######## design 1 ########
**config.mk**
```make
export PLATFORM = sky130hd
export DESIGN_NAME = otp_prog_seq
export DESIGN_NICKNAME = d
export VERILOG_FILES = /design/src/rtl/otp_prog_seq.sv
export SDC_FILE = /design/constraint.sdc
export NUM_CORES = 1
export LEC_CHECK = 0
export CAP_MARGIN = 20
export CORE_ASPECT_RATIO = 0.6
export CORE_UTILIZATION = 34
export CTS_CLUSTER_SIZE = 12
export DETAILED_ROUTE_END_ITERATION = 10
export HOLD_SLACK_MARGIN = 0.1
export PLACE_DENSITY = 0.8
export SLEW_MARGIN = 10
export SYNTH_ARGS = -nofsm -noshare
export SYNTH_HDL_FRONTEND = slang
export SYNTH_SLANG_ARGS = --single-unit
```
**constraint.sdc**
```tcl
create_clock -name clk_i -period 3.4 [get_ports clk_i]
set_input_delay 0.51 -clock clk_i [delete_from_list [all_inputs] [get_ports clk_i]]
set_output_delay 0.51 -clock clk_i [all_outputs]
set_load 0.01 [all_outputs]
```
**src/rtl/otp_prog_seq.sv**
```systemverilog
// OTP word programming sequencer: burns NumWords words through a req/gnt/rvalid OTP port.
// Define OTP_PROG_SEQ_VERIFY_EN to add a read-back compare after every successful write.
module otp_prog_seq #(
    parameter int          NumWords  = 12,
    parameter int          WordWidth = 16,
    parameter int          AddrWidth = 10,
    parameter int unsigned BaseAddr  = 0,
    parameter int          StopOnErr = 0,
    localparam int         CntW      = $clog2(NumWords + 1)
) (
    input  logic                          clk_i,
    input  logic                          rst_i,
    input  logic                          en_i,
    input  logic                          escalate_i,
    input  logic                          req_i,
    input  logic [NumWords*WordWidth-1:0] data_i,
    output logic                          ack_o,
    output logic                          err_o,
    output logic [2:0]                    err_code_o,
    output logic [CntW-1:0]               fail_cnt_o,
    output logic                          idle_o,
    output logic                          fsm_err_o,
    output logic                          otp_req_o,
    output logic                          otp_cmd_o,
    output logic [AddrWidth-1:0]          otp_addr_o,
    output logic [WordWidth-1:0]          otp_wdata_o,
    input  logic                          otp_gnt_i,
    input  logic                          otp_rvalid_i,
    input  logic [WordWidth-1:0]          otp_rdata_i,
    input  logic [2:0]                    otp_err_i
);

    // Codewords of the extended Hamming code: any two differ in at least 4 bits.
    typedef enum logic [7:0] {
        ResetSt      = 8'b0000_1111,
        IdleSt       = 8'b0011_0011,
        WriteSt      = 8'b0101_0101,
        WriteWaitSt  = 8'b1111_0000,
`ifdef OTP_PROG_SEQ_VERIFY_EN
        VerifySt     = 8'b1100_1100,
        VerifyWaitSt = 8'b1010_1010,
`endif
        ErrorSt      = 8'b0011_1100
    } state_e;

    state_e                r_state;
    state_e                w_next;
    logic [CntW-1:0]       r_idx;
    logic [CntW-1:0]       r_idx_inv;
    logic [CntW-1:0]       r_fail_cnt;
    logic [2:0]            r_err_code;

    logic [WordWidth-1:0]  w_word;
    logic [CntW-1:0]       w_idx_plus;
    logic [CntW-1:0]       w_fail_cnt_next;
    logic                  w_illegal;
    logic                  w_cnt_err;
    logic                  w_fsm_err;
    logic                  w_ack;
    logic                  w_err;
    logic                  w_advance;
    logic                  w_idx_clr;
    logic                  w_idx_inc;
    logic                  w_fail_now;
    logic [2:0]            w_fail_code;

    always_comb begin
        w_word = '0;
        for (int k = 0; k < NumWords; k++) begin
            if (r_idx == CntW'(k)) w_word = data_i[k*WordWidth +: WordWidth];
        end
    end

    always_comb begin
        w_illegal = 1'b1;
        case (r_state)
            ResetSt, IdleSt, WriteSt, WriteWaitSt, ErrorSt: w_illegal = 1'b0;
`ifdef OTP_PROG_SEQ_VERIFY_EN
            VerifySt, VerifyWaitSt:                          w_illegal = 1'b0;
`endif
            default:                                         w_illegal = 1'b1;
        endcase
    end

    // The index is held twice (true and inverted); any disagreement or out-of-range value is a fault.
    assign w_cnt_err  = (r_idx != ~r_idx_inv) || (r_idx > CntW'(NumWords - 1));
    assign w_fsm_err  = escalate_i || w_illegal || w_cnt_err;
    assign w_idx_plus = r_idx + CntW'(1);

    // NOTE: every combinational output gets a default first so no path can infer a latch.
    always_comb begin
        w_next      = r_state;
        w_ack       = 1'b0;
        w_err       = 1'b0;
        w_advance   = 1'b0;
        w_idx_clr   = 1'b0;
        w_idx_inc   = 1'b0;
        w_fail_now  = 1'b0;
        w_fail_code = 3'd0;

        case (r_state)
            ResetSt: if (en_i) w_next = IdleSt;
            IdleSt: begin
                if (req_i) begin
                    w_next    = WriteSt;
                    w_idx_clr = 1'b1;
                end
            end
            WriteSt: begin
                if (w_word == '0)   w_advance = 1'b1;
                else if (otp_gnt_i) w_next    = WriteWaitSt;
            end
            WriteWaitSt: begin
                if (otp_rvalid_i) begin
                    if (otp_err_i != 3'd0) begin
                        w_fail_now  = 1'b1;
                        w_fail_code = otp_err_i;
                    end
                    if (w_fail_now && (StopOnErr != 0)) begin
                        w_ack  = 1'b1;
                        w_err  = 1'b1;
                        w_next = ErrorSt;
                    end else begin
`ifdef OTP_PROG_SEQ_VERIFY_EN
                        // A word whose write already failed is not worth reading back.
                        if (w_fail_now) w_advance = 1'b1;
                        else            w_next    = VerifySt;
`else
                        w_advance = 1'b1;
`endif
                    end
                end
            end
`ifdef OTP_PROG_SEQ_VERIFY_EN
            VerifySt: if (otp_gnt_i) w_next = VerifyWaitSt;
            VerifyWaitSt: begin
                if (otp_rvalid_i) begin
                    if (otp_err_i != 3'd0) begin
                        w_fail_now  = 1'b1;
                        w_fail_code = otp_err_i;
                    end else if (otp_rdata_i != w_word) begin
                        w_fail_now  = 1'b1;
                        w_fail_code = 3'd4;
                    end
                    if (w_fail_now && (StopOnErr != 0)) begin
                        w_ack  = 1'b1;
                        w_err  = 1'b1;
                        w_next = ErrorSt;
                    end else begin
                        w_advance = 1'b1;
                    end
                end
            end
`endif
            ErrorSt: w_next = ErrorSt;
            default: w_next = ErrorSt;
        endcase

        w_fail_cnt_next = r_fail_cnt + CntW'(w_fail_now);

        if (w_advance) begin
            if (r_idx == CntW'(NumWords - 1)) begin
                w_ack  = 1'b1;
                w_err  = (w_fail_cnt_next != '0);
                w_next = w_err ? ErrorSt : IdleSt;
            end else begin
                w_idx_inc = 1'b1;
                w_next    = WriteSt;
            end
        end

        // Faults and escalation override everything: no ack, no bookkeeping, straight to ErrorSt.
        if (w_fsm_err) begin
            w_next     = ErrorSt;
            w_ack      = 1'b0;
            w_err      = 1'b0;
            w_idx_clr  = 1'b0;
            w_idx_inc  = 1'b0;
            w_fail_now = 1'b0;
        end
    end

    // NOTE: sequential state uses non-blocking assignments so all registers update from pre-edge values.
    always_ff @(posedge clk_i) begin
        if (rst_i) begin
            r_state    <= ResetSt;
            r_idx      <= '0;
            r_idx_inv  <= '1;
            r_fail_cnt <= '0;
            r_err_code <= 3'd0;
        end else begin
            r_state <= w_next;
            if (w_idx_clr) begin
                r_idx     <= '0;
                r_idx_inv <= '1;
            end else if (w_idx_inc) begin
                r_idx     <= w_idx_plus;
                r_idx_inv <= ~w_idx_plus;
            end
            if (w_idx_clr)       r_fail_cnt <= '0;
            else if (w_fail_now) r_fail_cnt <= w_fail_cnt_next;
            if (r_err_code == 3'd0) begin
                if (w_fsm_err || (r_state == ErrorSt)) r_err_code <= 3'd7;
                else if (w_fail_now)                   r_err_code <= w_fail_code;
            end
        end
    end

    assign ack_o      = w_ack;
    assign err_o      = w_err;
    assign fsm_err_o  = w_fsm_err;
    assign err_code_o = r_err_code;
    assign fail_cnt_o = r_fail_cnt;
    assign idle_o     = (r_state == IdleSt) || (r_state == ErrorSt);

`ifdef OTP_PROG_SEQ_VERIFY_EN
    assign otp_req_o = ((r_state == WriteSt) && (w_word != '0)) || (r_state == VerifySt);
`else
    logic w_unused_rdata;
    assign w_unused_rdata = ^otp_rdata_i;
    assign otp_req_o      = (r_state == WriteSt) && (w_word != '0);
`endif
    assign otp_cmd_o   = (r_state == WriteSt);
    assign otp_addr_o  = AddrWidth'(BaseAddr) + AddrWidth'(r_idx);
    assign otp_wdata_o = otp_req_o ? w_word : '0;

endmodule

```
### The metal 1 layer, design 1

(4 px per micron)
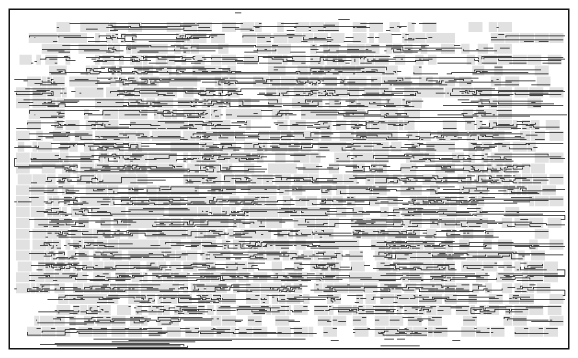
- wire length on this layer: 10200 microns
- main direction: horizontal
wire length reported by the detailed router: 22900 microns
routing usage on met1: 51.7%
number of vias after detailed routing: 6190

### Signal wires on met2, design 1

(4 px per micron)
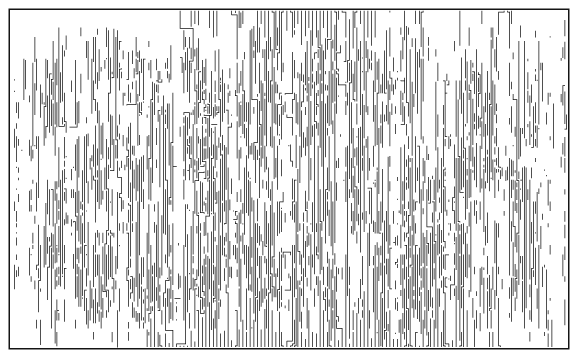
- wire length on this layer: 9970 microns
- main direction: vertical
- longest straight run: 42.5 microns
- share of all routed wire: 44%
- nets with wire on the layer: 993
met2 track demand over resource in global routing: 59.0%

==> ci_impl_report.md <==
### Flow metrics

| Metric | Value |
|---|---|
| Biggest register | `r_state` |
| Cell-internal power | `723 uW` |
| Setup Total Neg Slack | `-2.89 ns` |
| Final max-slew violation count | `0` |
| Layout net count | `1140` |
| Run status | `finished, violations left` |
| Worst hold slack | `just over 0.5 ns` |
| Critical Path Stages | `16` |
| Setup fix buffers added after clock tree synthesis | `25` |
| Placed Cells | `a little over 1000` |
| Number of endpoints failing setup at the final stage | `15` |
| Post-place instance area | `0.00711 sq mm` |
| Average wire per cell in the routed design | `21.7 microns` |
| Violated checks | `negative setup slack` |
| Antenna cell count | `0` |
| Register area share after synthesis | `a little under an eighth` |
| Final WS setup | `-0.279 ns` |
| Die Size | `0.0118 sq mm` |
| Area Growth Syn to Fin | `109%` |
| Capture point of the worst reg-to-reg path | `r_idx[0]` |
| Design Area, Final | `0.00806 sq mm` |
| Overall track demand over capacity in global routing | `37.2%` |
| Static Leakage | `3.30 nW` |
| R2R depth | `15` |
| Root Driver | `clkbuf_16` |
| Endpoint class of the critical path | `primary output` |
| Fraction of power consumed by sequential logic | `29.0%` |
| Via-per-instance ratio | `5.87` |
| Delay of the slowest critical-path stage | `0.36 ns` |
| Die X | `140 microns` |
| Warnings from Yosys | `0` |
| First element of the critical path | `r_idx[0]` |
| First-pass DRT Iterations | `5` |
| Top fanout value on the critical path | `8` |
-- cells in the mapped netlist (all sizes together) (7+ instances only) --
cell type  instances
a21oi             74
nor2              47
buf               44
nand2             44
nor2b             32
o21ai             32
dfxtp             23
nand3b            18
a221oi            14
inv               14
nand2b            14
nor3              14
o22ai             14
and2              13
clkbuf            12
o221ai            12
o211ai             9
o221a              9
a211oi             8
a311oi             8
a31oi              8
nand3              8
mux2i              7
or2                7
or3                7
-- worst register-to-register path: cells and delay by family (launching register included) --
family | cells | cell delay, ns
AND-OR/OR-AND | 4 | 0.93
adder cells (fa/ha/maj) | 1 | 0.25
buffers and inverters | 6 | 0.75
flip-flops | 1 | 0.36
multiplexers | 1 | 0.32
AND/OR/NAND/NOR | 3 | 0.90
-- area by class of cell --
class	instances	area, sq um
repair buffers	399	3810
multi-input cells	474	3460
fillers	844	2750
flip-flops and latches	23	468
well taps	139	174
clock buffers	3	75.1
inverters	15	63.8
clock inverters	1	7.51
-- per-layer routing --
metal	track usage (%)	share of wire [%]
met5	0	0.057
met4	8.79	2.2
met3	7.19	9.8
met2	59.0	44
met1	51.7	44

######## design 2 ########
File: config.mk
export PLATFORM = sky130hd
export DESIGN_NAME = divider_8bit_seq_flat
export DESIGN_NICKNAME = d
export VERILOG_FILES = /design/src/rtl/arith_pkg.sv /design/src/rtl/divider_8bit_seq_if.sv /design/src/rtl/subtracter_8bit.sv /design/src/rtl/divider_8bit_seq.sv /design/src/flat_wrapper.sv
export SDC_FILE = /design/constraint.sdc
export NUM_CORES = 1
export LEC_CHECK = 0
export ABC_AREA = 1
export CAP_MARGIN = 20
export CORE_MARGIN = 2
export CORE_UTILIZATION = 45
export CTS_CLUSTER_DIAMETER = 120
export DETAILED_ROUTE_END_ITERATION = 10
export GPL_TIMING_DRIVEN = 0
export PLACE_DENSITY_LB_ADDON = 0.12
export SLEW_MARGIN = 10
export SYNTH_ARGS = -nofsm -noshare
export SYNTH_HDL_FRONTEND = slang
export SYNTH_SLANG_ARGS = --single-unit
File: constraint.sdc
create_clock -name clk -period 4.05 [get_ports clk]
set_input_delay 0.405 -clock clk [delete_from_list [all_inputs] [get_ports clk]]
set_output_delay 0.405 -clock clk [all_outputs]
set_load 0.05 [all_outputs]
File: src/rtl/arith_pkg.sv
// Shared definitions for the arithmetic block: divider FSM states, iteration count
// and the magnitude helper used by the sequential divider.
package arith_pkg;

  typedef enum logic [2:0] {
    StIdle,
    StPrep,
    StIter,
    StFix,
    StDone
  } div_state_e;

  localparam int unsigned DIV_ITERS   = 8;
  localparam logic [7:0]  DBZ_DEFAULT = 8'hFF;

  // Two's-complement magnitude; -128 maps to 8'h80, read as unsigned 128 downstream.
  function automatic logic [7:0] mag8(input logic [7:0] x, input logic is_signed);
    return (is_signed && x[7]) ? (~x + 8'd1) : x;
  endfunction

endpackage

File: src/rtl/divider_8bit_seq_if.sv
// Start/done handshake and result bus between the sequencer and the sequential divider.
interface divider_8bit_seq_if;

  logic       start;
  logic       signed_mode;
  logic [7:0] dividend;
  logic [7:0] divisor;
  logic       busy;
  logic       done;
  logic [7:0] quotient;
  logic [7:0] remainder;
  logic       div_by_zero;
  logic       overflow;

  modport master (
    output start, signed_mode, dividend, divisor,
    input  busy, done, quotient, remainder, div_by_zero, overflow
  );

  modport slave (
    input  start, signed_mode, dividend, divisor,
    output busy, done, quotient, remainder, div_by_zero, overflow
  );

endinterface

File: src/rtl/subtracter_8bit.sv
// 8-bit subtracter; borrow = 1 means no borrow was needed (a >= b unsigned).
module subtracter_8bit (
  input  logic [7:0] a,
  input  logic [7:0] b,
  output logic [7:0] diff,
  output logic       borrow
);

  logic [8:0] sum;

  assign sum    = {1'b0, a} + {1'b0, ~b} + 9'd1;
  assign diff   = sum[7:0];
  assign borrow = sum[8];

endmodule

File: src/rtl/divider_8bit_seq.sv
// Multi-cycle restoring divider, one quotient bit per clock, signed or unsigned operands.
// Results are published to the bus together with the done pulse.
module divider_8bit_seq
  import arith_pkg::*;
#(
  parameter int unsigned WIDTH    = 8,
  parameter logic [7:0]  DBZ_QUOT = DBZ_DEFAULT
) (
  input logic               clk,
  input logic               rst_n,
  divider_8bit_seq_if.slave bus
);

  if (WIDTH != 8) begin : gen_bad_width
    $error("divider_8bit_seq: WIDTH must be 8 to match subtracter_8bit");
  end

  localparam int unsigned CntW = $clog2(DIV_ITERS);

  div_state_e      state_q;
  logic [7:0]      dvd_q, dvs_q;
  logic            smode_q;
  logic            q_neg_q, r_neg_q;
  logic [7:0]      q_q, r_q, d_q;
  logic [CntW-1:0] cnt_q;
  logic [7:0]      res_quot_q, res_rem_q;
  logic            res_dbz_q, res_ovf_q;
  logic            busy_q, done_q;
  logic [7:0]      quot_q, rem_q;
  logic            dbz_q, ovf_q;

  logic [7:0] r_sh;
  logic       r_msb;
  logic [7:0] sub_diff;
  logic       sub_borrow;
  logic       accept;

  // The bit shifted out of R is the 9th bit of the partial remainder.
  assign r_msb  = r_q[7];
  assign r_sh   = {r_q[6:0], q_q[7]};
  assign accept = r_msb | sub_borrow;

  subtracter_8bit u_sub (
    .a      (r_sh),
    .b      (d_q),
    .diff   (sub_diff),
    .borrow (sub_borrow)
  );

  always_ff @(posedge clk or negedge rst_n) begin
    if (!rst_n) begin
      state_q    <= StIdle;
      dvd_q      <= '0;
      dvs_q      <= '0;
      smode_q    <= 1'b0;
      q_neg_q    <= 1'b0;
      r_neg_q    <= 1'b0;
      q_q        <= '0;
      r_q        <= '0;
      d_q        <= '0;
      cnt_q      <= '0;
      res_quot_q <= '0;
      res_rem_q  <= '0;
      res_dbz_q  <= 1'b0;
      res_ovf_q  <= 1'b0;
      busy_q     <= 1'b0;
      done_q     <= 1'b0;
      quot_q     <= '0;
      rem_q      <= '0;
      dbz_q      <= 1'b0;
      ovf_q      <= 1'b0;
    end else begin
      busy_q <= (state_q == StPrep) || (state_q == StIter) || (state_q == StFix);
      done_q <= (state_q == StDone);
      case (state_q)
        StIdle, StDone: begin
          if (state_q == StDone) begin
            quot_q <= res_quot_q;
            rem_q  <= res_rem_q;
            dbz_q  <= res_dbz_q;
            ovf_q  <= res_ovf_q;
          end
          if (bus.start) begin
            dvd_q     <= bus.dividend;
            dvs_q     <= bus.divisor;
            smode_q   <= bus.signed_mode;
            res_dbz_q <= 1'b0;
            res_ovf_q <= 1'b0;
            // A start in DONE coincides with publishing, which must win.
            if (state_q == StIdle) begin
              dbz_q <= 1'b0;
              ovf_q <= 1'b0;
            end
            state_q <= StPrep;
          end else begin
            state_q <= StIdle;
          end
        end
        StPrep: begin
          if (dvs_q == 8'd0) begin
            res_quot_q <= DBZ_QUOT;
            res_rem_q  <= dvd_q;
            res_dbz_q  <= 1'b1;
            state_q    <= StDone;
          end else begin
            q_neg_q <= smode_q & (dvd_q[7] ^ dvs_q[7]);
            r_neg_q <= smode_q & dvd_q[7];
            q_q     <= mag8(dvd_q, smode_q);
            d_q     <= mag8(dvs_q, smode_q);
            r_q     <= '0;
            cnt_q   <= CntW'(DIV_ITERS - 1);
            state_q <= StIter;
          end
        end
        StIter: begin
          r_q   <= accept ? sub_diff : r_sh;
          q_q   <= {q_q[6:0], accept};
          cnt_q <= cnt_q - 1'b1;
          if (cnt_q == '0) begin
            state_q <= StFix;
          end
        end
        StFix: begin
          if (smode_q && (dvd_q == 8'h80) && (dvs_q == 8'hFF)) begin
            res_ovf_q  <= 1'b1;
            res_quot_q <= 8'h80;
            res_rem_q  <= 8'h00;
          end else begin
            res_quot_q <= q_neg_q ? (~q_q + 8'd1) : q_q;
            res_rem_q  <= r_neg_q ? (~r_q + 8'd1) : r_q;
          end
          state_q <= StDone;
        end
        default: state_q <= StIdle;
      endcase
    end
  end

  assign bus.busy        = busy_q;
  assign bus.done        = done_q;
  assign bus.quotient    = quot_q;
  assign bus.remainder   = rem_q;
  assign bus.div_by_zero = dbz_q;
  assign bus.overflow    = ovf_q;

endmodule

File: src/flat_wrapper.sv
// flat-port wrapper written by rule: the top's interface ports become plain ports
module divider_8bit_seq_flat import arith_pkg::*;
#(
  parameter int unsigned WIDTH    = 8,
  parameter logic [7:0]  DBZ_QUOT = DBZ_DEFAULT
)
  (clk, rst_n, bus_start, bus_signed_mode, bus_dividend, bus_divisor, bus_busy, bus_done, bus_quotient, bus_remainder, bus_div_by_zero, bus_overflow);
  divider_8bit_seq_if bus_i ();
  input logic clk;
  input logic rst_n;
  input wire logic [$bits(bus_i.start)-1:0] bus_start;
  input wire logic [$bits(bus_i.signed_mode)-1:0] bus_signed_mode;
  input wire logic [$bits(bus_i.dividend)-1:0] bus_dividend;
  input wire logic [$bits(bus_i.divisor)-1:0] bus_divisor;
  output wire logic [$bits(bus_i.busy)-1:0] bus_busy;
  output wire logic [$bits(bus_i.done)-1:0] bus_done;
  output wire logic [$bits(bus_i.quotient)-1:0] bus_quotient;
  output wire logic [$bits(bus_i.remainder)-1:0] bus_remainder;
  output wire logic [$bits(bus_i.div_by_zero)-1:0] bus_div_by_zero;
  output wire logic [$bits(bus_i.overflow)-1:0] bus_overflow;
  assign bus_i.start = bus_start;
  assign bus_i.signed_mode = bus_signed_mode;
  assign bus_i.dividend = bus_dividend;
  assign bus_i.divisor = bus_divisor;
  assign bus_busy = bus_i.busy;
  assign bus_done = bus_i.done;
  assign bus_quotient = bus_i.quotient;
  assign bus_remainder = bus_i.remainder;
  assign bus_div_by_zero = bus_i.div_by_zero;
  assign bus_overflow = bus_i.overflow;
  divider_8bit_seq #(.WIDTH(WIDTH), .DBZ_QUOT(DBZ_QUOT)) u_core (.clk(clk), .rst_n(rst_n), .bus(bus_i));
endmodule
==> ci_impl_report.md <==
### Flow metrics

| Metric | Value |
|---|---|
| Run status | `finished, final reports clean` |
| TritonCTS clock tree | `done` |
| Remaining routing DRC violations | `0` |
| Final max-slew violation count | `0` |
| Final-layout clock buffer total | `10` |
| Core box area | `0.0102 sq mm` |
| Placed Cells | `792` |
| Hold_buf cts | `0` |
| Cells along the critical path | `inv_1 > ha_1 > fa_1 > inv_1 > nand3_1 > nand2_1 > nand2_1 > nand2_1 > nand2_1 > nand2_1 > nand2_1 > nand2_1` |
| CP max-delay cell | `fa_1` |
| Unrepaired setup endpoints after global routing | `false` |
| Number of core rows | `37` |
| Io pins | `40` |
| Half-perimeter wire length after detailed placement | `8340 microns` |
| Reg2reg start | `u_core.q_q[7]` |
| R2R depth | `12` |
| Comb pwr share | `about 53%` |
| Dominant class by area | `registers` |
| Number of max-capacitance violations reported | `0` |
| Endpoint class of the critical path | `flip-flop` |
| Startpoint types | `flip-flop` |
| Power density of the placed cells | `870 mW/mm^2` |
| Top pwr grp | `combinational cells` |
| Largest logic family | `simple AND/OR/NAND/NOR gates` |
| Setup Total Neg Slack | `0 ns` |
| Effective utilization at floorplan | `45.7%` |
| Total net switching power | `2.28 mW` |
| Buffers outside the clock class | `57` |
| Remaining Overflow, GRT | `0` |
| Count of nets left with antenna violations after detail routing | `0` |
| Mux area share | `0%` |
| CP most frequent cell | `nand2_1` |
| R2R Setup Slk | `1.73 ns` |
| Total of cells resized after clock tree synthesis | `0` |
| Die X | `approximately 110 microns` |
| Starting DRC count in detailed routing | `between 200 and 300` |
| Commonest cells after routing, fill and taps aside | `nand2_1, dfrtp_1, nand3_1` |
| Total CTS buffers | `9` |
| Post-route total power | `around 4.7 mW` |
| RePlAce Congestion | `0.875` |
| Combinational cell power | `2.50 mW` |
| Total of buffers placed on input and output ports | `39` |
| Max-slew headroom at the worst pin | `57.0%` |
| Synthesized instance count | `616` |
| Syn Nets | `between 600 and 700` |
| Combinational gate area | `0.00211 sq mm` |
==> how the worst max path moves through the flow <==
stage             startpoint                     end  slack (ns)  depth (start not counted)
6_report       u_core.q_q[7]           u_core.r_q[6]        1.73                         12
5_1_grt        u_core.q_q[7]           u_core.r_q[5]        1.52                         12
4_1_cts        u_core.q_q[7]           u_core.r_q[5]        1.73                         12
3_5_place_dp   u_core.q_q[7]           u_core.r_q[5]        1.75                         12
3_3_place_gp           rst_n  u_core.bus.div_by_zero       -0.70                          1
2_1_floorplan  u_core.q_q[7]           u_core.r_q[7]        2.17                         12
==> cells in the mapped netlist, drive strengths merged <==
cell    count  share of area, %
nand2     212                17
dfrtp      87                47
inv        75               6.0
nand3      75               8.2
o21ai      52               5.6
nor2       37               3.1
a21oi      17               1.8
ha         15               4.0
clkbuf     11              0.89
xor2        9               1.7
buf         6              0.91
nand4       6              0.81
nand3b      4              0.65
nor3        4               1.0
a21boi      2              0.56
and3        1              0.13
clkinv      1             0.081
fa          1              0.43
o211ai      1              0.16
==> metal layers <==
layer  track usage (%)  wire length, microns  vias up
met1              29.6                  5360     1895
met2              32.8                  4980       98
met5                 0                     0        -
li1                  -                     -     2059
met3              4.14                   513        8
met4              5.73                   114        0
### The metal 1 layer, design 2

(4 px per micron)
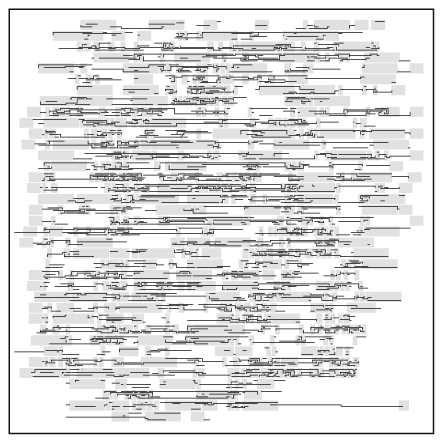
- wire length on this layer: 5360 microns
- share of all routed wire: 49%
- nets with wire on the layer: 635
wire length reported by the detailed router: 11000 microns
routing usage on met1: 29.6%
number of vias after detailed routing: 4060

### Signal wires on met2, design 2

(4 px per micron)
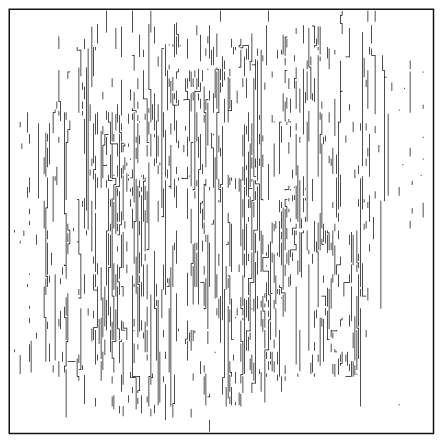
- wire length on this layer: 4980 microns
- nets with wire on the layer: 533
met2 track demand over resource in global routing: 32.8%


######## design 3 ########
### The metal 1 layer, design 3

(2 px per micron)
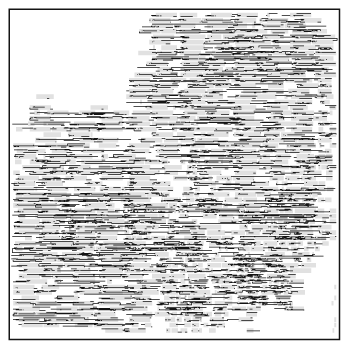
### Signal wires on met2, design 3

(3 px per micron)
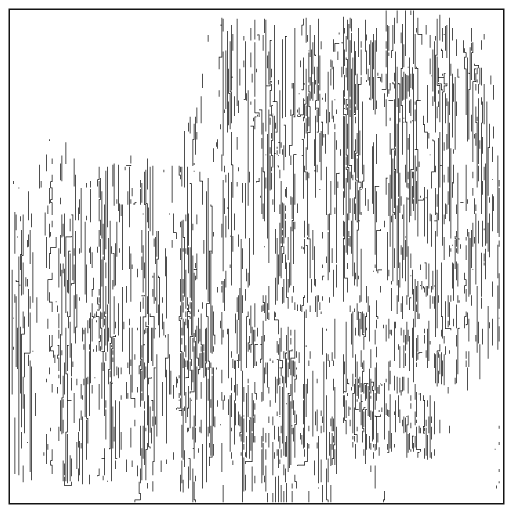
===== src/rtl/gpio_mailbox_bridge_pkg.sv =====
// Shared definitions for the GPIO mailbox bridge: flag bit positions and TX FSM encoding.
package gpio_mailbox_bridge_pkg;

  // Bit positions inside the 8-bit flag bytes exchanged with the core
  localparam int READ_FLICKER  = 0;
  localparam int WRITE_FLICKER = 1;

  // TX side: present a byte, toggle the write flicker, then wait for the core's read flicker
  typedef enum logic [1:0] {
    IDLE     = 2'd0,
    PRESENT  = 2'd1,
    WAIT_ACK = 2'd2
  } tx_state_t;

endpackage


===== src/rtl/mailbox_sync_fifo.sv =====
// Single-clock first-word-fall-through FIFO with occupancy output.
// A push into a full FIFO is accepted when a pop happens in the same cycle.
module mailbox_sync_fifo #(
  parameter int pDEPTH = 16,
  parameter int pWIDTH = 8
) (
  input  logic                       clk,
  input  logic                       reset_i,
  input  logic                       push,
  input  logic [pWIDTH-1:0]          push_data,
  input  logic                       pop,
  output logic [pWIDTH-1:0]          pop_data,
  output logic                       full,
  output logic                       empty,
  output logic [$clog2(pDEPTH):0]    level
);

  localparam int AW = $clog2(pDEPTH);
  localparam logic [AW:0] DEPTH_COUNT = (AW+1)'(pDEPTH);

  logic [pWIDTH-1:0] mem [pDEPTH];
  logic [AW-1:0]     wr_ptr;
  logic [AW-1:0]     rd_ptr;
  logic [AW:0]       count;
  logic              pop_ok;
  logic              push_ok;

  assign pop_ok   = pop & ~empty;
  assign push_ok  = push & (~full | pop_ok);
  assign full     = (count == DEPTH_COUNT);
  assign empty    = (count == '0);
  assign level    = count;
  assign pop_data = mem[rd_ptr];

  // Pointer and occupancy bookkeeping; pointers wrap naturally at the power-of-two depth
  always_ff @(posedge clk) begin
    if (reset_i) begin
      wr_ptr <= '0;
      rd_ptr <= '0;
      count  <= '0;
    end else begin
      if (push_ok) wr_ptr <= wr_ptr + 1'b1;
      if (pop_ok)  rd_ptr <= rd_ptr + 1'b1;
      count <= count + (AW+1)'(push_ok) - (AW+1)'(pop_ok);
    end
  end

  // Storage write; contents need no reset because occupancy gates every read
  always_ff @(posedge clk) begin
    if (push_ok) mem[wr_ptr] <= push_data;
  end

endmodule


===== src/rtl/gpio_mailbox_bridge.sv =====
// Byte-stream bridge between the USB register block and the PULPino GPIO toggle mailbox.
// Handshake (both stream ports): a byte moves on a clock edge where valid and ready are both 1;
// valid never waits on ready. Mailbox side: every byte is announced by toggling a write flicker
// and acknowledged by toggling the partner's read flicker.
module gpio_mailbox_bridge
  import gpio_mailbox_bridge_pkg::*;
#(
  parameter int pFIFO_DEPTH  = 16,
  parameter int pACK_TIMEOUT = 65535
) (
  input  logic                            crypto_clk,
  input  logic                            reset_i,
  input  logic [7:0]                      s_tx_data,
  input  logic                            s_tx_valid,
  output logic                            s_tx_ready,
  output logic [7:0]                      m_rx_data,
  output logic                            m_rx_valid,
  input  logic                            m_rx_ready,
  input  logic [7:0]                      I_pulpino_data,
  input  logic [7:0]                      I_pulpino_flags,
  output logic [7:0]                      O_ext_data,
  output logic [7:0]                      O_ext_flags,
  output logic [$clog2(pFIFO_DEPTH):0]    O_tx_level,
  output logic [$clog2(pFIFO_DEPTH):0]    O_rx_level,
  output logic                            O_timeout_err,
  output logic                            O_proto_err,
  input  logic                            I_clear_err,
  output tx_state_t                       tx_state_dbg
);

  localparam int TW = (pACK_TIMEOUT > 1) ? $clog2(pACK_TIMEOUT) : 1;
  localparam logic [TW-1:0] TIMER_LAST = TW'(pACK_TIMEOUT - 1);

  tx_state_t     state_q, state_d;
  logic [TW-1:0] timer;
  logic [1:0]    flag_q;
  logic          ack_tog, new_tog;
  logic          write_flick, read_flick;
  logic          tx_full, tx_empty, tx_pop;
  logic [7:0]    tx_head;
  logic          load_data, toggle_w, clr_timer, inc_timer, set_timeout;
  logic          rx_full, rx_empty, rx_pop, rx_space;
  logic          rx_push, toggle_r, set_pend, clr_pend, set_proto;
  logic [7:0]    rx_push_data;
  logic          rx_pending;
  logic [7:0]    pend_data;
  logic          unused_flags;

  // Only the two flicker bits carry meaning; the rest of the core's flag byte is ignored
  assign unused_flags = ^I_pulpino_flags[7:2];

  assign ack_tog    = I_pulpino_flags[READ_FLICKER]  ^ flag_q[READ_FLICKER];
  assign new_tog    = I_pulpino_flags[WRITE_FLICKER] ^ flag_q[WRITE_FLICKER];
  assign s_tx_ready = ~tx_full & ~reset_i;
  assign m_rx_valid = ~rx_empty;
  assign rx_pop     = m_rx_valid & m_rx_ready;
  assign rx_space   = ~rx_full | rx_pop;
  assign tx_state_dbg = state_q;

  // Flag history; also loads during reset so the first cycle after release sees no stale toggle
  always_ff @(posedge crypto_clk) begin
    flag_q <= I_pulpino_flags[1:0];
  end

  mailbox_sync_fifo #(.pDEPTH(pFIFO_DEPTH), .pWIDTH(8)) u_tx_fifo (
    .clk       (crypto_clk),
    .reset_i   (reset_i),
    .push      (s_tx_valid & s_tx_ready),
    .push_data (s_tx_data),
    .pop       (tx_pop),
    .pop_data  (tx_head),
    .full      (tx_full),
    .empty     (tx_empty),
    .level     (O_tx_level)
  );

  mailbox_sync_fifo #(.pDEPTH(pFIFO_DEPTH), .pWIDTH(8)) u_rx_fifo (
    .clk       (crypto_clk),
    .reset_i   (reset_i),
    .push      (rx_push),
    .push_data (rx_push_data),
    .pop       (rx_pop),
    .pop_data  (m_rx_data),
    .full      (rx_full),
    .empty     (rx_empty),
    .level     (O_rx_level)
  );

  // TX FSM state register
  always_ff @(posedge crypto_clk) begin
    if (reset_i) state_q <= IDLE;
    else         state_q <= state_d;
  end

  // TX FSM next state and datapath controls
  always_comb begin
    state_d     = state_q;
    tx_pop      = 1'b0;
    load_data   = 1'b0;
    toggle_w    = 1'b0;
    clr_timer   = 1'b0;
    inc_timer   = 1'b0;
    set_timeout = 1'b0;
    case (state_q)
      IDLE: begin
        if (!tx_empty) begin
          tx_pop    = 1'b1;
          load_data = 1'b1;
          state_d   = PRESENT;
        end
      end
      PRESENT: begin
        toggle_w  = 1'b1;
        clr_timer = 1'b1;
        state_d   = WAIT_ACK;
      end
      WAIT_ACK: begin
        if (ack_tog) begin
          state_d = IDLE;
        end else if (timer == TIMER_LAST) begin
          set_timeout = 1'b1;
          state_d     = IDLE;
        end else begin
          inc_timer = 1'b1;
        end
      end
      default: state_d = IDLE;
    endcase
  end

  // TX datapath: presented byte, write flicker, ack timer and sticky timeout flag
  always_ff @(posedge crypto_clk) begin
    if (reset_i) begin
      O_ext_data    <= '0;
      write_flick   <= 1'b0;
      timer         <= '0;
      O_timeout_err <= 1'b0;
    end else begin
      if (load_data) O_ext_data <= tx_head;
      if (toggle_w)  write_flick <= ~write_flick;
      if (clr_timer)      timer <= '0;
      else if (inc_timer) timer <= timer + 1'b1;
      if (set_timeout)      O_timeout_err <= 1'b1;
      else if (I_clear_err) O_timeout_err <= 1'b0;
    end
  end

  // RX decisions: push live or pending byte when there is room, otherwise withhold the ack
  always_comb begin
    rx_push      = 1'b0;
    rx_push_data = I_pulpino_data;
    toggle_r     = 1'b0;
    set_pend     = 1'b0;
    clr_pend     = 1'b0;
    set_proto    = 1'b0;
    if (rx_pending) begin
      if (rx_space) begin
        rx_push      = 1'b1;
        rx_push_data = pend_data;
        toggle_r     = 1'b1;
        clr_pend     = 1'b1;
      end
      if (new_tog) set_proto = 1'b1;
    end else if (new_tog) begin
      if (rx_space) begin
        rx_push  = 1'b1;
        toggle_r = 1'b1;
      end else begin
        set_pend = 1'b1;
      end
    end
  end

  // RX state: read flicker, pending byte holder and sticky protocol error
  always_ff @(posedge crypto_clk) begin
    if (reset_i) begin
      read_flick  <= 1'b0;
      rx_pending  <= 1'b0;
      pend_data   <= '0;
      O_proto_err <= 1'b0;
    end else begin
      if (toggle_r) read_flick <= ~read_flick;
      if (set_pend) begin
        rx_pending <= 1'b1;
        pend_data  <= I_pulpino_data;
      end else if (clr_pend) begin
        rx_pending <= 1'b0;
      end
      if (set_proto)        O_proto_err <= 1'b1;
      else if (I_clear_err) O_proto_err <= 1'b0;
    end
  end

  // Flag byte towards the core; unused upper bits stay low
  always_comb begin
    O_ext_flags                = '0;
    O_ext_flags[READ_FLICKER]  = read_flick;
    O_ext_flags[WRITE_FLICKER] = write_flick;
  end

endmodule

===== config.mk =====
export PLATFORM = sky130hd
export DESIGN_NAME = gpio_mailbox_bridge
export DESIGN_NICKNAME = d
export VERILOG_FILES = /design/src/rtl/gpio_mailbox_bridge_pkg.sv /design/src/rtl/mailbox_sync_fifo.sv /design/src/rtl/gpio_mailbox_bridge.sv
export SDC_FILE = /design/constraint.sdc
export NUM_CORES = 1
export LEC_CHECK = 0
export CORE_UTILIZATION = 51
export DETAILED_ROUTE_END_ITERATION = 12
export PLACE_DENSITY = 0.72
export SYNTH_ARGS = -nofsm -noshare
export SYNTH_HDL_FRONTEND = slang
export SYNTH_SLANG_ARGS = --single-unit

===== constraint.sdc =====
create_clock -name crypto_clk -period 2.43 [get_ports crypto_clk]
set_clock_uncertainty 0.05 [all_clocks]
set_input_delay 0.729 -clock crypto_clk [delete_from_list [all_inputs] [get_ports crypto_clk]]
set_output_delay 0.729 -clock crypto_clk [all_outputs]
set_load 0.005 [all_outputs]

==> ci_impl_report.md <==
### Flow metrics

| Metric | Value |
|---|---|
| Area Growth Syn to Fin | `23.9%` |
| Violated checks | `negative setup slack` |
| MI comb cells | `389` |
| Synth area leaders | `edfxtp_1, dfxtp_1, mux4_2` |
| Via count of the first global-routing pass | `7465` |
| Register area share after synthesis | `around 68%` |
| Setup fix buffers added after clock tree synthesis | `19` |
| Effective utilization at floorplan | `between 50 and 60%` |
| Fin cells | `1321` |
| Compound-Gate Fraction of Synth Area | `under 10%` |
| Syn_area_per_cell | `17.1 sq um` |
| Mux area share | `15.8%` |
| Latency at later pin | `0.52 ns` |
| Root Driver | `clkbuf_16` |
| CP most frequent cell | `buf_6` |
| Placed Cells | `approximately 1200` |
| First-pass DRT Iterations | `4` |
| Post-synth EDFFs | `between 200 and 300` |
| Number of endpoints failing setup at the final stage | `13` |
| Total of cells resized after clock tree synthesis | `85` |
| Kind of cell adding the most delay to the critical path | `multiplexers` |
| Share of the cycle needed by the critical path after routing | `131%` |
| Pin count of the biggest net entering global routing | `42` |
| Proportion of total power due to net switching | `~26%` |
| Endpoint class of the critical path | `primary output` |
| Number of levels the H-tree was split into | `2` |
| Cell-internal power | `12.1 mW` |
| R2R Setup Slk | `-0.23 ns` |
| Run status | `finished, violations left` |
| Warnings from Yosys | `0` |
| Crit path required time | `roughly 1.7 ns` |
| Synthesized-area fraction occupied by and/or/nand/nor cells | `7.00%` |
| Combinational gate area | `between 0.004 and 0.005 sq mm` |
| Dominant class by area | `registers` |
| R2R depth | `14` |
| RePlAce Congestion | `0.781` |
| Average wire per cell in the routed design | `20.3 microns` |
| Worst hold slack | `approximately 0.42 ns` |
| Post-place instance area | `between 0.015 and 0.02 sq mm` |
| Number of buffer and inverter instances along the worst setup path | `4` |
| Number of max-capacitance violations reported | `0` |
| Max-slew headroom at the worst pin | `a little over three fifths` |
| Half-perimeter wire length after detailed placement | `16800 microns` |
| Final worst path period need | `3.18 ns` |
| Number of sequential cells | `327` |
| Overall track demand over capacity in global routing | `between 20% and 30%` |
| Xor-xnor portion of the synthesized cell area | `1.23%` |
| Static Leakage | `5.68 nW` |
| Power share of the clock group | `between 30 and 40%` |
| Final WS setup | `-0.749 ns` |
| Unrepaired setup endpoints after global routing | `true` |
| Die X | `164 microns` |
| Remaining routing DRC violations | `0` |
| Reg2reg start | `u_tx_fifo.level[3]` |
| Global-route wire length before repair | `41100 microns` |
| Layout filler cell count | `approximately 1800` |
| Dominant logic cell type in the layout | `edfxtp_1` |
| Cell depth of the worst hold path | `2` |
| Most frequently used flop master after synthesis | `edfxtp_1` |
| TritonCTS clock tree | `done` |
| Design Area, Final | `~0.017 sq mm` |
| YS chip area | `0.0134 sq mm` |
| Cell Type Count | `61` |
| Buffers outside the clock class | `175` |
| Sinks on the clock net | `between 300 and 400` |
| Layout net count | `~1000` |
| Largest logic family | `multiplexers` |
About 'The metal 1 layer' of design 3:
- share of all routed wire: 42%
- longest straight run: 42.8 microns
- main direction: horizontal
- nets with wire on the layer: 932
- wire length on this layer: 11400 microns
number of vias after detailed routing: 7389
wire length reported by the detailed router: 26800 microns
routing usage on met1: 26.9%

About 'Signal wires on met2' of design 3:
- wire length on this layer: 13300 microns
- share of all routed wire: 50%
- longest straight run: 72.8 microns
met2 track demand over resource in global routing: 34.4%

-- layer usage --
layer | routed length [microns] | track usage, % | vias up
li1 | - | - | 3391
met1 | 11400 | 26.9 | 3706
met2 | 13300 | 34.4 | 243
met3 | 1520 | 3.74 | 49
met4 | 607 | 6.19 | 0
met5 | 0 | 0 | -
-- logic make-up (layout without fill, tap and decap cells) --
group	Yosys count	after routing
buffers and inverters	75	270
flip-flops	327	327
AND/OR/NAND/NOR	174	174
multiplexers	112	112
XOR/XNOR	18	18
AND-OR/OR-AND	53	53
other	1	6
adder cells (fa/ha/maj)	26	26
-- state kept, by name, summed over array words and instances (netlist names), named ones only --
| signal | cells |
|---|---|
| O_timeout_err | 1 |
| read_flick | 1 |
| write_flick | 1 |
| u_rx_fifo.rd_ptr | 4 |
| u_rx_fifo.mem | 128 |
| u_tx_fifo.wr_ptr | 4 |
| flag_q | 2 |
| u_tx_fifo.mem | 128 |
| O_proto_err | 1 |
| tx_state_dbg | 2 |
| rx_pending | 1 |
| pend_data | 8 |
| timer | 16 |
| u_rx_fifo.level | 5 |
| O_ext_data | 8 |
| u_rx_fifo.wr_ptr | 4 |
| u_tx_fifo.level | 5 |
| u_tx_fifo.rd_ptr | 4 |

######## design 4 ########
--- config.mk ---
export PLATFORM = sky130hd
export DESIGN_NAME = encoder_cpu
export DESIGN_NICKNAME = d
export VERILOG_FILES = /design/src/rtl/encoder_cpu.sv
export SDC_FILE = /design/constraint.sdc
export NUM_CORES = 1
export LEC_CHECK = 0
export CORE_MARGIN = 2
export CORE_UTILIZATION = 30
export CTS_BUF_LIST = sky130_fd_sc_hd__clkbuf_16
export CTS_CLUSTER_SIZE = 10
export DETAILED_ROUTE_END_ITERATION = 6
export HOLD_SLACK_MARGIN = 0.06
export PLACE_DENSITY = 0.49
export SLEW_MARGIN = 20
export SYNTH_ARGS = -nofsm -noshare
export SYNTH_HDL_FRONTEND = slang
export SYNTH_SLANG_ARGS = --single-unit
--- constraint.sdc ---
create_clock -name clk -period 3.1 [get_ports clk]
set_clock_uncertainty 0.15 [all_clocks]
set_input_delay 0.775 -clock clk [delete_from_list [all_inputs] [get_ports clk]]
set_output_delay 0.775 -clock clk [all_outputs]
set_load 0.01 [all_outputs]
--- src/rtl/encoder_cpu.sv ---
// encoder_cpu: packs CPU instruction fields into 32-bit code words, buffers
// them in a DEPTH-entry FIFO and presents them with a running program address.
// Optional macro ENC_OPCODE_CHECK_EN: drop field sets whose opcode is
// >= NUM_OPS and raise a sticky err flag; otherwise err is tied low.
module encoder_cpu #(
  parameter int DEPTH   = 4,
  parameter int ADDR_W  = 8,
  parameter int NUM_OPS = 16
) (
  input  logic                      clk,
  input  logic                      rst_n,
  input  logic                      en_en,
  input  logic                      clr,
  input  logic                      in_valid,
  output logic                      in_ready,
  input  logic                      fmt,
  input  logic [5:0]                opcode_cpu,
  input  logic [1:0]                func_cpu,
  input  logic [23:0]               addr_cpu,
  input  logic [7:0]                imm_cpu,
  output logic                      out_valid,
  input  logic                      out_ready,
  output logic [31:0]               code,
  output logic [ADDR_W-1:0]         prog_addr,
  output logic [$clog2(DEPTH):0]    count,
  output logic                      err
);

  localparam int PTR_W = $clog2(DEPTH);
  localparam int CNT_W = PTR_W + 1;

  logic [31:0]       mem_q [DEPTH];
  logic [PTR_W-1:0]  rd_ptr_q, rd_ptr_d;
  logic [PTR_W-1:0]  wr_ptr_q, wr_ptr_d;
  logic [CNT_W-1:0]  count_q, count_d;
  logic [ADDR_W-1:0] prog_addr_q, prog_addr_d;
  logic [31:0]       word;
  logic              accept, illegal, push, pop;

  // Address format carries a 24-bit target; immediate format zero-fills the top.
  assign word = fmt ? {16'h0000, imm_cpu, opcode_cpu, func_cpu}
                    : {addr_cpu, opcode_cpu, func_cpu};

  // in_ready is held low during reset even if en_en is already high.
  assign in_ready  = rst_n & en_en & (count_q < CNT_W'(DEPTH));
  assign out_valid = (count_q != '0);
  assign code      = out_valid ? mem_q[rd_ptr_q] : 32'h0;
  assign prog_addr = prog_addr_q;
  assign count     = count_q;
  assign accept    = in_valid & in_ready;

`ifdef ENC_OPCODE_CHECK_EN
  logic err_q, err_d;

  assign illegal = (32'(opcode_cpu) >= 32'(NUM_OPS));
  assign err     = err_q;

  // Sticky illegal-opcode flag; only clr or reset clears it.
  always_comb begin
    err_d = err_q;
    if (clr)                    err_d = 1'b0;
    else if (accept && illegal) err_d = 1'b1;
  end

  // Error flag register.
  always_ff @(posedge clk or negedge rst_n) begin
    if (!rst_n) err_q <= 1'b0;
    else        err_q <= err_d;
  end
`else
  assign illegal = 1'b0;
  assign err     = 1'b0;
`endif

  // clr swallows any same-cycle push or pop.
  assign push = accept & ~illegal & ~clr;
  assign pop  = out_valid & out_ready & ~clr;

  // Next-state for pointers, occupancy and program address.
  always_comb begin
    rd_ptr_d    = rd_ptr_q;
    wr_ptr_d    = wr_ptr_q;
    count_d     = count_q;
    prog_addr_d = prog_addr_q;
    if (clr) begin
      rd_ptr_d    = '0;
      wr_ptr_d    = '0;
      count_d     = '0;
      prog_addr_d = '0;
    end else begin
      if (push) wr_ptr_d = wr_ptr_q + PTR_W'(1);
      if (pop) begin
        rd_ptr_d    = rd_ptr_q + PTR_W'(1);
        prog_addr_d = prog_addr_q + ADDR_W'(1);
      end
      case ({push, pop})
        2'b10:   count_d = count_q + CNT_W'(1);
        2'b01:   count_d = count_q - CNT_W'(1);
        default: count_d = count_q;
      endcase
    end
  end

  // Control state registers.
  always_ff @(posedge clk or negedge rst_n) begin
    if (!rst_n) begin
      rd_ptr_q    <= '0;
      wr_ptr_q    <= '0;
      count_q     <= '0;
      prog_addr_q <= '0;
    end else begin
      rd_ptr_q    <= rd_ptr_d;
      wr_ptr_q    <= wr_ptr_d;
      count_q     <= count_d;
      prog_addr_q <= prog_addr_d;
    end
  end

  // Storage needs no reset: count gates visibility of stale entries.
  always_ff @(posedge clk) begin
    if (push) mem_q[wr_ptr_q] <= word;
  end

endmodule

### The metal 1 layer, design 4

(2 px per micron)
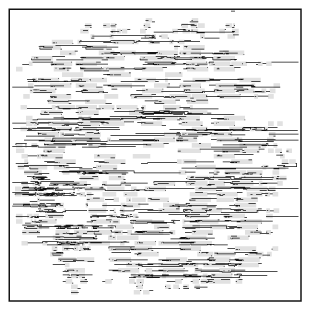
- wire length on this layer: 5490 microns
- main direction: horizontal
- share of all routed wire: 45%
- longest straight run: 53.4 microns
wire length reported by the detailed router: 12300 microns
number of vias after detailed routing: 3136
routing usage on met1: 15.6%

### Signal wires on met2, design 4

(3 px per micron)
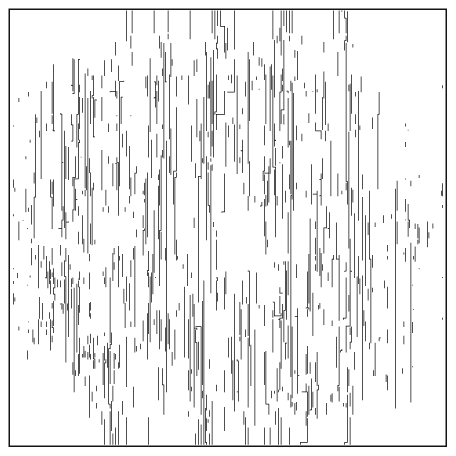
- share of all routed wire: 49%
- main direction: vertical
- wire length on this layer: 6070 microns
met2 track demand over resource in global routing: 19.7%

==> ci_impl_report.md <==
### Flow metrics

| Metric | Value |
|---|---|
| Syn_area_per_cell | `18.7 sq um` |
| CP max-delay cell | `mux4_2` |
| Cell depth of the worst hold path | `2` |
| Run status | `finished, final reports clean` |
| Top fanout value on the critical path | `7` |
| YS chip area | `roughly 0.0060 sq mm` |
| F_max | `0.331 GHz` |
| Multi-input logic portion of the cell area | `20.4%` |
| Portion of synthesized cell area occupied by the leading cell type | `64.3%` |
| Final worst path period need | `3.02 ns` |
| Final max-slew violation count | `0` |
| Combined flip-flop and latch cell area | `0.00422 sq mm` |
| Capture point of the worst reg-to-reg path | `count[2]` |
| Overall track demand over capacity in global routing | `roughly an eighth` |
| Die span in y | `145 microns` |
| Largest vdd supply drop | `~400 uV` |
| Delay of the slowest critical-path stage | `0.49 ns` |
| Total CTS buffers | `17` |
| Via count of the first global-routing pass | `3364` |
| Sequential portion of the cell area | `52.6%` |
| Worst setup timing slack at the placement stage | `roughly 0.057 ns` |
| Endpoint class of the critical path | `primary output` |
| Proportion of total power due to net switching | `roughly a quarter` |
| Dominant class by area | `registers` |
| Number of max-capacitance violations reported | `0` |
| Layout filler cell count | `1834` |
| Count of nets left with antenna violations after detail routing | `0` |
| Core box area | `0.0195 sq mm` |
| Synth area leaders | `edfxtp_1, mux4_2, dfrtp_1` |
| Remaining Overflow, GRT | `0` |
| Length of routed wiring on met1 | `5490 microns` |
| Die Size | `0.0211 sq mm` |
| Number of buffer and inverter instances along the worst setup path | `3` |
| Power density of the placed cells | `approximately 730 mW/mm^2` |
| Layout cell share with drive strength beyond 1 | `24.4%` |
| Fin cells | `712` |
| Sum of met3 wire segment lengths after detailed routing | `551 microns` |
| Static Leakage | `2.89 nW` |
| Deepest clock path buffer count | `2` |
| Antenna cell count | `0` |
### Metal 3, design 4

(2 px per micron)
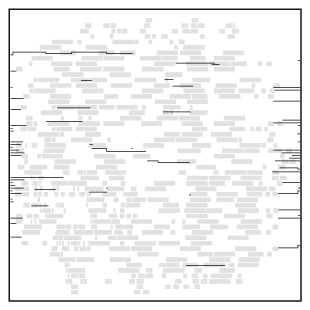
- main direction: horizontal
- wire length on this layer: 552 microns
grt met3 use: 3.30%

[layout by cell type (no fill, tap or decap), types with 3 or more instances in the layout]
master	n
edfxtp_1	128
clkdlybuf4s50_1	59
nor2b_1	37
mux4_2	32
dlygate4sd2_1	29
nor2_1	17
clkbuf_16	17
buf_4	14
dfrtp_1	13
and2b_1	11
mux2_2	8
nand2_1	6
buf_12	6
xnor2_1	5
ha_1	5
clkinv_2	5
inv_1	4
and2_2	4
xor2_1	4
bufinv_16	4
nand4_1	3
dlymetal6s2s_1	3
[registers in the layout (all words and copies together), names as in the netlist]
name	cells
mem_q	128
count	3
wr_ptr_q	2
prog_addr	8
rd_ptr_q	2
[through the flow]
| step | power [mW] | util (%) | area, sq um |
|---|---|---|---|
| after floorplan | 3.11 | - | 5980 |
| after global placement | 3.95 | 37.6 | 7340 |
| after detailed placement | 3.96 | 37.6 | 7340 |
| after CTS | 5.96 | 41.0 | 8010 |
| after global routing | 6.12 | 41.1 | 8020 |
| final | 5.84 | 41.1 | 8020 |

######## design 5 ########
### The metal 1 layer, design 5

(2 px per micron)
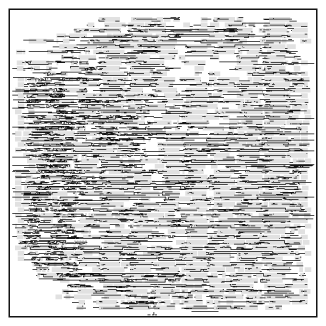
### Signal wires on met2, design 5

(3 px per micron)
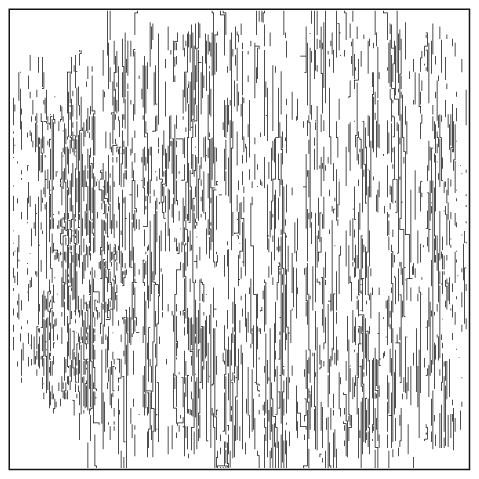
## config.mk

```make
export PLATFORM = sky130hd
export DESIGN_NAME = fetch_queue_unit
export DESIGN_NICKNAME = d
export VERILOG_FILES = /design/src/rtl/fetch_queue_unit.sv
export SDC_FILE = /design/constraint.sdc
export NUM_CORES = 1
export LEC_CHECK = 0
export CORE_MARGIN = 2
export CORE_UTILIZATION = 61
export CTS_BUF_LIST = sky130_fd_sc_hd__clkbuf_4 sky130_fd_sc_hd__clkbuf_8
export CTS_CLUSTER_DIAMETER = 50
export DETAILED_ROUTE_END_ITERATION = 7
export PLACE_DENSITY = 0.86
export RECOVER_POWER = 100
export SLEW_MARGIN = 40
export SYNTH_ARGS = -nofsm -noshare
export SYNTH_HDL_FRONTEND = slang
export SYNTH_SLANG_ARGS = --single-unit
export TNS_END_PERCENT = 100
```

## constraint.sdc

```tcl
create_clock -name clk_i -period 7.7 [get_ports clk_i]
set_clock_uncertainty 0.2 [all_clocks]
set_input_delay 1.155 -clock clk_i [delete_from_list [all_inputs] [get_ports clk_i]]
set_output_delay 1.155 -clock clk_i [all_outputs]
set_load 0.02 [all_outputs]
```

## src/rtl/fetch_queue_unit.sv

```systemverilog
// Instruction-fetch queue: requests instructions from a single-outstanding memory
// port and buffers {pc, ir} pairs in a DEPTH-entry FIFO in front of the ID stage.
module fetch_queue_unit #(
    parameter int              XLEN     = 32,
    parameter int              DEPTH    = 4,
    parameter logic [XLEN-1:0] RESET_PC = '0,
    parameter int              PC_STEP  = 4
) (
    input  logic            clk_i,
    input  logic            n_rst_i,
    input  logic            ID_stall_i,
    input  logic            MEM_do_branch_i,
    input  logic [XLEN-1:0] MEM_pc_branched_i,
    output logic            imem_req_o,
    output logic [XLEN-1:0] imem_addr_o,
    input  logic            imem_gnt_i,
    input  logic            imem_rvalid_i,
    input  logic [XLEN-1:0] imem_rdata_i,
    output logic            IFID_valid_o,
    output logic [XLEN-1:0] IFID_pc_o,
    output logic [XLEN-1:0] IFID_ir_o
);

    localparam int                PTR_W   = $clog2(DEPTH);
    localparam logic [PTR_W+1:0]  DEPTH_W = (PTR_W + 2)'(DEPTH);
    localparam logic [XLEN-1:0]   STEP_W  = XLEN'(PC_STEP);
    localparam logic [PTR_W:0]    CNT_ONE = (PTR_W + 1)'(1);
    localparam logic [PTR_W-1:0]  PTR_ONE = PTR_W'(1);

    logic [XLEN-1:0]  fetch_pc_q, fetch_pc_d;
    logic [XLEN-1:0]  pend_pc_q, pend_pc_d;
    logic [PTR_W-1:0] rd_ptr_q, rd_ptr_d;
    logic [PTR_W-1:0] wr_ptr_q, wr_ptr_d;
    logic [PTR_W:0]   count_q, count_d;
    logic             pend_q, pend_d;
    logic             drop_q, drop_d;

    logic [XLEN-1:0]  fifo_pc_mem [DEPTH];
    logic [XLEN-1:0]  fifo_ir_mem [DEPTH];

    logic             grant;
    logic             push;
    logic             pop;
    logic             head_valid;
    logic [PTR_W+1:0] occupancy;

    // The pending request counts as occupied so its response always has a slot.
    always_comb begin
        occupancy  = {1'b0, count_q} + {{(PTR_W + 1){1'b0}}, pend_q};
        imem_req_o = (occupancy < DEPTH_W) && (!pend_q || imem_rvalid_i);
        grant      = imem_req_o && imem_gnt_i;
        head_valid = (count_q != '0);
        push       = imem_rvalid_i && pend_q && !drop_q && !MEM_do_branch_i;
        pop        = head_valid && !ID_stall_i && !MEM_do_branch_i;
    end

    always_comb begin
        fetch_pc_d = fetch_pc_q;
        pend_pc_d  = pend_pc_q;
        rd_ptr_d   = rd_ptr_q;
        wr_ptr_d   = wr_ptr_q;
        count_d    = count_q;
        pend_d     = pend_q;
        drop_d     = drop_q;

        if (grant) begin
            pend_d    = 1'b1;
            pend_pc_d = fetch_pc_q;
        end else if (imem_rvalid_i) begin
            pend_d = 1'b0;
        end

        if (MEM_do_branch_i) begin
            // A grant in this cycle still fetched the old address; mark it for disposal.
            fetch_pc_d = MEM_pc_branched_i;
            rd_ptr_d   = '0;
            wr_ptr_d   = '0;
            count_d    = '0;
            drop_d     = pend_d;
        end else begin
            if (grant) begin
                fetch_pc_d = fetch_pc_q + STEP_W;
            end
            if (grant || imem_rvalid_i) begin
                drop_d = 1'b0;
            end
            if (push) begin
                wr_ptr_d = wr_ptr_q + PTR_ONE;
            end
            if (pop) begin
                rd_ptr_d = rd_ptr_q + PTR_ONE;
            end
            case ({push, pop})
                2'b10:   count_d = count_q + CNT_ONE;
                2'b01:   count_d = count_q - CNT_ONE;
                default: count_d = count_q;
            endcase
        end
    end

    always_ff @(posedge clk_i or negedge n_rst_i) begin
        if (!n_rst_i) begin
            fetch_pc_q <= RESET_PC;
            pend_pc_q  <= '0;
            rd_ptr_q   <= '0;
            wr_ptr_q   <= '0;
            count_q    <= '0;
            pend_q     <= 1'b0;
            drop_q     <= 1'b0;
        end else begin
            fetch_pc_q <= fetch_pc_d;
            pend_pc_q  <= pend_pc_d;
            rd_ptr_q   <= rd_ptr_d;
            wr_ptr_q   <= wr_ptr_d;
            count_q    <= count_d;
            pend_q     <= pend_d;
            drop_q     <= drop_d;
        end
    end

    always_ff @(posedge clk_i) begin
        if (push) begin
            fifo_pc_mem[wr_ptr_q] <= pend_pc_q;
            fifo_ir_mem[wr_ptr_q] <= imem_rdata_i;
        end
    end

    // Storage is not reset, so the head is masked to zero whenever the queue is empty.
    assign imem_addr_o  = fetch_pc_q;
    assign IFID_valid_o = head_valid;
    assign IFID_pc_o    = head_valid ? fifo_pc_mem[rd_ptr_q] : '0;
    assign IFID_ir_o    = head_valid ? fifo_ir_mem[rd_ptr_q] : '0;

endmodule

```

==> ci_impl_report.md <==
### Flow metrics

| Metric | Value |
|---|---|
| Run status | `finished, violations left` |
| Violated checks | `max-capacitance violations, max-slew violations` |
| RePlAce Congestion | `about 0.84` |
| Synth async-reset ratio | `22.2%` |
| Adder and majority cell fraction of the synthesized area | `0.610%` |
| Post-synth EDFFs | `between 200 and 300` |
| Cells along the critical path | `clkbuf_1 > clkinv_1 > and3_1 > clkbuf_1 > clkbuf_1` |
| Cell depth of the worst hold path | `0` |
| Non-clock buffer area fraction after layout | `about a tenth` |
| First-pass DRT Iterations | `5` |
| Number of max-capacitance violations reported | `13` |
| Number of cells in Yosys stat | `around 850` |
| Total net switching power | `1.46 mW` |
| Half-perimeter wire length after detailed placement | `17500 microns` |
| Setup Total Neg Slack | `0 ns` |
| Antenna cell count | `1` |
| Kind of cell adding the most delay to the critical path | `buffers and inverters` |
| Remaining Overflow, GRT | `0` |
| Power drawn by the sequential cells | `2.31 mW` |
| Hold_buf cts | `0` |
| Reg2reg start | `pend_q` |
| Number of core rows | `54` |
| Delay of the slowest critical-path stage | `1.34 ns` |
| Top fanout value on the critical path | `34` |
| Most instantiated cells after synthesis | `edfxtp_1, nand2_1, dfrtp_1` |
| Antenna violations before repair | `2` |
| Synthesized instance count | `851` |
| CP max-delay cell | `clkbuf_1` |
| Largest registers | `fifo_ir_mem (128), fifo_pc_mem (128)` |
| Worst slew pin tran | `4.02 ns` |
| Buffers outside the clock class | `178` |
| Final max-slew violation count | `472` |
| Number of sequential cells | `329` |
| Synthesized-area fraction occupied by and/or/nand/nor cells | `11.3%` |
| Setup fix buffers added after clock tree synthesis | `0` |
| Static Leakage | `approximately 5.8 nW` |
| Multi-input logic portion of the cell area | `22.8%` |
| MI comb cells | `~460` |
| Mux area share | `11.0%` |
| Number of endpoints failing setup at the final stage | `0` |
| Capture point of the worst reg-to-reg path | `fifo_pc_mem[1][14]` |
| Total of cells resized after clock tree synthesis | `0` |
| Max-slew headroom at the worst pin | `-168%` |
| Number of levels the H-tree was split into | `2` |
| Tool warnings | `29` |
| Syn Nets | `between 900 and 1000` |
| Final WS setup | `1.97 ns` |
| Power consumed by the clock network | `approximately 1.5 mW` |
Notes on 'The metal 1 layer' of design 5 above:
- longest straight run: 50.6 microns
- nets with wire on the layer: 978
- share of all routed wire: 41%
- main direction: horizontal
wire length reported by the detailed router: 27600 microns
number of vias after detailed routing: 8003
routing usage on met1: 34.1%

Notes on 'Signal wires on met2' of design 5 above:
- wire length on this layer: 14000 microns
- nets with wire on the layer: 950
- share of all routed wire: 51%
met2 track demand over resource in global routing: 40.1%

-- placed cells by master (no fill, tap or decap), drive strengths merged, types with 17 or more instances in the layout --
| master | netlist | routed |
|---|---|---|
| and2 | 67 | 67 |
| clkbuf | 32 | 90 |
| dlygate4sd3 | 0 | 110 |
| nand4 | 21 | 21 |
| nor2 | 17 | 17 |
| mux4 | 64 | 64 |
| dfrtp | 73 | 73 |
| o21ai | 27 | 27 |
| nand2 | 105 | 105 |
| nand3 | 23 | 23 |
| edfxtp | 256 | 256 |
| clkdlybuf4s50 | 0 | 55 |
-- per-stage QoR --
stage	power [mW]	util, %	instances
floorplan	3.06	-	851
global route	5.22	75.4	1350
detailed placement	3.64	71.2	1258
global placement	3.59	70.5	1252
finish	4.99	75.4	1350
CTS	5.10	76.0	1349
-- metal layers --
| layer | track usage [%] | share of wire (%) | routed length, microns |
|---|---|---|---|
| met4 | 6.22 | 1.5 | 418 |
| met5 | 0 | 0.047 | 13 |
| met2 | 40.1 | 51 | 14000 |
| met1 | 34.1 | 41 | 11500 |
| met3 | 4.48 | 6.4 | 1780 |
-- worst reg2reg max path, delay by kind of cell (launching register included) --
kind,cells,cell delay (ns)
buf+inv,2,2.54
flops,1,0.64
simple gates,2,1.21

######## design 6 ########
### The metal 1 layer, design 6

(4 px per micron)
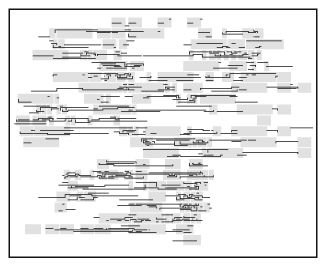
### Signal wires on met2, design 6

(6 px per micron)
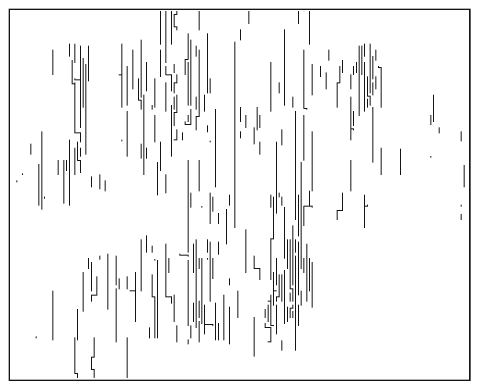
### Metal 3, design 6

(4 px per micron)
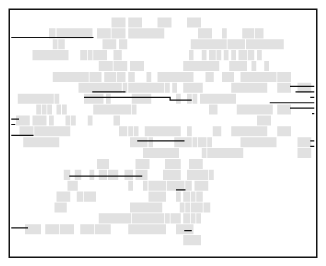
<file path="config.mk">
export PLATFORM = sky130hd
export DESIGN_NAME = lfsr_rand_sched
export DESIGN_NICKNAME = d
export VERILOG_FILES = /design/src/rtl/lfsr_pkg.sv /design/src/rtl/lfsr_rand_sched_core.sv /design/src/rtl/lfsr_rand_sched.sv
export SDC_FILE = /design/constraint.sdc
export NUM_CORES = 1
export LEC_CHECK = 0
export CAP_MARGIN = 25
export CORE_ASPECT_RATIO = 0.8
export CORE_UTILIZATION = 30
export CTS_CLUSTER_SIZE = 30
export DETAILED_ROUTE_END_ITERATION = 12
export GPL_TIMING_DRIVEN = 0
export PLACE_DENSITY_LB_ADDON = 0.1
export SLEW_MARGIN = 20
export SYNTH_ARGS = -nofsm -noshare
export SYNTH_HDL_FRONTEND = slang
export SYNTH_SLANG_ARGS = --single-unit
</file>
<file path="constraint.sdc">
create_clock -name clk -period 5.9 [get_ports clk]
set_input_delay 1.18 -clock clk [delete_from_list [all_inputs] [get_ports clk]]
set_output_delay 1.18 -clock clk [all_outputs]
set_load 0.01 [all_outputs]
</file>
<file path="src/rtl/lfsr_pkg.sv">
// Shared types and helpers for the LFSR random-word scheduler.
//   sched_state_e : scheduler FSM states (warm-up / serving)
//   lfsr_next     : one Fibonacci step, q -> {q[w-2:0], ^(q & taps)}
//   rr_pick       : round-robin one-hot pick starting at ptr
// Helpers work on MAX_*-wide vectors; callers cast to their own width.
package lfsr_pkg;

    localparam int unsigned MAX_WIDTH = 32;
    localparam int unsigned MAX_REQ   = 32;
    localparam int unsigned REQ_IW    = $clog2(MAX_REQ);

    typedef enum logic {
        ST_WARMUP,
        ST_SERVE
    } sched_state_e;

    function automatic logic [MAX_WIDTH-1:0] lfsr_next(
        input logic [MAX_WIDTH-1:0] q,
        input logic [MAX_WIDTH-1:0] taps,
        input int unsigned          width
    );
        logic                 fb;
        logic [MAX_WIDTH-1:0] mask;
        fb   = ^(q & taps);
        mask = {MAX_WIDTH{1'b1}} >> (MAX_WIDTH - width);
        return ((q << 1) | MAX_WIDTH'(fb)) & mask;
    endfunction

    // Search ptr, ptr+1, ... (mod n) and return the first set request as one-hot.
    function automatic logic [MAX_REQ-1:0] rr_pick(
        input logic [MAX_REQ-1:0] req,
        input int unsigned        ptr,
        input int unsigned        n
    );
        logic [MAX_REQ-1:0] g;
        logic               found;
        logic [REQ_IW-1:0]  sel;
        g     = '0;
        found = 1'b0;
        for (int unsigned k = 0; k < MAX_REQ; k++) begin
            if (k < n && !found) begin
                sel = REQ_IW'((ptr + k) % n);
                if (req[sel]) begin
                    g[sel] = 1'b1;
                    found  = 1'b1;
                end
            end
        end
        return g;
    endfunction

endpackage

</file>
<file path="src/rtl/lfsr_rand_sched_core.sv">
// lfsr_core: Fibonacci LFSR register.
//   clk, rst  : clock, asynchronous active-high reset (q <= SEED)
//   step      : advance one LFSR step
//   load      : load load_val (takes priority over step)
//   load_val  : value to load; caller guarantees it is non-zero
//   q         : current LFSR state
module lfsr_core
    import lfsr_pkg::*;
#(
    parameter int unsigned      WIDTH = 5,
    parameter logic [WIDTH-1:0] TAPS  = 5'b10010,
    parameter logic [WIDTH-1:0] SEED  = 5'b00001
) (
    input  logic             clk,
    input  logic             rst,
    input  logic             step,
    input  logic             load,
    input  logic [WIDTH-1:0] load_val,
    output logic [WIDTH-1:0] q
);

    logic [WIDTH-1:0] q_next;

    assign q_next = WIDTH'(lfsr_next(MAX_WIDTH'(q), MAX_WIDTH'(TAPS), WIDTH));

    always_ff @(posedge clk or posedge rst) begin
        if (rst) begin
            q <= SEED;
        end else if (load) begin
            q <= load_val;
        end else if (step) begin
            q <= q_next;
        end
    end

endmodule

</file>
<file path="src/rtl/lfsr_rand_sched.sv">
// lfsr_rand_sched: shares one LFSR between NUM_REQ requesters, round-robin,
// one random word per cycle, with seeding, warm-up and zero-seed rejection.
//   clk, rst   : clock, asynchronous active-high reset
//   req        : per-requester request, held until granted
//   gnt        : registered one-hot grant pulse
//   rvalid     : random word valid, coincident with gnt
//   rdata      : random word (LFSR value before the granting step)
//   ready      : high while serving
//   seed_load  : load seed_val (priority over arbitration)
//   seed_val   : seed to load; zero is replaced by SEED
//   lockup_err : pulse when a zero seed was rejected
module lfsr_rand_sched
    import lfsr_pkg::*;
#(
    parameter int unsigned      NUM_REQ = 4,
    parameter int unsigned      WIDTH   = 5,
    parameter logic [WIDTH-1:0] TAPS    = 5'b10010,
    parameter logic [WIDTH-1:0] SEED    = 5'b00001,
    parameter int unsigned      WARMUP  = 4
) (
    input  logic               clk,
    input  logic               rst,
    input  logic [NUM_REQ-1:0] req,
    output logic [NUM_REQ-1:0] gnt,
    output logic               rvalid,
    output logic [WIDTH-1:0]   rdata,
    output logic               ready,
    input  logic               seed_load,
    input  logic [WIDTH-1:0]   seed_val,
    output logic               lockup_err
);

    localparam int unsigned PW = $clog2(NUM_REQ);
    localparam int unsigned CW = (WARMUP > 0) ? $clog2(WARMUP + 1) : 1;
    localparam sched_state_e INIT_STATE = (WARMUP == 0) ? ST_SERVE : ST_WARMUP;

    sched_state_e       state;
    logic [CW-1:0]      cnt;
    logic [PW-1:0]      rr_ptr;
    logic [WIDTH-1:0]   q;
    logic [NUM_REQ-1:0] pick;
    logic [PW-1:0]      pick_idx;
    logic [PW-1:0]      ptr_next;
    logic               serve_hit;
    logic               core_step;
    logic               seed_zero;
    logic [WIDTH-1:0]   load_val;

    assign ready     = (state == ST_SERVE);
    assign seed_zero = (seed_val == '0);
    assign load_val  = seed_zero ? SEED : seed_val;
    assign serve_hit = !seed_load && (state == ST_SERVE) && (|req);
    assign core_step = !seed_load && ((state == ST_WARMUP) || serve_hit);

    assign pick = NUM_REQ'(rr_pick(MAX_REQ'(req), 32'(rr_ptr), NUM_REQ));

    always_comb begin
        pick_idx = '0;
        for (int unsigned k = 0; k < NUM_REQ; k++) begin
            if (pick[k]) begin
                pick_idx = PW'(k);
            end
        end
    end

    assign ptr_next = (pick_idx == PW'(NUM_REQ - 1)) ? '0 : pick_idx + 1'b1;

    lfsr_core #(
        .WIDTH (WIDTH),
        .TAPS  (TAPS),
        .SEED  (SEED)
    ) u_core (
        .clk      (clk),
        .rst      (rst),
        .step     (core_step),
        .load     (seed_load),
        .load_val (load_val),
        .q        (q)
    );

    always_ff @(posedge clk or posedge rst) begin
        if (rst) begin
            state      <= INIT_STATE;
            cnt        <= CW'(WARMUP);
            rr_ptr     <= '0;
            gnt        <= '0;
            rvalid     <= 1'b0;
            rdata      <= '0;
            lockup_err <= 1'b0;
        end else begin
            gnt        <= '0;
            rvalid     <= 1'b0;
            lockup_err <= 1'b0;
            if (seed_load) begin
                lockup_err <= seed_zero;
                cnt        <= CW'(WARMUP);
                state      <= INIT_STATE;
            end else begin
                case (state)
                    ST_WARMUP: begin
                        cnt <= cnt - 1'b1;
                        if (cnt == CW'(1)) begin
                            state <= ST_SERVE;
                        end
                    end
                    ST_SERVE: begin
                        if (serve_hit) begin
                            gnt    <= pick;
                            rvalid <= 1'b1;
                            rdata  <= q;
                            rr_ptr <= ptr_next;
                        end
                    end
                    default: state <= INIT_STATE;
                endcase
            end
        end
    end

endmodule

</file>
==> ci_impl_report.md <==
### Flow metrics

| Metric | Value |
|---|---|
| Highest-utilization routing layer at the global route stage | `met2` |
| Die X | `76.5 microns` |
| Syn Nets | `between 150 and 200` |
| Die Size | `roughly 0.0047 sq mm` |
| Run status | `finished, final reports clean` |
| Final worst path period need | `2.95 ns` |
| Combinational cell power | `309 uW` |
| Final cell utilization of the core | `40.1%` |
| MI comb cells | `99` |
| Top routing layer in use | `met4` |
| Combined flip-flop and latch cell area | `553 sq um` |
| Final-layout clock buffer total | `3` |
| Clock-cell share of area | `4.21%` |
| Invs w/o clock | `9` |
| Most instantiated cells after synthesis | `nand2_1, dfrtp_1, nor2_1` |
| Layout net count | `182` |
| Max-slew headroom at the worst pin | `between 40% and 50%` |
| Number of max-capacitance violations reported | `0` |
| Pin count of the biggest net entering global routing | `23` |
| Setup Skew | `around 0.0028 ns` |
| Half-perimeter wire length after detailed placement | `2030 microns` |
| Reg2reg start | `rr_ptr[1]` |
| Static Leakage | `approximately 0.74 nW` |
| Non-clock buffer area fraction after layout | `15.4%` |
Notes on 'The metal 1 layer' of design 6 above:
- share of all routed wire: 52%
- wire length on this layer: 1420 microns
- main direction: horizontal
- nets with wire on the layer: 160
- longest straight run: 21.2 microns
routing usage on met1: 18.3%
wire length reported by the detailed router: 2730 microns
number of vias after detailed routing: 1049

Notes on 'Signal wires on met2' of design 6 above:
- main direction: vertical
- nets with wire on the layer: 138
- wire length on this layer: 1160 microns
- share of all routed wire: 42%
met2 track demand over resource in global routing: 18.9%

Notes on 'Metal 3' of design 6 above:
- share of all routed wire: 4.7%
- longest straight run: 21.4 microns
- main direction: horizontal
- wire length on this layer: 129 microns
grt met3 use: 3.70%

[cell usage in the layout (no fill, tap or decap), types with 4 or more instances in the layout]
master,instances
nor2b_1,5
nand2_1,25
dfrtp_1,20
inv_1,8
clkdlybuf4s50_1,22
o21ai_1,4
mux2i_1,4
a21oi_1,8
nor2_1,12
ha_1,8
[worst max-delay path: stages]
cell and delay [ns]:
clkdlybuf4s50_1 0.55, mux4_2 0.61, nor3_2 0.25, a221o_1 0.25
nor2b_1 0.07, o31ai_2 0.22
[final timing paths]
kind | endpoint | slack [ns] | depth (start not counted)
min | u_core.q[0] | 0.49 | 2
max | rr_ptr[1] | 2.95 | 6
max in group asynchronous | rdata[4] | 3.98 | 2
min reg2reg | u_core.q[0] | 0.49 | 2
min in group asynchronous | ready | 1.39 | 2
max reg2reg | rr_ptr[1] | 3.31 | 7
[logic make-up after synthesis]
logic type | Yosys count | synth area share [%]
simple gates | 57 | 20.9
compound gates | 23 | 12.4
flops | 22 | 41.5
buf+inv | 14 | 5.63
mux | 8 | 10.0
fa+ha+maj | 8 | 7.51
xor+xnor | 3 | 1.97

######## design 7 ########
### The metal 1 layer, design 7

(3 px per micron)
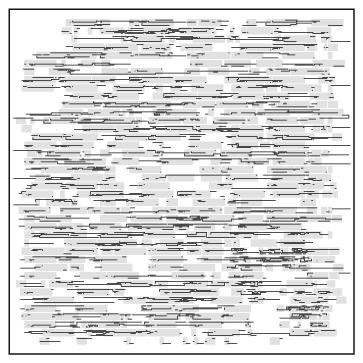
### Signal wires on met2, design 7

(4 px per micron)
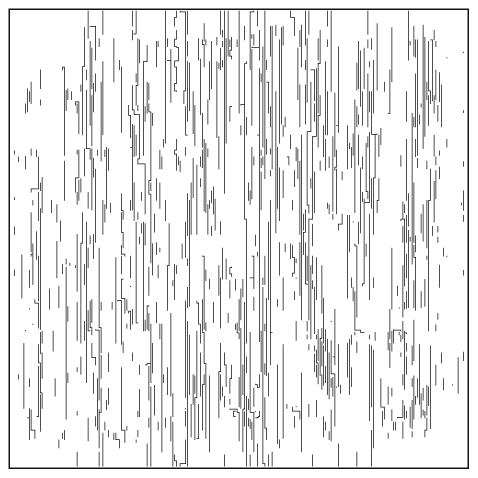
### Metal 3, design 7

(2 px per micron)
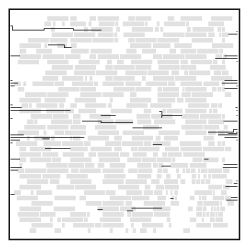
`src/rtl/fu_result_buffer_if.sv`:
```
// Handshake bundle between an FU writeback port, its result buffer and the CDB arbiter.
// The master side is the FU/CDB environment; the slave side is fu_result_buffer.
interface fu_result_buffer_if #(
    parameter int DEPTH  = 4,
    parameter int TAG_W  = 5,
    parameter int DATA_W = 32
);
    logic                       fu_valid;
    logic [TAG_W-1:0]           fu_tag;
    logic [DATA_W-1:0]          fu_v;
    logic                       fu_ready;
    logic                       ack;
    logic                       flush;
    logic                       done;
    logic [TAG_W-1:0]           rob_tag;
    logic [DATA_W-1:0]          v;
    logic [$clog2(DEPTH):0]     count;

    modport master (
        output fu_valid, fu_tag, fu_v, ack, flush,
        input  fu_ready, done, rob_tag, v, count
    );

    modport slave (
        input  fu_valid, fu_tag, fu_v, ack, flush,
        output fu_ready, done, rob_tag, v, count
    );
endinterface

```
`src/rtl/fu_result_buffer.sv`:
```
// Per-FU completion FIFO holding {rob_tag, v} until the CDB grants it.
// Optional same-cycle bypass of an empty buffer is enabled by defining FU_RESULT_BYPASS_EN.
module fu_result_buffer #(
    parameter int DEPTH  = 4,
    parameter int TAG_W  = 5,
    parameter int DATA_W = 32
) (
    input logic                clock,
    input logic                reset,
    fu_result_buffer_if.slave  bus
);
    localparam int PTR_W = $clog2(DEPTH);
    localparam int CNT_W = PTR_W + 1;
    localparam logic [CNT_W-1:0] FULL_CNT = CNT_W'(DEPTH);

    logic [TAG_W-1:0]  tag_mem [DEPTH];
    logic [DATA_W-1:0] val_mem [DEPTH];
    logic [PTR_W-1:0]  head;
    logic [PTR_W-1:0]  tail;
    logic [CNT_W-1:0]  occ;
    logic              not_empty;
    logic              ready;
    logic              push;
    logic              pop;
    logic              write;

    assign not_empty    = (occ != '0);
    assign ready        = (occ != FULL_CNT);
    assign bus.fu_ready = ready;
    assign bus.count    = occ;
    assign push         = bus.fu_valid & ready;
    assign pop          = bus.ack & not_empty;

`ifdef FU_RESULT_BYPASS_EN
    logic bypass_hit;
    assign bypass_hit = push & ~not_empty;
    // A bypassed result granted in the same cycle is already on the CDB, so it is never stored.
    assign write      = push & ~(bypass_hit & bus.ack);
`else
    assign write      = push;
`endif

    always_comb begin
        bus.done    = 1'b0;
        bus.rob_tag = '0;
        bus.v       = '0;
        if (not_empty) begin
            bus.done    = 1'b1;
            bus.rob_tag = tag_mem[head];
            bus.v       = val_mem[head];
        end
`ifdef FU_RESULT_BYPASS_EN
        else if (bypass_hit) begin
            bus.done    = 1'b1;
            bus.rob_tag = bus.fu_tag;
            bus.v       = bus.fu_v;
        end
`endif
    end

    // Flush shares the reset path; a granted head in a flush cycle is simply discarded.
    always_ff @(posedge clock) begin
        if (!reset || bus.flush) begin
            head <= '0;
            tail <= '0;
            occ  <= '0;
        end else begin
            if (write) tail <= tail + PTR_W'(1);
            if (pop)   head <= head + PTR_W'(1);
            case ({write, pop})
                2'b10:   occ <= occ + CNT_W'(1);
                2'b01:   occ <= occ - CNT_W'(1);
                default: occ <= occ;
            endcase
        end
    end

    always_ff @(posedge clock) begin
        if (reset && !bus.flush && write) begin
            tag_mem[tail] <= bus.fu_tag;
            val_mem[tail] <= bus.fu_v;
        end
    end
endmodule

```
`src/flat_wrapper.sv`:
```
// flat-port wrapper written by rule: the top's interface ports become plain ports
module fu_result_buffer_flat 
#(
    parameter int DEPTH  = 4,
    parameter int TAG_W  = 5,
    parameter int DATA_W = 32
)
  (clock, reset, bus_fu_valid, bus_fu_tag, bus_fu_v, bus_ack, bus_flush, bus_fu_ready, bus_done, bus_rob_tag, bus_v, bus_count);
  fu_result_buffer_if #(.DEPTH(DEPTH), .TAG_W(TAG_W), .DATA_W(DATA_W)) bus_i ();
  input logic clock;
  input logic reset;
  input wire logic [$bits(bus_i.fu_valid)-1:0] bus_fu_valid;
  input wire logic [$bits(bus_i.fu_tag)-1:0] bus_fu_tag;
  input wire logic [$bits(bus_i.fu_v)-1:0] bus_fu_v;
  input wire logic [$bits(bus_i.ack)-1:0] bus_ack;
  input wire logic [$bits(bus_i.flush)-1:0] bus_flush;
  output wire logic [$bits(bus_i.fu_ready)-1:0] bus_fu_ready;
  output wire logic [$bits(bus_i.done)-1:0] bus_done;
  output wire logic [$bits(bus_i.rob_tag)-1:0] bus_rob_tag;
  output wire logic [$bits(bus_i.v)-1:0] bus_v;
  output wire logic [$bits(bus_i.count)-1:0] bus_count;
  assign bus_i.fu_valid = bus_fu_valid;
  assign bus_i.fu_tag = bus_fu_tag;
  assign bus_i.fu_v = bus_fu_v;
  assign bus_i.ack = bus_ack;
  assign bus_i.flush = bus_flush;
  assign bus_fu_ready = bus_i.fu_ready;
  assign bus_done = bus_i.done;
  assign bus_rob_tag = bus_i.rob_tag;
  assign bus_v = bus_i.v;
  assign bus_count = bus_i.count;
  fu_result_buffer #(.DEPTH(DEPTH), .TAG_W(TAG_W), .DATA_W(DATA_W)) u_core (.clock(clock), .reset(reset), .bus(bus_i));
endmodule
```
`config.mk`:
```
export PLATFORM = sky130hd
export DESIGN_NAME = fu_result_buffer_flat
export DESIGN_NICKNAME = d
export VERILOG_FILES = /design/src/rtl/fu_result_buffer_if.sv /design/src/rtl/fu_result_buffer.sv /design/src/flat_wrapper.sv
export SDC_FILE = /design/constraint.sdc
export NUM_CORES = 1
export LEC_CHECK = 0
export CORE_MARGIN = 1.5
export CORE_UTILIZATION = 49
export DETAILED_ROUTE_END_ITERATION = 16
export MAX_ROUTING_LAYER = met4
export PLACE_DENSITY_LB_ADDON = 0.05
export SLEW_MARGIN = 20
export SYNTH_ARGS = -nofsm -noshare
export SYNTH_HDL_FRONTEND = slang
export SYNTH_SLANG_ARGS = --single-unit
export TNS_END_PERCENT = 50
```
`constraint.sdc`:
```
create_clock -name clock -period 2 [get_ports clock]
set_input_delay 0.3 -clock clock [delete_from_list [all_inputs] [get_ports clock]]
set_output_delay 0.3 -clock clock [all_outputs]
set_load 0.005 [all_outputs]
```
==> ci_impl_report.md <==
### Flow metrics

| Metric | Value |
|---|---|
| Synth area leaders | `edfxtp_1, mux4_2, nor2b_1` |
| Number of levels the H-tree was split into | `4` |
| Power density of the placed cells | `872 mW/mm^2` |
| Design Area, Final | `0.00815 sq mm` |
| Number of endpoints failing setup at the final stage | `38` |
| Layout net count | `475` |
| Final WS setup | `-0.173 ns` |
| Run status | `finished, violations left` |
| Yosys top cell by area | `edfxtp_1` |
| Final worst path period need | `2.17 ns` |
| Placed Cells | `552` |
| TritonCTS clock tree | `done` |
| Remaining routing DRC violations | `0` |
| Violated checks | `negative setup slack` |
| Setup crit end | `bus_rob_tag[4]` |
| Io pins | `roughly 84` |
About 'The metal 1 layer' of design 7:
- main direction: horizontal
- wire length on this layer: 4990 microns
- longest straight run: 31.3 microns
- share of all routed wire: 44%
- nets with wire on the layer: 423
routing usage on met1: 24.8%
number of vias after detailed routing: 3110
wire length reported by the detailed router: 11300 microns

About 'Signal wires on met2' of design 7:
- share of all routed wire: 52%
- main direction: vertical
- nets with wire on the layer: 437
- longest straight run: 68.3 microns
met2 track demand over resource in global routing: 31.1%

About 'Metal 3' of design 7:
- share of all routed wire: 3.5%
- main direction: horizontal
grt met3 use: 4.71%

## power by group through the flow
stage	Clock (mW)	Sequential [mW]	Combinational, mW
6_report	3.00	3.64	0.464
3_5_place_dp	0	3.71	0.448
5_1_grt	3.19	3.65	0.505
3_3_place_gp	0	3.71	0.445
4_1_cts	3.06	3.64	0.475
2_1_floorplan	0	3.71	0.162
## worst reg2reg max path: stages (launching register included)
cell and delay (ns):
dfxtp_2 0.32, or3b_4 0.39, and2_4 0.15, inv_2 0.06, ha_4 0.12, inv_2 0.04, fa_2 0.34, xor2_1 0.15
or3_1 0.30, a21oi_1 0.12
## area by class of cell
class	count	area (sq um)	area share, %
inverter	7	26.3	0.322
multi-input combinational	112	1480	18.2
clock inverter	12	124	1.52
clock buffer	19	433	5.31
timing repair buffer	132	1240	15.2
tap	168	210	2.58
sequential	157	4630	56.9
## timing repair
item	in CTS	in global routing
buffers inserted	23	1
endpoints found under the setup margin	40	40
gates resized	173	18
hold endpoints to repair	0	0
cloned	2	0
pin swaps	1	0
## layer usage
layer  track usage (%)  vias up  routed length, microns
met1              24.8     1602                    4990
li1                  -     1435                       -
met4              7.25        0                      82
met5                 -        -                       0
met2              31.1       67                    5830
met3              4.71        6                     395

######## design 8 ########
### The metal 1 layer, design 8

(4 px per micron)
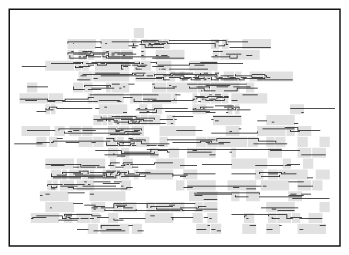
**src/rtl/sap1_pkg.sv**
```systemverilog
// Shared SAP-1 constants and the RAM loader state encoding.
package sap1_pkg;

    localparam int unsigned SAP1_ADDR_W = 4;
    localparam int unsigned SAP1_DATA_W = 8;

    typedef enum logic [2:0] {
        LD_IDLE,
        LD_LOAD,
        LD_CHECK,
        LD_DONE,
        LD_ERROR
    } loader_state_t;

endpackage

```
**src/rtl/sap1_idle_timer.sv**
```systemverilog
// Inter-byte idle timer: reloads on clear, counts down while enabled, flags expiry at zero.
module sap1_idle_timer #(
    parameter int unsigned TIMEOUT_CYCLES = 1024
) (
    input  logic clk,
    input  logic rst_n,
    input  logic clear,
    input  logic enable,
    output logic expire
);

    localparam int unsigned CW     = (TIMEOUT_CYCLES > 1) ? $clog2(TIMEOUT_CYCLES) : 1;
    localparam int unsigned RELOAD = (TIMEOUT_CYCLES > 0) ? TIMEOUT_CYCLES - 1 : 0;

    logic [CW-1:0] count;

    always_ff @(posedge clk) begin
        if (!rst_n) begin
            count <= CW'(RELOAD);
        end else if (clear) begin
            count <= CW'(RELOAD);
        end else if (enable && count != '0) begin
            count <= count - 1'b1;
        end
    end

    // A zero count means TIMEOUT_CYCLES-1 idle cycles have already elapsed.
    assign expire = (TIMEOUT_CYCLES != 0) && enable && (count == '0);

endmodule

```
**src/rtl/sap1_ram_loader.sv**
```systemverilog
// SAP-1 program memory writer: streams 2**ADDR_W bytes into RAM while holding the CPU in clear.
// Optional trailing checksum byte enabled by defining CHECKSUM_EN.
module sap1_ram_loader
    import sap1_pkg::*;
#(
    parameter int unsigned ADDR_W         = SAP1_ADDR_W,
    parameter int unsigned DATA_W         = SAP1_DATA_W,
    parameter int unsigned TIMEOUT_CYCLES = 1024
) (
    input  logic              CLK,
    input  logic              CLR_bar,
    input  logic              start,
    input  logic [DATA_W-1:0] in_data,
    input  logic              in_valid,
    output logic              in_ready,
    output logic              mem_we,
    output logic [ADDR_W-1:0] mem_addr,
    output logic [DATA_W-1:0] mem_wdata,
    output logic              cpu_hold,
    output logic              done,
    output logic              error
);

    loader_state_t     state;
    logic [ADDR_W-1:0] addr;
    logic              xfer;
    logic              ld_active;
    logic              expire;
`ifdef CHECKSUM_EN
    logic [DATA_W-1:0] sum;
`endif

    assign xfer      = in_valid && in_ready;
    assign ld_active = (state == LD_LOAD) || (state == LD_CHECK);

    sap1_idle_timer #(
        .TIMEOUT_CYCLES(TIMEOUT_CYCLES)
    ) u_idle_timer (
        .clk   (CLK),
        .rst_n (CLR_bar),
        .clear (start || xfer || !ld_active),
        .enable(ld_active),
        .expire(expire)
    );

    always_ff @(posedge CLK) begin
        if (!CLR_bar) begin
            state     <= LD_IDLE;
            addr      <= '0;
            in_ready  <= 1'b0;
            mem_we    <= 1'b0;
            mem_addr  <= '0;
            mem_wdata <= '0;
            cpu_hold  <= 1'b0;
            done      <= 1'b0;
            error     <= 1'b0;
`ifdef CHECKSUM_EN
            sum       <= '0;
`endif
        end else begin
            mem_we <= 1'b0;
            // start wins over a same-cycle transfer; that byte is simply dropped.
            if (start) begin
                state    <= LD_LOAD;
                addr     <= '0;
                in_ready <= 1'b1;
                cpu_hold <= 1'b1;
                done     <= 1'b0;
                error    <= 1'b0;
`ifdef CHECKSUM_EN
                sum      <= '0;
`endif
            end else begin
                case (state)
                    LD_LOAD: begin
                        if (xfer) begin
                            mem_we    <= 1'b1;
                            mem_addr  <= addr;
                            mem_wdata <= in_data;
`ifdef CHECKSUM_EN
                            sum       <= sum + in_data;
`endif
                            if (addr == '1) begin
`ifdef CHECKSUM_EN
                                state    <= LD_CHECK;
`else
                                state    <= LD_DONE;
                                done     <= 1'b1;
                                cpu_hold <= 1'b0;
                                in_ready <= 1'b0;
`endif
                            end else begin
                                addr <= addr + 1'b1;
                            end
                        end else if (expire) begin
                            state    <= LD_ERROR;
                            error    <= 1'b1;
                            in_ready <= 1'b0;
                        end
                    end
`ifdef CHECKSUM_EN
                    LD_CHECK: begin
                        if (xfer) begin
                            in_ready <= 1'b0;
                            if (in_data == sum) begin
                                state    <= LD_DONE;
                                done     <= 1'b1;
                                cpu_hold <= 1'b0;
                            end else begin
                                state <= LD_ERROR;
                                error <= 1'b1;
                            end
                        end else if (expire) begin
                            state    <= LD_ERROR;
                            error    <= 1'b1;
                            in_ready <= 1'b0;
                        end
                    end
`endif
                    default: ;
                endcase
            end
        end
    end

endmodule

```
**config.mk**
```make
export PLATFORM = sky130hd
export DESIGN_NAME = sap1_ram_loader
export DESIGN_NICKNAME = d
export VERILOG_FILES = /design/src/rtl/sap1_pkg.sv /design/src/rtl/sap1_idle_timer.sv /design/src/rtl/sap1_ram_loader.sv
export SDC_FILE = /design/constraint.sdc
export NUM_CORES = 1
export LEC_CHECK = 0
export CELL_PAD_IN_SITES_DETAIL_PLACEMENT = 0
export CELL_PAD_IN_SITES_GLOBAL_PLACEMENT = 1
export CORE_ASPECT_RATIO = 0.7
export CORE_MARGIN = 2
export CORE_UTILIZATION = 34
export CTS_BUF_LIST = sky130_fd_sc_hd__clkbuf_16
export DETAILED_ROUTE_END_ITERATION = 7
export PLACE_DENSITY_LB_ADDON = 0.1
export SLEW_MARGIN = 20
export SYNTH_ARGS = -nofsm -noshare
export SYNTH_HDL_FRONTEND = slang
export SYNTH_SLANG_ARGS = --single-unit
```
**constraint.sdc**
```tcl
create_clock -name CLK -period 2 [get_ports CLK]
set_input_delay 0.3 -clock CLK [delete_from_list [all_inputs] [get_ports CLK]]
set_output_delay 0.3 -clock CLK [all_outputs]
set_load 0.1 [all_outputs]
```
==> ci_impl_report.md <==
### Flow metrics

| Metric | Value |
|---|---|
| Tool warnings | `26` |
| F_max | `0.511 GHz` |
| Deepest clock path buffer count | `2` |
| Effective utilization at floorplan | `36.3%` |
| Die X | `82.3 microns` |
| Invs w/o clock | `5` |
| Via count of the first global-routing pass | `between 1000 and 1500` |
| Non-clock buffer area fraction after layout | `16.8%` |
| Xor-xnor portion of the synthesized cell area | `3.00%` |
| Hold Path End | `error` |
| Count of nets left with antenna violations after detail routing | `0` |
| Worst hold slack | `0.481 ns` |
| Setup Total Neg Slack | `0 ns` |
| Run status | `finished, final reports clean` |
| Setup Skew | `0.00720 ns` |
| Mux area share | `10.3%` |
| Layout net count | `roughly 210` |
| Remaining routing DRC violations | `0` |
| Most frequently used flop master after synthesis | `dfxtp_1` |
| Dominant class by area | `combinational gates` |
| Die span in y | `58.8 microns` |
| Grt met3 use | `6.13%` |
| Final cell utilization of the core | `between 50% and 60%` |
| Startpoint of the worst hold path | `error` |
| Static Leakage | `0.775 nW` |
| Comb pwr share | `8.7%` |
| YS chip area | `0.00146 sq mm` |
| Number of max-capacitance violations reported | `0` |
| Starting DRC count in detailed routing | `85` |
| Die Size | `0.00484 sq mm` |
| Power share of the clock group | `between 40% and 50%` |
| Capture point of the worst reg-to-reg path | `u_idle_timer.count[7]` |
| Antenna cell count | `0` |
| Adder and majority cell fraction of the synthesized area | `1.72%` |
| Largest logic family | `simple AND/OR/NAND/NOR gates` |
| Root Driver | `clkbuf_16` |
| Cell Type Count | `37` |
| Unrepaired setup endpoints after global routing | `false` |
| CP max-delay cell | `or4_1` |
| Endpoint class of the critical path | `flip-flop` |
| Final-layout clock buffer total | `5` |
| Register area share after synthesis | `46.7%` |
About 'The metal 1 layer' of design 8:
- nets with wire on the layer: 188
- share of all routed wire: 53%
- main direction: horizontal
- longest straight run: 33.6 microns
routing usage on met1: 21.3%
number of vias after detailed routing: 1202
wire length reported by the detailed router: 3240 microns

## how the worst max path moves through the flow
stage               cells after the start                     to  slack (ns)             startpoint
floorplan                               6  u_idle_timer.count[4]        0.04  u_idle_timer.count[0]
global placement                        4  u_idle_timer.count[7]        0.08  u_idle_timer.count[0]
detailed placement                      4  u_idle_timer.count[7]       -0.03  u_idle_timer.count[0]
CTS                                     4  u_idle_timer.count[7]        0.03  u_idle_timer.count[0]
global route                            4  u_idle_timer.count[7]       0.006  u_idle_timer.count[0]
finish                                  4  u_idle_timer.count[7]        0.04  u_idle_timer.count[0]
## flip-flops by register name, summed over array words and instances, names as in the netlist, 3 cells and up
signal and count:
mem_wdata 8, mem_addr 4, addr 4, state 3
u_idle_timer.count 10
## Yosys cell counts (3+ instances only)
| library cell | instances |
|---|---|
| a21oi_1 | 5 |
| inv_1 | 5 |
| and2_1 | 3 |
| nand3_1 | 4 |
| nor2_1 | 12 |
| nor2b_1 | 14 |
| dfxtp_1 | 34 |
| nand2_1 | 4 |
| or4_1 | 4 |
| o21a_1 | 4 |
| and3_1 | 3 |
| nor3_1 | 6 |
| o21ai_0 | 6 |
| mux2i_1 | 15 |
| xor2_1 | 3 |

######## design 9 ########
### The metal 1 layer, design 9

(3 px per micron)
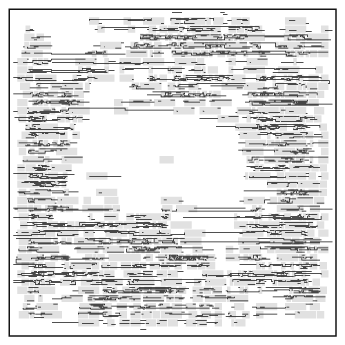
### Signal wires on met2, design 9

(4 px per micron)
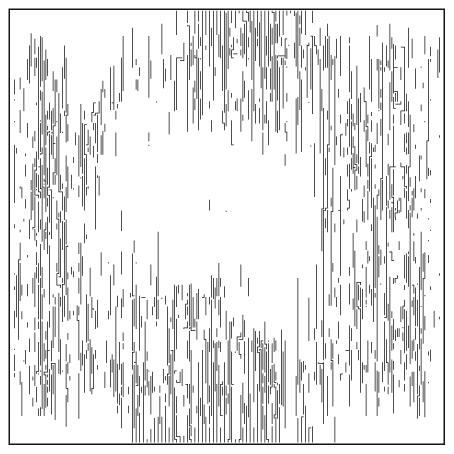
### Metal 3, design 9

(2 px per micron)
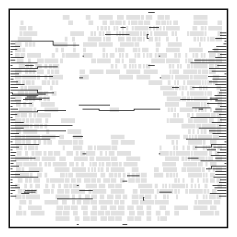
File: src/rtl/mem_interface.sv
// Unified instruction/data memory port for the multi-cycle MIPS datapath.
// Optional feature: define MISALIGN_TRAP_EN to drop misaligned accesses and set a sticky misalign flag.
module mem_interface #(
  parameter int unsigned ADDR_W = 10
) (
  input  logic              clk,
  input  logic              rst,
  input  logic              IorD,
  input  logic              MemWrite,
  input  logic              IRWrite,
  input  logic [31:0]       PC,
  input  logic [31:0]       ALUOut,
  input  logic [31:0]       WriteData,
  output logic [31:0]       Instr,
  output logic [31:0]       Data,
  output logic              Stall,
  output logic              mem_req,
  output logic              mem_we,
  output logic [ADDR_W-1:0] mem_addr,
  output logic [31:0]       mem_wdata,
  input  logic [31:0]       mem_rdata,
  input  logic              mem_ack,
  output logic              misalign
);

  typedef enum logic {IDLE, BUSY} state_t;
  typedef enum logic [1:0] {KIND_WRITE, KIND_FETCH, KIND_LOAD} kind_t;

  state_t      state;
  kind_t       kind;
  logic        is_write;
  logic        is_fetch;
  logic        is_load;
  logic        is_op;
  logic        start_c;
  logic        trap_c;
  logic [31:0] effaddr;
  kind_t       next_kind;
  logic        unused_addr_bits;

`ifdef MISALIGN_TRAP_EN
  logic trap_hold;
`endif

  // Op decode in priority order: store beats fetch beats load.
  always_comb begin
    is_write  = MemWrite;
    is_fetch  = IRWrite & ~MemWrite;
    is_load   = IorD & ~MemWrite & ~IRWrite;
    is_op     = is_write | is_fetch | is_load;
    effaddr   = IorD ? ALUOut : PC;
    next_kind = is_write ? KIND_WRITE : (is_fetch ? KIND_FETCH : KIND_LOAD);
`ifdef MISALIGN_TRAP_EN
    // The cycle after a trap ignores the (dropped) op so Stall releases the FSM.
    start_c   = (state == IDLE) & is_op & ~trap_hold;
    trap_c    = start_c & (effaddr[1:0] != 2'b00);
`else
    start_c   = (state == IDLE) & is_op;
    trap_c    = 1'b0;
`endif
  end

  assign unused_addr_bits = ^{effaddr[31:ADDR_W+2], effaddr[1:0]};

  always_comb begin
    Stall = 1'b0;
    if (!rst) begin
      Stall = start_c | ((state == BUSY) & ~mem_ack);
    end
  end

  // Transaction FSM; request fields stay frozen from issue through the ack cycle.
  always_ff @(posedge clk) begin
    if (rst) begin
      state     <= IDLE;
      kind      <= KIND_FETCH;
      mem_req   <= 1'b0;
      mem_we    <= 1'b0;
      mem_addr  <= '0;
      mem_wdata <= '0;
      Instr     <= '0;
      Data      <= '0;
`ifdef MISALIGN_TRAP_EN
      trap_hold <= 1'b0;
      misalign  <= 1'b0;
`endif
    end else begin
`ifdef MISALIGN_TRAP_EN
      trap_hold <= trap_c;
      if (trap_c) begin
        misalign <= 1'b1;
      end
`endif
      case (state)
        IDLE: begin
          if (start_c && !trap_c) begin
            state     <= BUSY;
            kind      <= next_kind;
            mem_req   <= 1'b1;
            mem_we    <= is_write;
            mem_addr  <= effaddr[ADDR_W+1:2];
            mem_wdata <= WriteData;
          end
        end
        BUSY: begin
          if (mem_ack) begin
            state   <= IDLE;
            mem_req <= 1'b0;
            mem_we  <= 1'b0;
            if (kind == KIND_FETCH) begin
              Instr <= mem_rdata;
            end
            if (kind == KIND_LOAD) begin
              Data <= mem_rdata;
            end
          end
        end
      endcase
    end
  end

`ifndef MISALIGN_TRAP_EN
  assign misalign = 1'b0;
`endif

endmodule

File: config.mk
export PLATFORM = sky130hd
export DESIGN_NAME = mem_interface
export DESIGN_NICKNAME = d
export VERILOG_FILES = /design/src/rtl/mem_interface.sv
export SDC_FILE = /design/constraint.sdc
export NUM_CORES = 1
export LEC_CHECK = 0
export CORE_MARGIN = 2
export CORE_UTILIZATION = 38
export CTS_CLUSTER_SIZE = 30
export DETAILED_ROUTE_END_ITERATION = 6
export PLACE_DENSITY = 0.88
export SKIP_CTS_REPAIR_TIMING = 1
export SYNTH_ARGS = -nofsm -noshare
export SYNTH_HDL_FRONTEND = slang
export SYNTH_SLANG_ARGS = --single-unit
File: constraint.sdc
create_clock -name clk -period 1.7 [get_ports clk]
set_input_delay 0.17 -clock clk [delete_from_list [all_inputs] [get_ports clk]]
set_output_delay 0.17 -clock clk [all_outputs]
set_load 0.1 [all_outputs]
==> ci_impl_report.md <==
### Flow metrics

| Metric | Value |
|---|---|
| Final cell utilization of the core | `57.9%` |
| Fin cells | `slightly above 800` |
| Largest logic family | `AND-OR/OR-AND gates` |
| Synthesized-area fraction occupied by and/or/nand/nor cells | `17.8%` |
| Cell Type Count | `23` |
| CP max-delay cell | `clkdlybuf4s50_1` |
| Number of buffer and inverter instances along the worst setup path | `2` |
| Synthesized registers | `roughly 110` |
| Startpoint types | `input port` |
| RePlAce Congestion | `0.773` |
| Synth area leaders | `dfxtp_1, a21oi_1, nand2_1` |
| Total number of tap cells | `about 140` |
| Yosys top cell by area | `dfxtp_1` |
| Tool warnings | `about 70` |
| Power share of the clock group | `26.0%` |
| Layout filler cell count | `963` |
| Xor-xnor portion of the synthesized cell area | `0%` |
| Starting DRC count in detailed routing | `roughly 290` |
| Via count of the first global-routing pass | `4072` |
| Worst-path clk slew | `about 0.10 ns` |
| Cell depth of the worst hold path | `3` |
| Most frequent cell after synthesis | `nand2_1` |
| Design Area, Final | `0.00622 sq mm` |
| Compound-Gate Fraction of Synth Area | `20.4%` |
| Final-layout clock buffer total | `11` |
| Share of the cycle needed by the critical path after routing | `97.9%` |
| Core box area | `0.0107 sq mm` |
| Count of nets left with antenna violations after detail routing | `0` |
| Commonest cells after routing, fill and taps aside | `nand2_1, buf_4, dfxtp_1` |
| Hold Path End | `state` |
| Combined flip-flop and latch cell area | `0.00222 sq mm` |
| Total of buffers placed on input and output ports | `198` |
| Worst slew pin tran | `around 0.79 ns` |
| Run status | `finished, final reports clean` |
| Deepest clock path buffer count | `2` |
| Cells along the critical path | `clkdlybuf4s50_1 > or3_1 > o211a_2 > buf_12` |
| Cell-internal power | `slightly below 4 mW` |
| TritonCTS clock tree | `done` |
| YS chip area | `0.00414 sq mm` |
| Total net switching power | `2.14 mW` |
| Number of endpoints failing setup at the final stage | `0` |
| Hold Violations, Final | `0` |
| Dominant class by area | `registers` |
| Hold Path Class | `in -> reg` |
| Syn_area_per_cell | `8.25 sq um` |
| Setup Skew | `0.00719 ns` |
| Register area share after synthesis | `53.7%` |
| Endpoint class of the critical path | `primary output` |
| Sequential portion of the cell area | `35.7%` |
| R2R depth | `2` |
| Half-perimeter wire length after detailed placement | `8750 microns` |
| Portion of synthesized cell area occupied by the leading cell type | `a little over half` |
| Adder and majority cell fraction of the synthesized area | `0%` |
| Io pins | `between 200 and 250` |
| Largest vdd supply drop | `508 uV` |
| Via-per-instance ratio | `5.15` |
| Dominant logic cell type in the layout | `nand2_1` |
| Sinks on the clock net | `~110` |
| Remaining routing DRC violations | `0` |
| Post-synth EDFFs | `0` |
| Die X | `108 microns` |
| Crit path required time | `1.53 ns` |
| R2R Setup Slk | `0.34 ns` |
| Kind of cell adding the most delay to the critical path | `buffers and inverters` |
| Global-route wire length before repair | `19100 microns` |
| Mux area share | `2.42%` |
| Setup Total Neg Slack | `0 ns` |
| Non-clock buffer area fraction after layout | `31.1%` |
| Placed Cells | `810` |
| Final worst path period need | `1.66 ns` |
Notes on 'The metal 1 layer' of design 9 above:
- longest straight run: 35.9 microns
- wire length on this layer: 4900 microns
- main direction: horizontal
number of vias after detailed routing: 4256
routing usage on met1: 23.8%
wire length reported by the detailed router: 12300 microns

Notes on 'Signal wires on met2' of design 9 above:
- wire length on this layer: 6080 microns
- share of all routed wire: 50%
met2 track demand over resource in global routing: 35.8%

Notes on 'Metal 3' of design 9 above:
- main direction: horizontal
- longest straight run: 30.6 microns
- nets with wire on the layer: 142
grt met3 use: 5.30%

[per-stage QoR]
step / setup slack [ns] / total power [mW] / hold slack, ns
CTS: -0.0138 / 6.12 / 0.0687
floorplan: 0.103 / 4.02 / 0.283
global placement: 0.0210 / 4.52 / 0.443
global route: 0.00869 / 6.31 / 0.0963
finish: 0.0352 / 6.06 / 0.0926
detailed placement: -0.0874 / 4.55 / 0.447
[power by group through the flow]
| stage | Combinational (mW) | Sequential, mW | Clock, mW |
|---|---|---|---|
| 6_report | 1.69 | 2.80 | 1.57 |
| 4_1_cts | 1.69 | 2.80 | 1.63 |
| 3_5_place_dp | 1.69 | 2.86 | 0 |
| 2_1_floorplan | 0.339 | 3.68 | 0 |
| 5_1_grt | 1.76 | 2.82 | 1.73 |
| 3_3_place_gp | 1.67 | 2.85 | 0 |
[routing by layer]
metal / routed length, microns / vias up / global-route usage, % / share of wire [%]
met5: 0 / - / 0 / 0
met4: 195 / 0 / 7.51 / 1.6
met3: 1090 / 17 / 5.30 / 8.9
met2: 6080 / 179 / 35.8 / 50
met1: 4900 / 2005 / 23.8 / 40
li1: - / 2055 / - / -

######## design 10 ########
### The metal 1 layer, design 10

(3 px per micron)
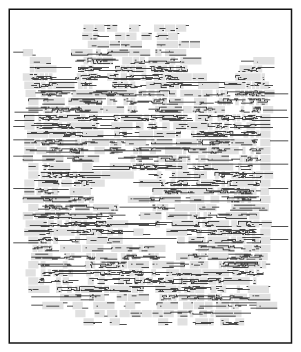
<file path="src/rtl/full_st_out_stream_tx_pkg.sv">
// Shared types for the stage result stream transmitter.
// float_24_8 word type, FSM encoding and default widths.
package full_st_out_stream_tx_pkg;

  localparam int DATA_W_DEF  = 32;
  localparam int WIDTH_W_DEF = 4;
  localparam int DEPTH_W_DEF = 3;

  typedef logic [DATA_W_DEF-1:0] float_24_8;

  localparam logic [1:0] ST_IDLE   = 2'd0;
  localparam logic [1:0] ST_STREAM = 2'd1;
  localparam logic [1:0] ST_DRAIN  = 2'd2;

endpackage

</file>
<file path="src/rtl/full_st_skid_buf2.sv">
// Two-entry ready/valid skid buffer; head entry drives the output.
// Writer must never push into a full buffer without a pop.
module full_st_skid_buf2 #(
  parameter int DATA_W = 32
) (
  input  logic              clk,
  input  logic              reset,
  input  logic              in_vld,
  input  logic [DATA_W-1:0] in_data,
  output logic              out_vld,
  output logic [DATA_W-1:0] out_data,
  input  logic              out_rdy,
  output logic [1:0]        count
);

  logic [DATA_W-1:0] ent0;
  logic [DATA_W-1:0] ent1;
  logic              pop;

  assign out_vld  = (count != 2'd0);
  assign out_data = ent0;
  assign pop      = out_vld & out_rdy;

  always_ff @(posedge clk) begin
    if (reset) begin
      count <= 2'd0;
      ent0  <= '0;
      ent1  <= '0;
    end else begin
      unique case ({in_vld, pop})
        2'b10: begin
          if (count == 2'd0) ent0 <= in_data;
          else ent1 <= in_data;
          count <= count + 2'd1;
        end
        2'b01: begin
          ent0  <= ent1;
          count <= count - 2'd1;
        end
        2'b11: begin
          if (count == 2'd2) begin
            ent0 <= ent1;
            ent1 <= in_data;
          end else begin
            ent0 <= in_data;
          end
        end
        default: ;
      endcase
    end
  end

endmodule

</file>
<file path="src/rtl/full_st_out_stream_tx.sv">
// Streams finished result rows onto the next stage's ready/valid/first bus.
// FULL_ST_TX_LAST_EN adds out_last; FULL_ST_TX_OVF_ASSERT checks row_done overflow.
module full_st_out_stream_tx
  import full_st_out_stream_tx_pkg::*;
#(
  parameter int DATA_W  = DATA_W_DEF,
  parameter int WIDTH_W = WIDTH_W_DEF,
  parameter int DEPTH_W = DEPTH_W_DEF
) (
  input  logic                       clk,
  input  logic                       reset,
  input  logic [WIDTH_W-1:0]         load_length,
  input  logic [DEPTH_W-1:0]         load_depth,
  input  logic                       row_done,
  output logic [DEPTH_W-1:0]         wr_row,
  output logic                       row_space,
  output logic                       mem_rd_en,
  output logic [DEPTH_W+WIDTH_W-1:0] mem_rd_addr,
  input  logic [DATA_W-1:0]          mem_rd_data,
  output logic [DATA_W-1:0]          out_data,
  output logic                       out_fst,
  output logic                       out_vld,
  input  logic                       out_rdy,
`ifdef FULL_ST_TX_LAST_EN
  output logic                       out_last,
`endif
  output logic                       tx_row_finish,
  output logic                       tx_busy
);

  logic [1:0]         state;
  logic [DEPTH_W-1:0] rd_row;
  logic [WIDTH_W-1:0] rd_word;
  logic [WIDTH_W-1:0] rd_word_a;
  logic [WIDTH_W-1:0] out_idx;
  logic [DEPTH_W:0]   pending;
  logic               inflight;
  logic [1:0]         buf_count;
  logic [2:0]         occ;
  logic               room;
  logic               pop;
  logic               last_hs;
  logic               row_acc;

  assign pop       = out_vld & out_rdy;
  assign last_hs   = pop & (out_idx == load_length);
  assign row_space = (pending <= {1'b0, load_depth});
  assign row_acc   = row_done & row_space;
  assign occ       = {1'b0, buf_count} + {2'b0, inflight};
  assign room      = occ < (3'd2 + {2'b0, pop});
  assign out_fst   = out_vld & (out_idx == '0);
  assign tx_busy   = (state != ST_IDLE) | (pending != '0);
`ifdef FULL_ST_TX_LAST_EN
  assign out_last  = out_vld & (out_idx == load_length);
`endif

  // A finishing row is still counted in pending; hold off until it retires.
  always_comb begin
    mem_rd_en = 1'b0;
    rd_word_a = rd_word;
    case (state)
      ST_IDLE: begin
        mem_rd_en = (pending != '0) & ~tx_row_finish;
        rd_word_a = '0;
      end
      ST_STREAM: mem_rd_en = room;
      default: ;
    endcase
  end

  assign mem_rd_addr = {rd_row, rd_word_a};

  always_ff @(posedge clk) begin
    if (reset) begin
      state         <= ST_IDLE;
      rd_row        <= '0;
      rd_word       <= '0;
      wr_row        <= '0;
      out_idx       <= '0;
      pending       <= '0;
      inflight      <= 1'b0;
      tx_row_finish <= 1'b0;
    end else begin
      inflight      <= mem_rd_en;
      tx_row_finish <= last_hs;
      if (row_acc)
        wr_row <= (wr_row == load_depth) ? '0 : wr_row + DEPTH_W'(1);
      unique case ({row_acc, tx_row_finish})
        2'b10:   pending <= pending + (DEPTH_W+1)'(1);
        2'b01:   pending <= pending - (DEPTH_W+1)'(1);
        default: ;
      endcase
      if (pop)
        out_idx <= last_hs ? '0 : out_idx + WIDTH_W'(1);
      if (last_hs)
        rd_row <= (rd_row == load_depth) ? '0 : rd_row + DEPTH_W'(1);
      case (state)
        ST_IDLE: begin
          if (mem_rd_en) begin
            rd_word <= WIDTH_W'(1);
            state   <= (load_length == '0) ? ST_DRAIN : ST_STREAM;
          end
        end
        ST_STREAM: begin
          if (mem_rd_en) begin
            rd_word <= (rd_word == load_length) ? '0 : rd_word + WIDTH_W'(1);
            if (rd_word == load_length) state <= ST_DRAIN;
          end
        end
        ST_DRAIN: if (last_hs) state <= ST_IDLE;
        default: state <= ST_IDLE;
      endcase
    end
  end

`ifdef FULL_ST_TX_OVF_ASSERT
  always_ff @(posedge clk)
    if (!reset && row_done)
      assert (row_space) else $error("row_done with no free row slot");
`endif

  full_st_skid_buf2 #(
    .DATA_W(DATA_W)
  ) u_skid (
    .clk     (clk),
    .reset   (reset),
    .in_vld  (inflight),
    .in_data (mem_rd_data),
    .out_vld (out_vld),
    .out_data(out_data),
    .out_rdy (out_rdy),
    .count   (buf_count)
  );

endmodule

</file>
<file path="config.mk">
export PLATFORM = sky130hd
export DESIGN_NAME = full_st_out_stream_tx
export DESIGN_NICKNAME = d
export VERILOG_FILES = /design/src/rtl/full_st_out_stream_tx_pkg.sv /design/src/rtl/full_st_skid_buf2.sv /design/src/rtl/full_st_out_stream_tx.sv
export SDC_FILE = /design/constraint.sdc
export NUM_CORES = 1
export LEC_CHECK = 0
export ABC_AREA = 1
export CAP_MARGIN = 20
export CORE_ASPECT_RATIO = 1.2
export CORE_MARGIN = 4
export CORE_UTILIZATION = 48
export CTS_BUF_LIST = sky130_fd_sc_hd__clkbuf_4 sky130_fd_sc_hd__clkbuf_8
export CTS_CLUSTER_DIAMETER = 100
export DETAILED_ROUTE_END_ITERATION = 12
export HOLD_SLACK_MARGIN = 0.02
export PLACE_DENSITY = 0.82
export SLEW_MARGIN = 20
export SYNTH_ARGS = -nofsm -noshare
export SYNTH_HDL_FRONTEND = slang
export SYNTH_SLANG_ARGS = --single-unit
</file>
<file path="constraint.sdc">
create_clock -name clk -period 2.62 [get_ports clk]
set_clock_uncertainty 0.2 [all_clocks]
set_input_delay 0.524 -clock clk [delete_from_list [all_inputs] [get_ports clk]]
set_output_delay 0.524 -clock clk [all_outputs]
set_load 0.01 [all_outputs]
</file>
==> ci_impl_report.md <==
### Flow metrics

| Metric | Value |
|---|---|
| Run status | `finished, final reports clean` |
| Clock-cell share of area | `3.46%` |
| Synth area leaders | `dfxtp_1, o21ai_0, a21oi_1` |
| Overall track demand over capacity in global routing | `20.9%` |
| Total number of tap cells | `117` |
| Highest-utilization routing layer at the global route stage | `met2` |
| F_max | `just over 0.4 GHz` |
| Top routing layer in use | `met4` |
| Global-route wire length before repair | `18200 microns` |
| Cells along the critical path | `inv_1 > nand4_1 > or2_2 > clkdlybuf4s50_1` |
| Commonest cells after routing, fill and taps aside | `o21ai_0, dfxtp_1, clkdlybuf4s50_1` |
| Startpoint types | `flip-flop` |
| Final cell utilization of the core | `65.9%` |
| Area Growth Syn to Fin | `33.6%` |
| TritonCTS clock tree | `done` |
| Kind of cell adding the most delay to the critical path | `buffers and inverters` |
## Picture notes: 'The metal 1 layer' of design 10
- wire length on this layer: 4560 microns
- main direction: horizontal
wire length reported by the detailed router: 10800 microns
number of vias after detailed routing: 4165

logic make-up after synthesis:
family | share of synthesized area, %
AND/OR/NAND/NOR | 11.7
adder cells (fa/ha/maj) | 5.21
buffers and inverters | 9.54
flip-flops | 41.7
XOR/XNOR | 2.49
AND-OR/OR-AND | 29.4
worst paths after layout:
path	slack (ns)	cells past startpoint	endpoint
setup / recovery	0.14	4	tx_busy
hold reg to reg	0.25	2	u_skid.ent1[21]
hold / removal	0.25	2	u_skid.ent1[21]
setup reg to reg	0.17	13	pending[3]
state kept, by name, indices dropped and copies added (netlist names):
signal / cells
rd_word: 4
u_skid.ent1: 32
wr_row: 3
u_skid.out_data: 32
rd_row: 3
tx_row_finish: 1
pending: 4
u_skid.count: 2
out_idx: 4
inflight: 1
state: 2
repair_timing:
item | in CTS | in global routing
endpoints found under the setup margin | 4 | 8
hold buffers | 0 | 0
resized | 11 | 14
cloned | 0 | 0
setup buffers | 0 | 1
pin swaps | 4 | 7
where the power goes:
part | total, mW | switching, mW | internal, mW
Sequential | 2.09 | 0.277 | 1.81
Clock | 0.938 | 0.498 | 0.441
Combinational | 2.57 | 1.36 | 1.21
Total | 5.59 | 2.13 | 3.46

######## design 11 ########
### The metal 1 layer, design 11

(2 px per micron)
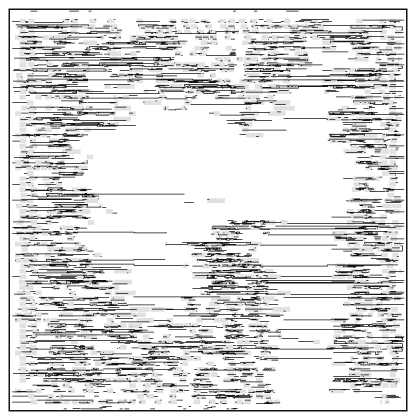
### Signal wires on met2, design 11

(2 px per micron)
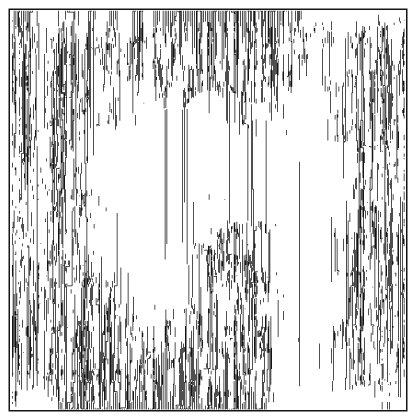
$ cat config.mk
export PLATFORM = sky130hd
export DESIGN_NAME = arb_nxm
export DESIGN_NICKNAME = d
export VERILOG_FILES = /design/src/rtl/arb_nxm.sv
export SDC_FILE = /design/constraint.sdc
export NUM_CORES = 1
export LEC_CHECK = 0
export CAP_MARGIN = 10
export CORE_AREA = 2 2 196 198
export CTS_CLUSTER_DIAMETER = 100
export DETAILED_ROUTE_END_ITERATION = 10
export DIE_AREA = 0 0 198 200
export GPL_TIMING_DRIVEN = 0
export HOLD_SLACK_MARGIN = 0.05
export PLACE_DENSITY = 0.57
export REMOVE_ABC_BUFFERS = 1
export SYNTH_ARGS = -nofsm -noshare
export SYNTH_HDL_FRONTEND = slang
export SYNTH_SLANG_ARGS = --single-unit
$ cat constraint.sdc
create_clock -name clk -period 6.6 [get_ports clk]
set_input_delay 1.32 -clock clk [delete_from_list [all_inputs] [get_ports clk]]
set_output_delay 1.32 -clock clk [all_outputs]
set_load 0.01 [all_outputs]
$ cat src/rtl/arb_nxm.sv
// arb_nxm: NUM_M-master to NUM_S-slave bus arbiter with address decode and slave timeout.
// One transaction in flight at a time, walking IDLE -> XFER -> RESP -> IDLE.
module arb_nxm #(
    parameter int NUM_M   = 4,
    parameter int NUM_S   = 4,
    parameter int DATA_W  = 32,
    parameter int RR      = 1,
    parameter int TIMEOUT = 900
) (
    input  logic                    clk,
    input  logic                    rst,
    input  logic [NUM_M-1:0]        m_req,
    input  logic [NUM_M*32-1:0]     m_addr,
    input  logic [NUM_M-1:0]        m_we,
    input  logic [NUM_M*DATA_W-1:0] m_wdata,
    output logic [NUM_M-1:0]        m_gnt,
    output logic [NUM_M-1:0]        m_ack,
    output logic                    m_err,
    output logic [DATA_W-1:0]       m_rdata,
    output logic [NUM_S-1:0]        s_sel,
    output logic [31:0]             s_addr,
    output logic                    s_we,
    output logic [DATA_W-1:0]       s_wdata,
    input  logic [NUM_S-1:0]        s_ack,
    input  logic [NUM_S*DATA_W-1:0] s_rdata
);

    localparam int         MW     = (NUM_M > 1) ? $clog2(NUM_M) : 1;
    localparam int         CW     = $clog2(TIMEOUT + 1);
    localparam logic [4:0] NUM_S5 = 5'(NUM_S);

    typedef enum logic [1:0] {IDLE, XFER, RESP} state_t;
    state_t state, state_nx;

    logic [MW-1:0]     last, win_idx;
    logic              win_any;
    logic [NUM_M-1:0]  rot;
    int                base, pick;

    logic [31:0]       addr_q;
    logic              we_q;
    logic [DATA_W-1:0] wdata_q, rdata_q;
    logic              err_q;
    logic [CW-1:0]     cnt;

    logic              hit, sack, tmo, xfer_hit;
    logic [3:0]        sidx;
    logic [NUM_S-1:0]  sel;
    logic [DATA_W-1:0] srd;

    // Rotate requests so the search begins just after the last winner (or at 0 in fixed mode).
    always_comb begin
        base    = 0;
        pick    = 0;
        win_any = 1'b0;
        if (RR != 0) begin
            base = int'(last) + 1;
            if (base >= NUM_M) base = 0;
        end
        rot = NUM_M'({m_req, m_req} >> base);
        for (int i = NUM_M - 1; i >= 0; i--) begin
            if (rot[i]) begin
                win_any = 1'b1;
                pick    = base + i;
            end
        end
        if (pick >= NUM_M) pick = pick - NUM_M;
        win_idx = MW'(pick);
    end

    assign sidx     = addr_q[15:12];
    assign hit      = (addr_q[31:16] == 16'hFFEF) && (addr_q[11:8] == 4'h2) && ({1'b0, sidx} < NUM_S5);
    assign tmo      = (cnt == CW'(TIMEOUT - 1));
    assign xfer_hit = (state == XFER) && hit;

    always_comb begin
        sel  = '0;
        sack = 1'b0;
        srd  = '0;
        for (int j = 0; j < NUM_S; j++) begin
            if (hit && sidx == 4'(j)) begin
                sel[j] = 1'b1;
                sack   = s_ack[j];
                srd    = s_rdata[j*DATA_W +: DATA_W];
            end
        end
    end

    always_comb begin
        state_nx = state;
        case (state)
            IDLE:    if (win_any) state_nx = XFER;
            XFER:    if (!hit || sack || tmo) state_nx = RESP;
            RESP:    state_nx = IDLE;
            default: state_nx = IDLE;
        endcase
    end

    // The winner's request is latched at grant so a master may drop m_req without disturbing the transfer.
    always_ff @(posedge clk) begin
        if (rst) begin
            state   <= IDLE;
            m_gnt   <= '0;
            last    <= MW'(NUM_M - 1);
            addr_q  <= '0;
            we_q    <= 1'b0;
            wdata_q <= '0;
            rdata_q <= '0;
            err_q   <= 1'b0;
            cnt     <= '0;
        end else begin
            state <= state_nx;
            case (state)
                IDLE: begin
                    if (win_any) begin
                        last    <= win_idx;
                        cnt     <= '0;
                        err_q   <= 1'b0;
                        rdata_q <= '0;
                        for (int i = 0; i < NUM_M; i++) begin
                            m_gnt[i] <= (win_idx == MW'(i));
                            if (win_idx == MW'(i)) begin
                                addr_q  <= m_addr[32*i +: 32];
                                we_q    <= m_we[i];
                                wdata_q <= m_wdata[i*DATA_W +: DATA_W];
                            end
                        end
                    end
                end
                XFER: begin
                    cnt <= cnt + 1'b1;
                    if (!hit) begin
                        err_q <= 1'b1;
                    end else if (sack) begin
                        if (!we_q) rdata_q <= srd;
                    end else if (tmo) begin
                        err_q <= 1'b1;
                    end
                end
                RESP:    m_gnt <= '0;
                default: m_gnt <= '0;
            endcase
        end
    end

    always_comb begin
        m_ack   = '0;
        m_err   = 1'b0;
        m_rdata = '0;
        if (state == RESP) begin
            m_ack = m_gnt;
            m_err = err_q;
            if (!err_q) m_rdata = rdata_q;
        end
    end

    assign s_sel   = xfer_hit ? sel     : '0;
    assign s_addr  = xfer_hit ? addr_q  : '0;
    assign s_we    = xfer_hit & we_q;
    assign s_wdata = xfer_hit ? wdata_q : '0;

endmodule

==> ci_impl_report.md <==
### Flow metrics

| Metric | Value |
|---|---|
| Die Size | `0.0396 sq mm` |
| Most instantiated cells after synthesis | `mux2i_1, dfxtp_1, nand3b_1` |
| Hold Path End | `last[1]` |
| Run status | `finished, final reports clean` |
| Power consumed by the clock network | `976 uW` |
| Final-layout clock buffer total | `21` |
| Total CTS buffers | `17` |
| Fraction of power consumed by sequential logic | `a little under a third` |
| Average wire per cell in the routed design | `19.5 microns` |
| Via-per-instance ratio | `~4.7` |
| Cell-internal power | `1.91 mW` |
| Remaining routing DRC violations | `0` |
| Count of nets left with antenna violations after detail routing | `0` |
| Static Leakage | `5.48 nW` |
| Buffers outside the clock class | `512` |
| Endpoint class of the critical path | `primary output` |
| MI comb cells | `649` |
| Share of the cycle needed by the critical path after routing | `75.4%` |
| Cell depth of the worst hold path | `1` |
| Layout cell share with drive strength beyond 1 | `a little under an eighth` |
| RePlAce Congestion | `approximately 0.76` |
| Pin count of the biggest net entering global routing | `74` |
| Warnings from Yosys | `0` |
| Kind of cell adding the most delay to the critical path | `simple AND/OR/NAND/NOR gates` |
| Non-clock buffer area fraction after layout | `36.9%` |
| Top pwr grp | `the clock network` |
| Sequential portion of the cell area | `16.3%` |
| Layout net count | `1699` |
| Number of buffer and inverter instances along the worst setup path | `3` |
| Reg2reg start | `addr_q[10]` |
| Tool warnings | `25` |
| Startpoint of the worst hold path | `last[1]` |
## Picture notes: 'The metal 1 layer' of design 11
- longest straight run: 62.1 microns
- wire length on this layer: 13900 microns
wire length reported by the detailed router: 35500 microns
routing usage on met1: 18.7%

## Picture notes: 'Signal wires on met2' of design 11
- wire length on this layer: 18500 microns
- share of all routed wire: 52%
- nets with wire on the layer: 1433
- longest straight run: 120 microns
- main direction: vertical
met2 track demand over resource in global routing: 32.2%
number of vias after detailed routing: 8535

==> flip-flops by register name (all words and copies together), names as in the netlist <==
register	cells
wdata_q	32
state	2
rdata_q	32
m_gnt	4
cnt	10
last	2
err_q	1
we_q	1
addr_q	32
==> cells by family (layout without fill, tap and decap cells) <==
family / count (synthesis) / after routing / share of synthesized area [%]
multiplexers: 165 / 165 / 20.9
AND/OR/NAND/NOR: 314 / 314 / 26.4
AND-OR/OR-AND: 162 / 162 / 18.0
other: 1 / 8 / 0.0459
adder cells (fa/ha/maj): 2 / 2 / 0.306
flip-flops: 116 / 116 / 28.4
buffers and inverters: 97 / 544 / 5.95
==> per-stage QoR <==
stage               power (mW)  area (sq um)  setup slack (ns)  cells  TNS [ns]
finish                    2.75         14300              1.62   1822         0
global route              2.90         14300              1.46   1820         0
CTS                       2.79         14200              1.56   1819         0
detailed placement        1.80         13600              1.91   1790         0
global placement          1.87         13400             -3.70   1780   -252.69
floorplan                 1.41          7720            -0.455    768    -30.28
==> per-layer routing <==
layer / wire (microns) / share of wire, %
met5: 13 / 0.037
met4: 481 / 1.4
met3: 2660 / 7.5
met2: 18500 / 52
met1: 13900 / 39


==> layout pictures side by side <==
Routing congestion.
Plate I
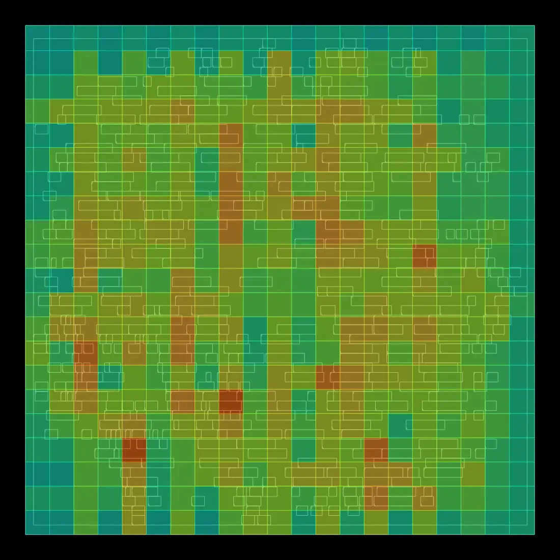
Plate II
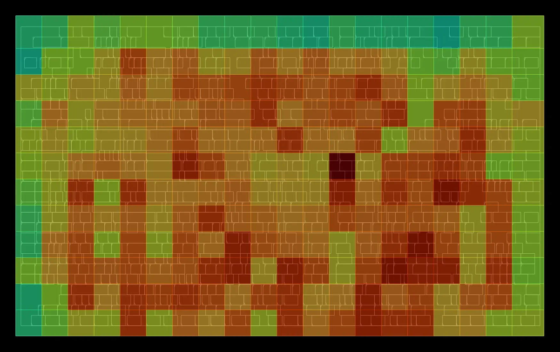
Plate III
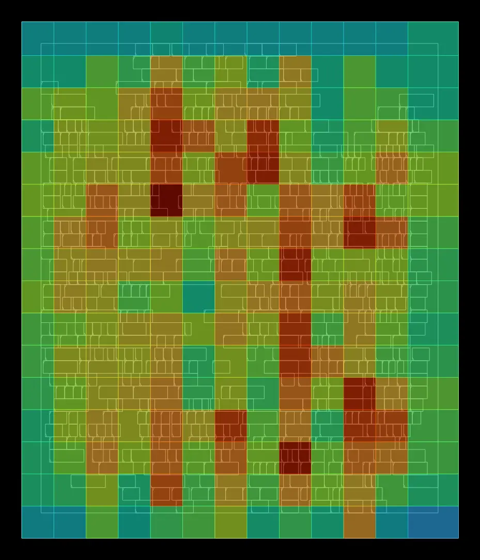
Plate IV
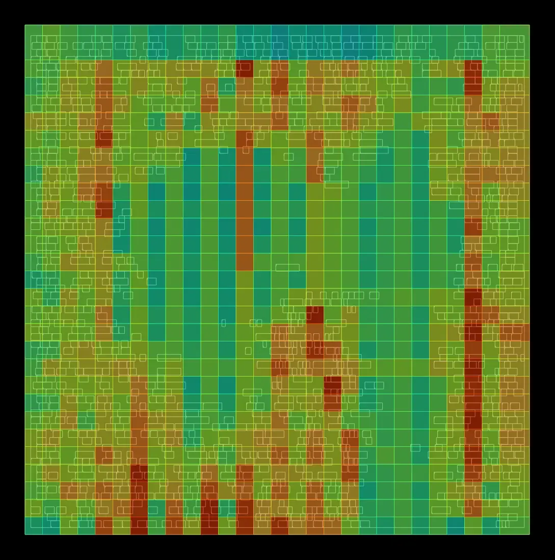
Plate V
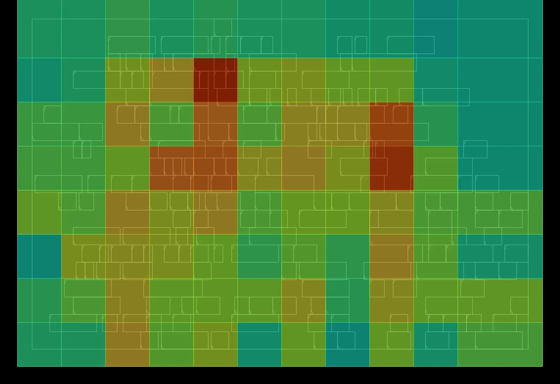
Plate VI
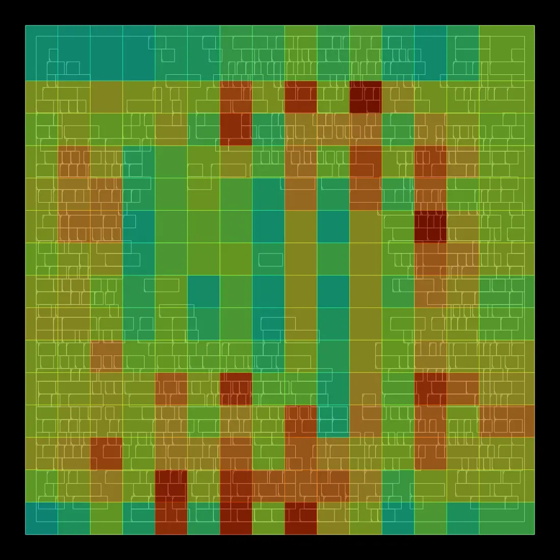
- highest track usage: Plate II
- lowest track usage: Plate I
design 4 -> Plate I
design 8 -> Plate V
design 10 -> Plate III
design 9 -> Plate VI
design 1 -> Plate II
design 11 -> Plate IV


==> gallery <==
Metal 3.
shot_01.png
(2 px per micron)
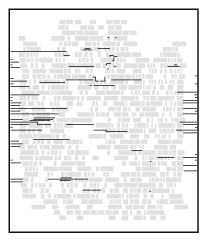
shot_02.png
(2 px per micron)
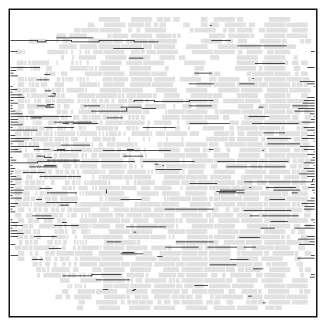
shot_03.png
(2 px per micron)
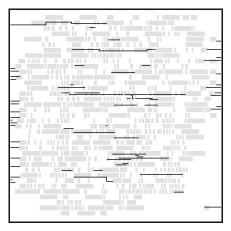
shot_04.png
(2 px per micron)
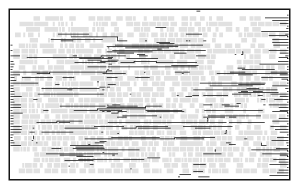
shot_05.png
(3 px per micron)
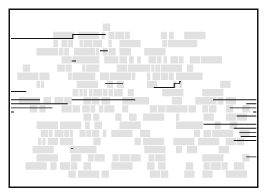
shot_06.png
(1.5 px per micron)
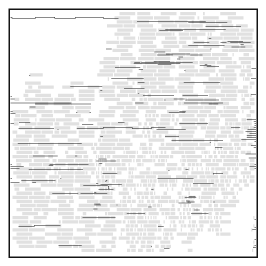
shot_01.png comes from design 10.
shot_02.png comes from design 5.
shot_06.png comes from design 3.
shot_03.png comes from design 2.
shot_04.png comes from design 1.
shot_05.png comes from design 8.

Key to shot_06.png:
- share of all routed wire: 5.7%
- wire length on this layer: 1520 microns
- longest straight run: 45.5 microns
- nets with wire on the layer: 115

Power figures rest on the tool's default switching activity, not on a simulated workload.
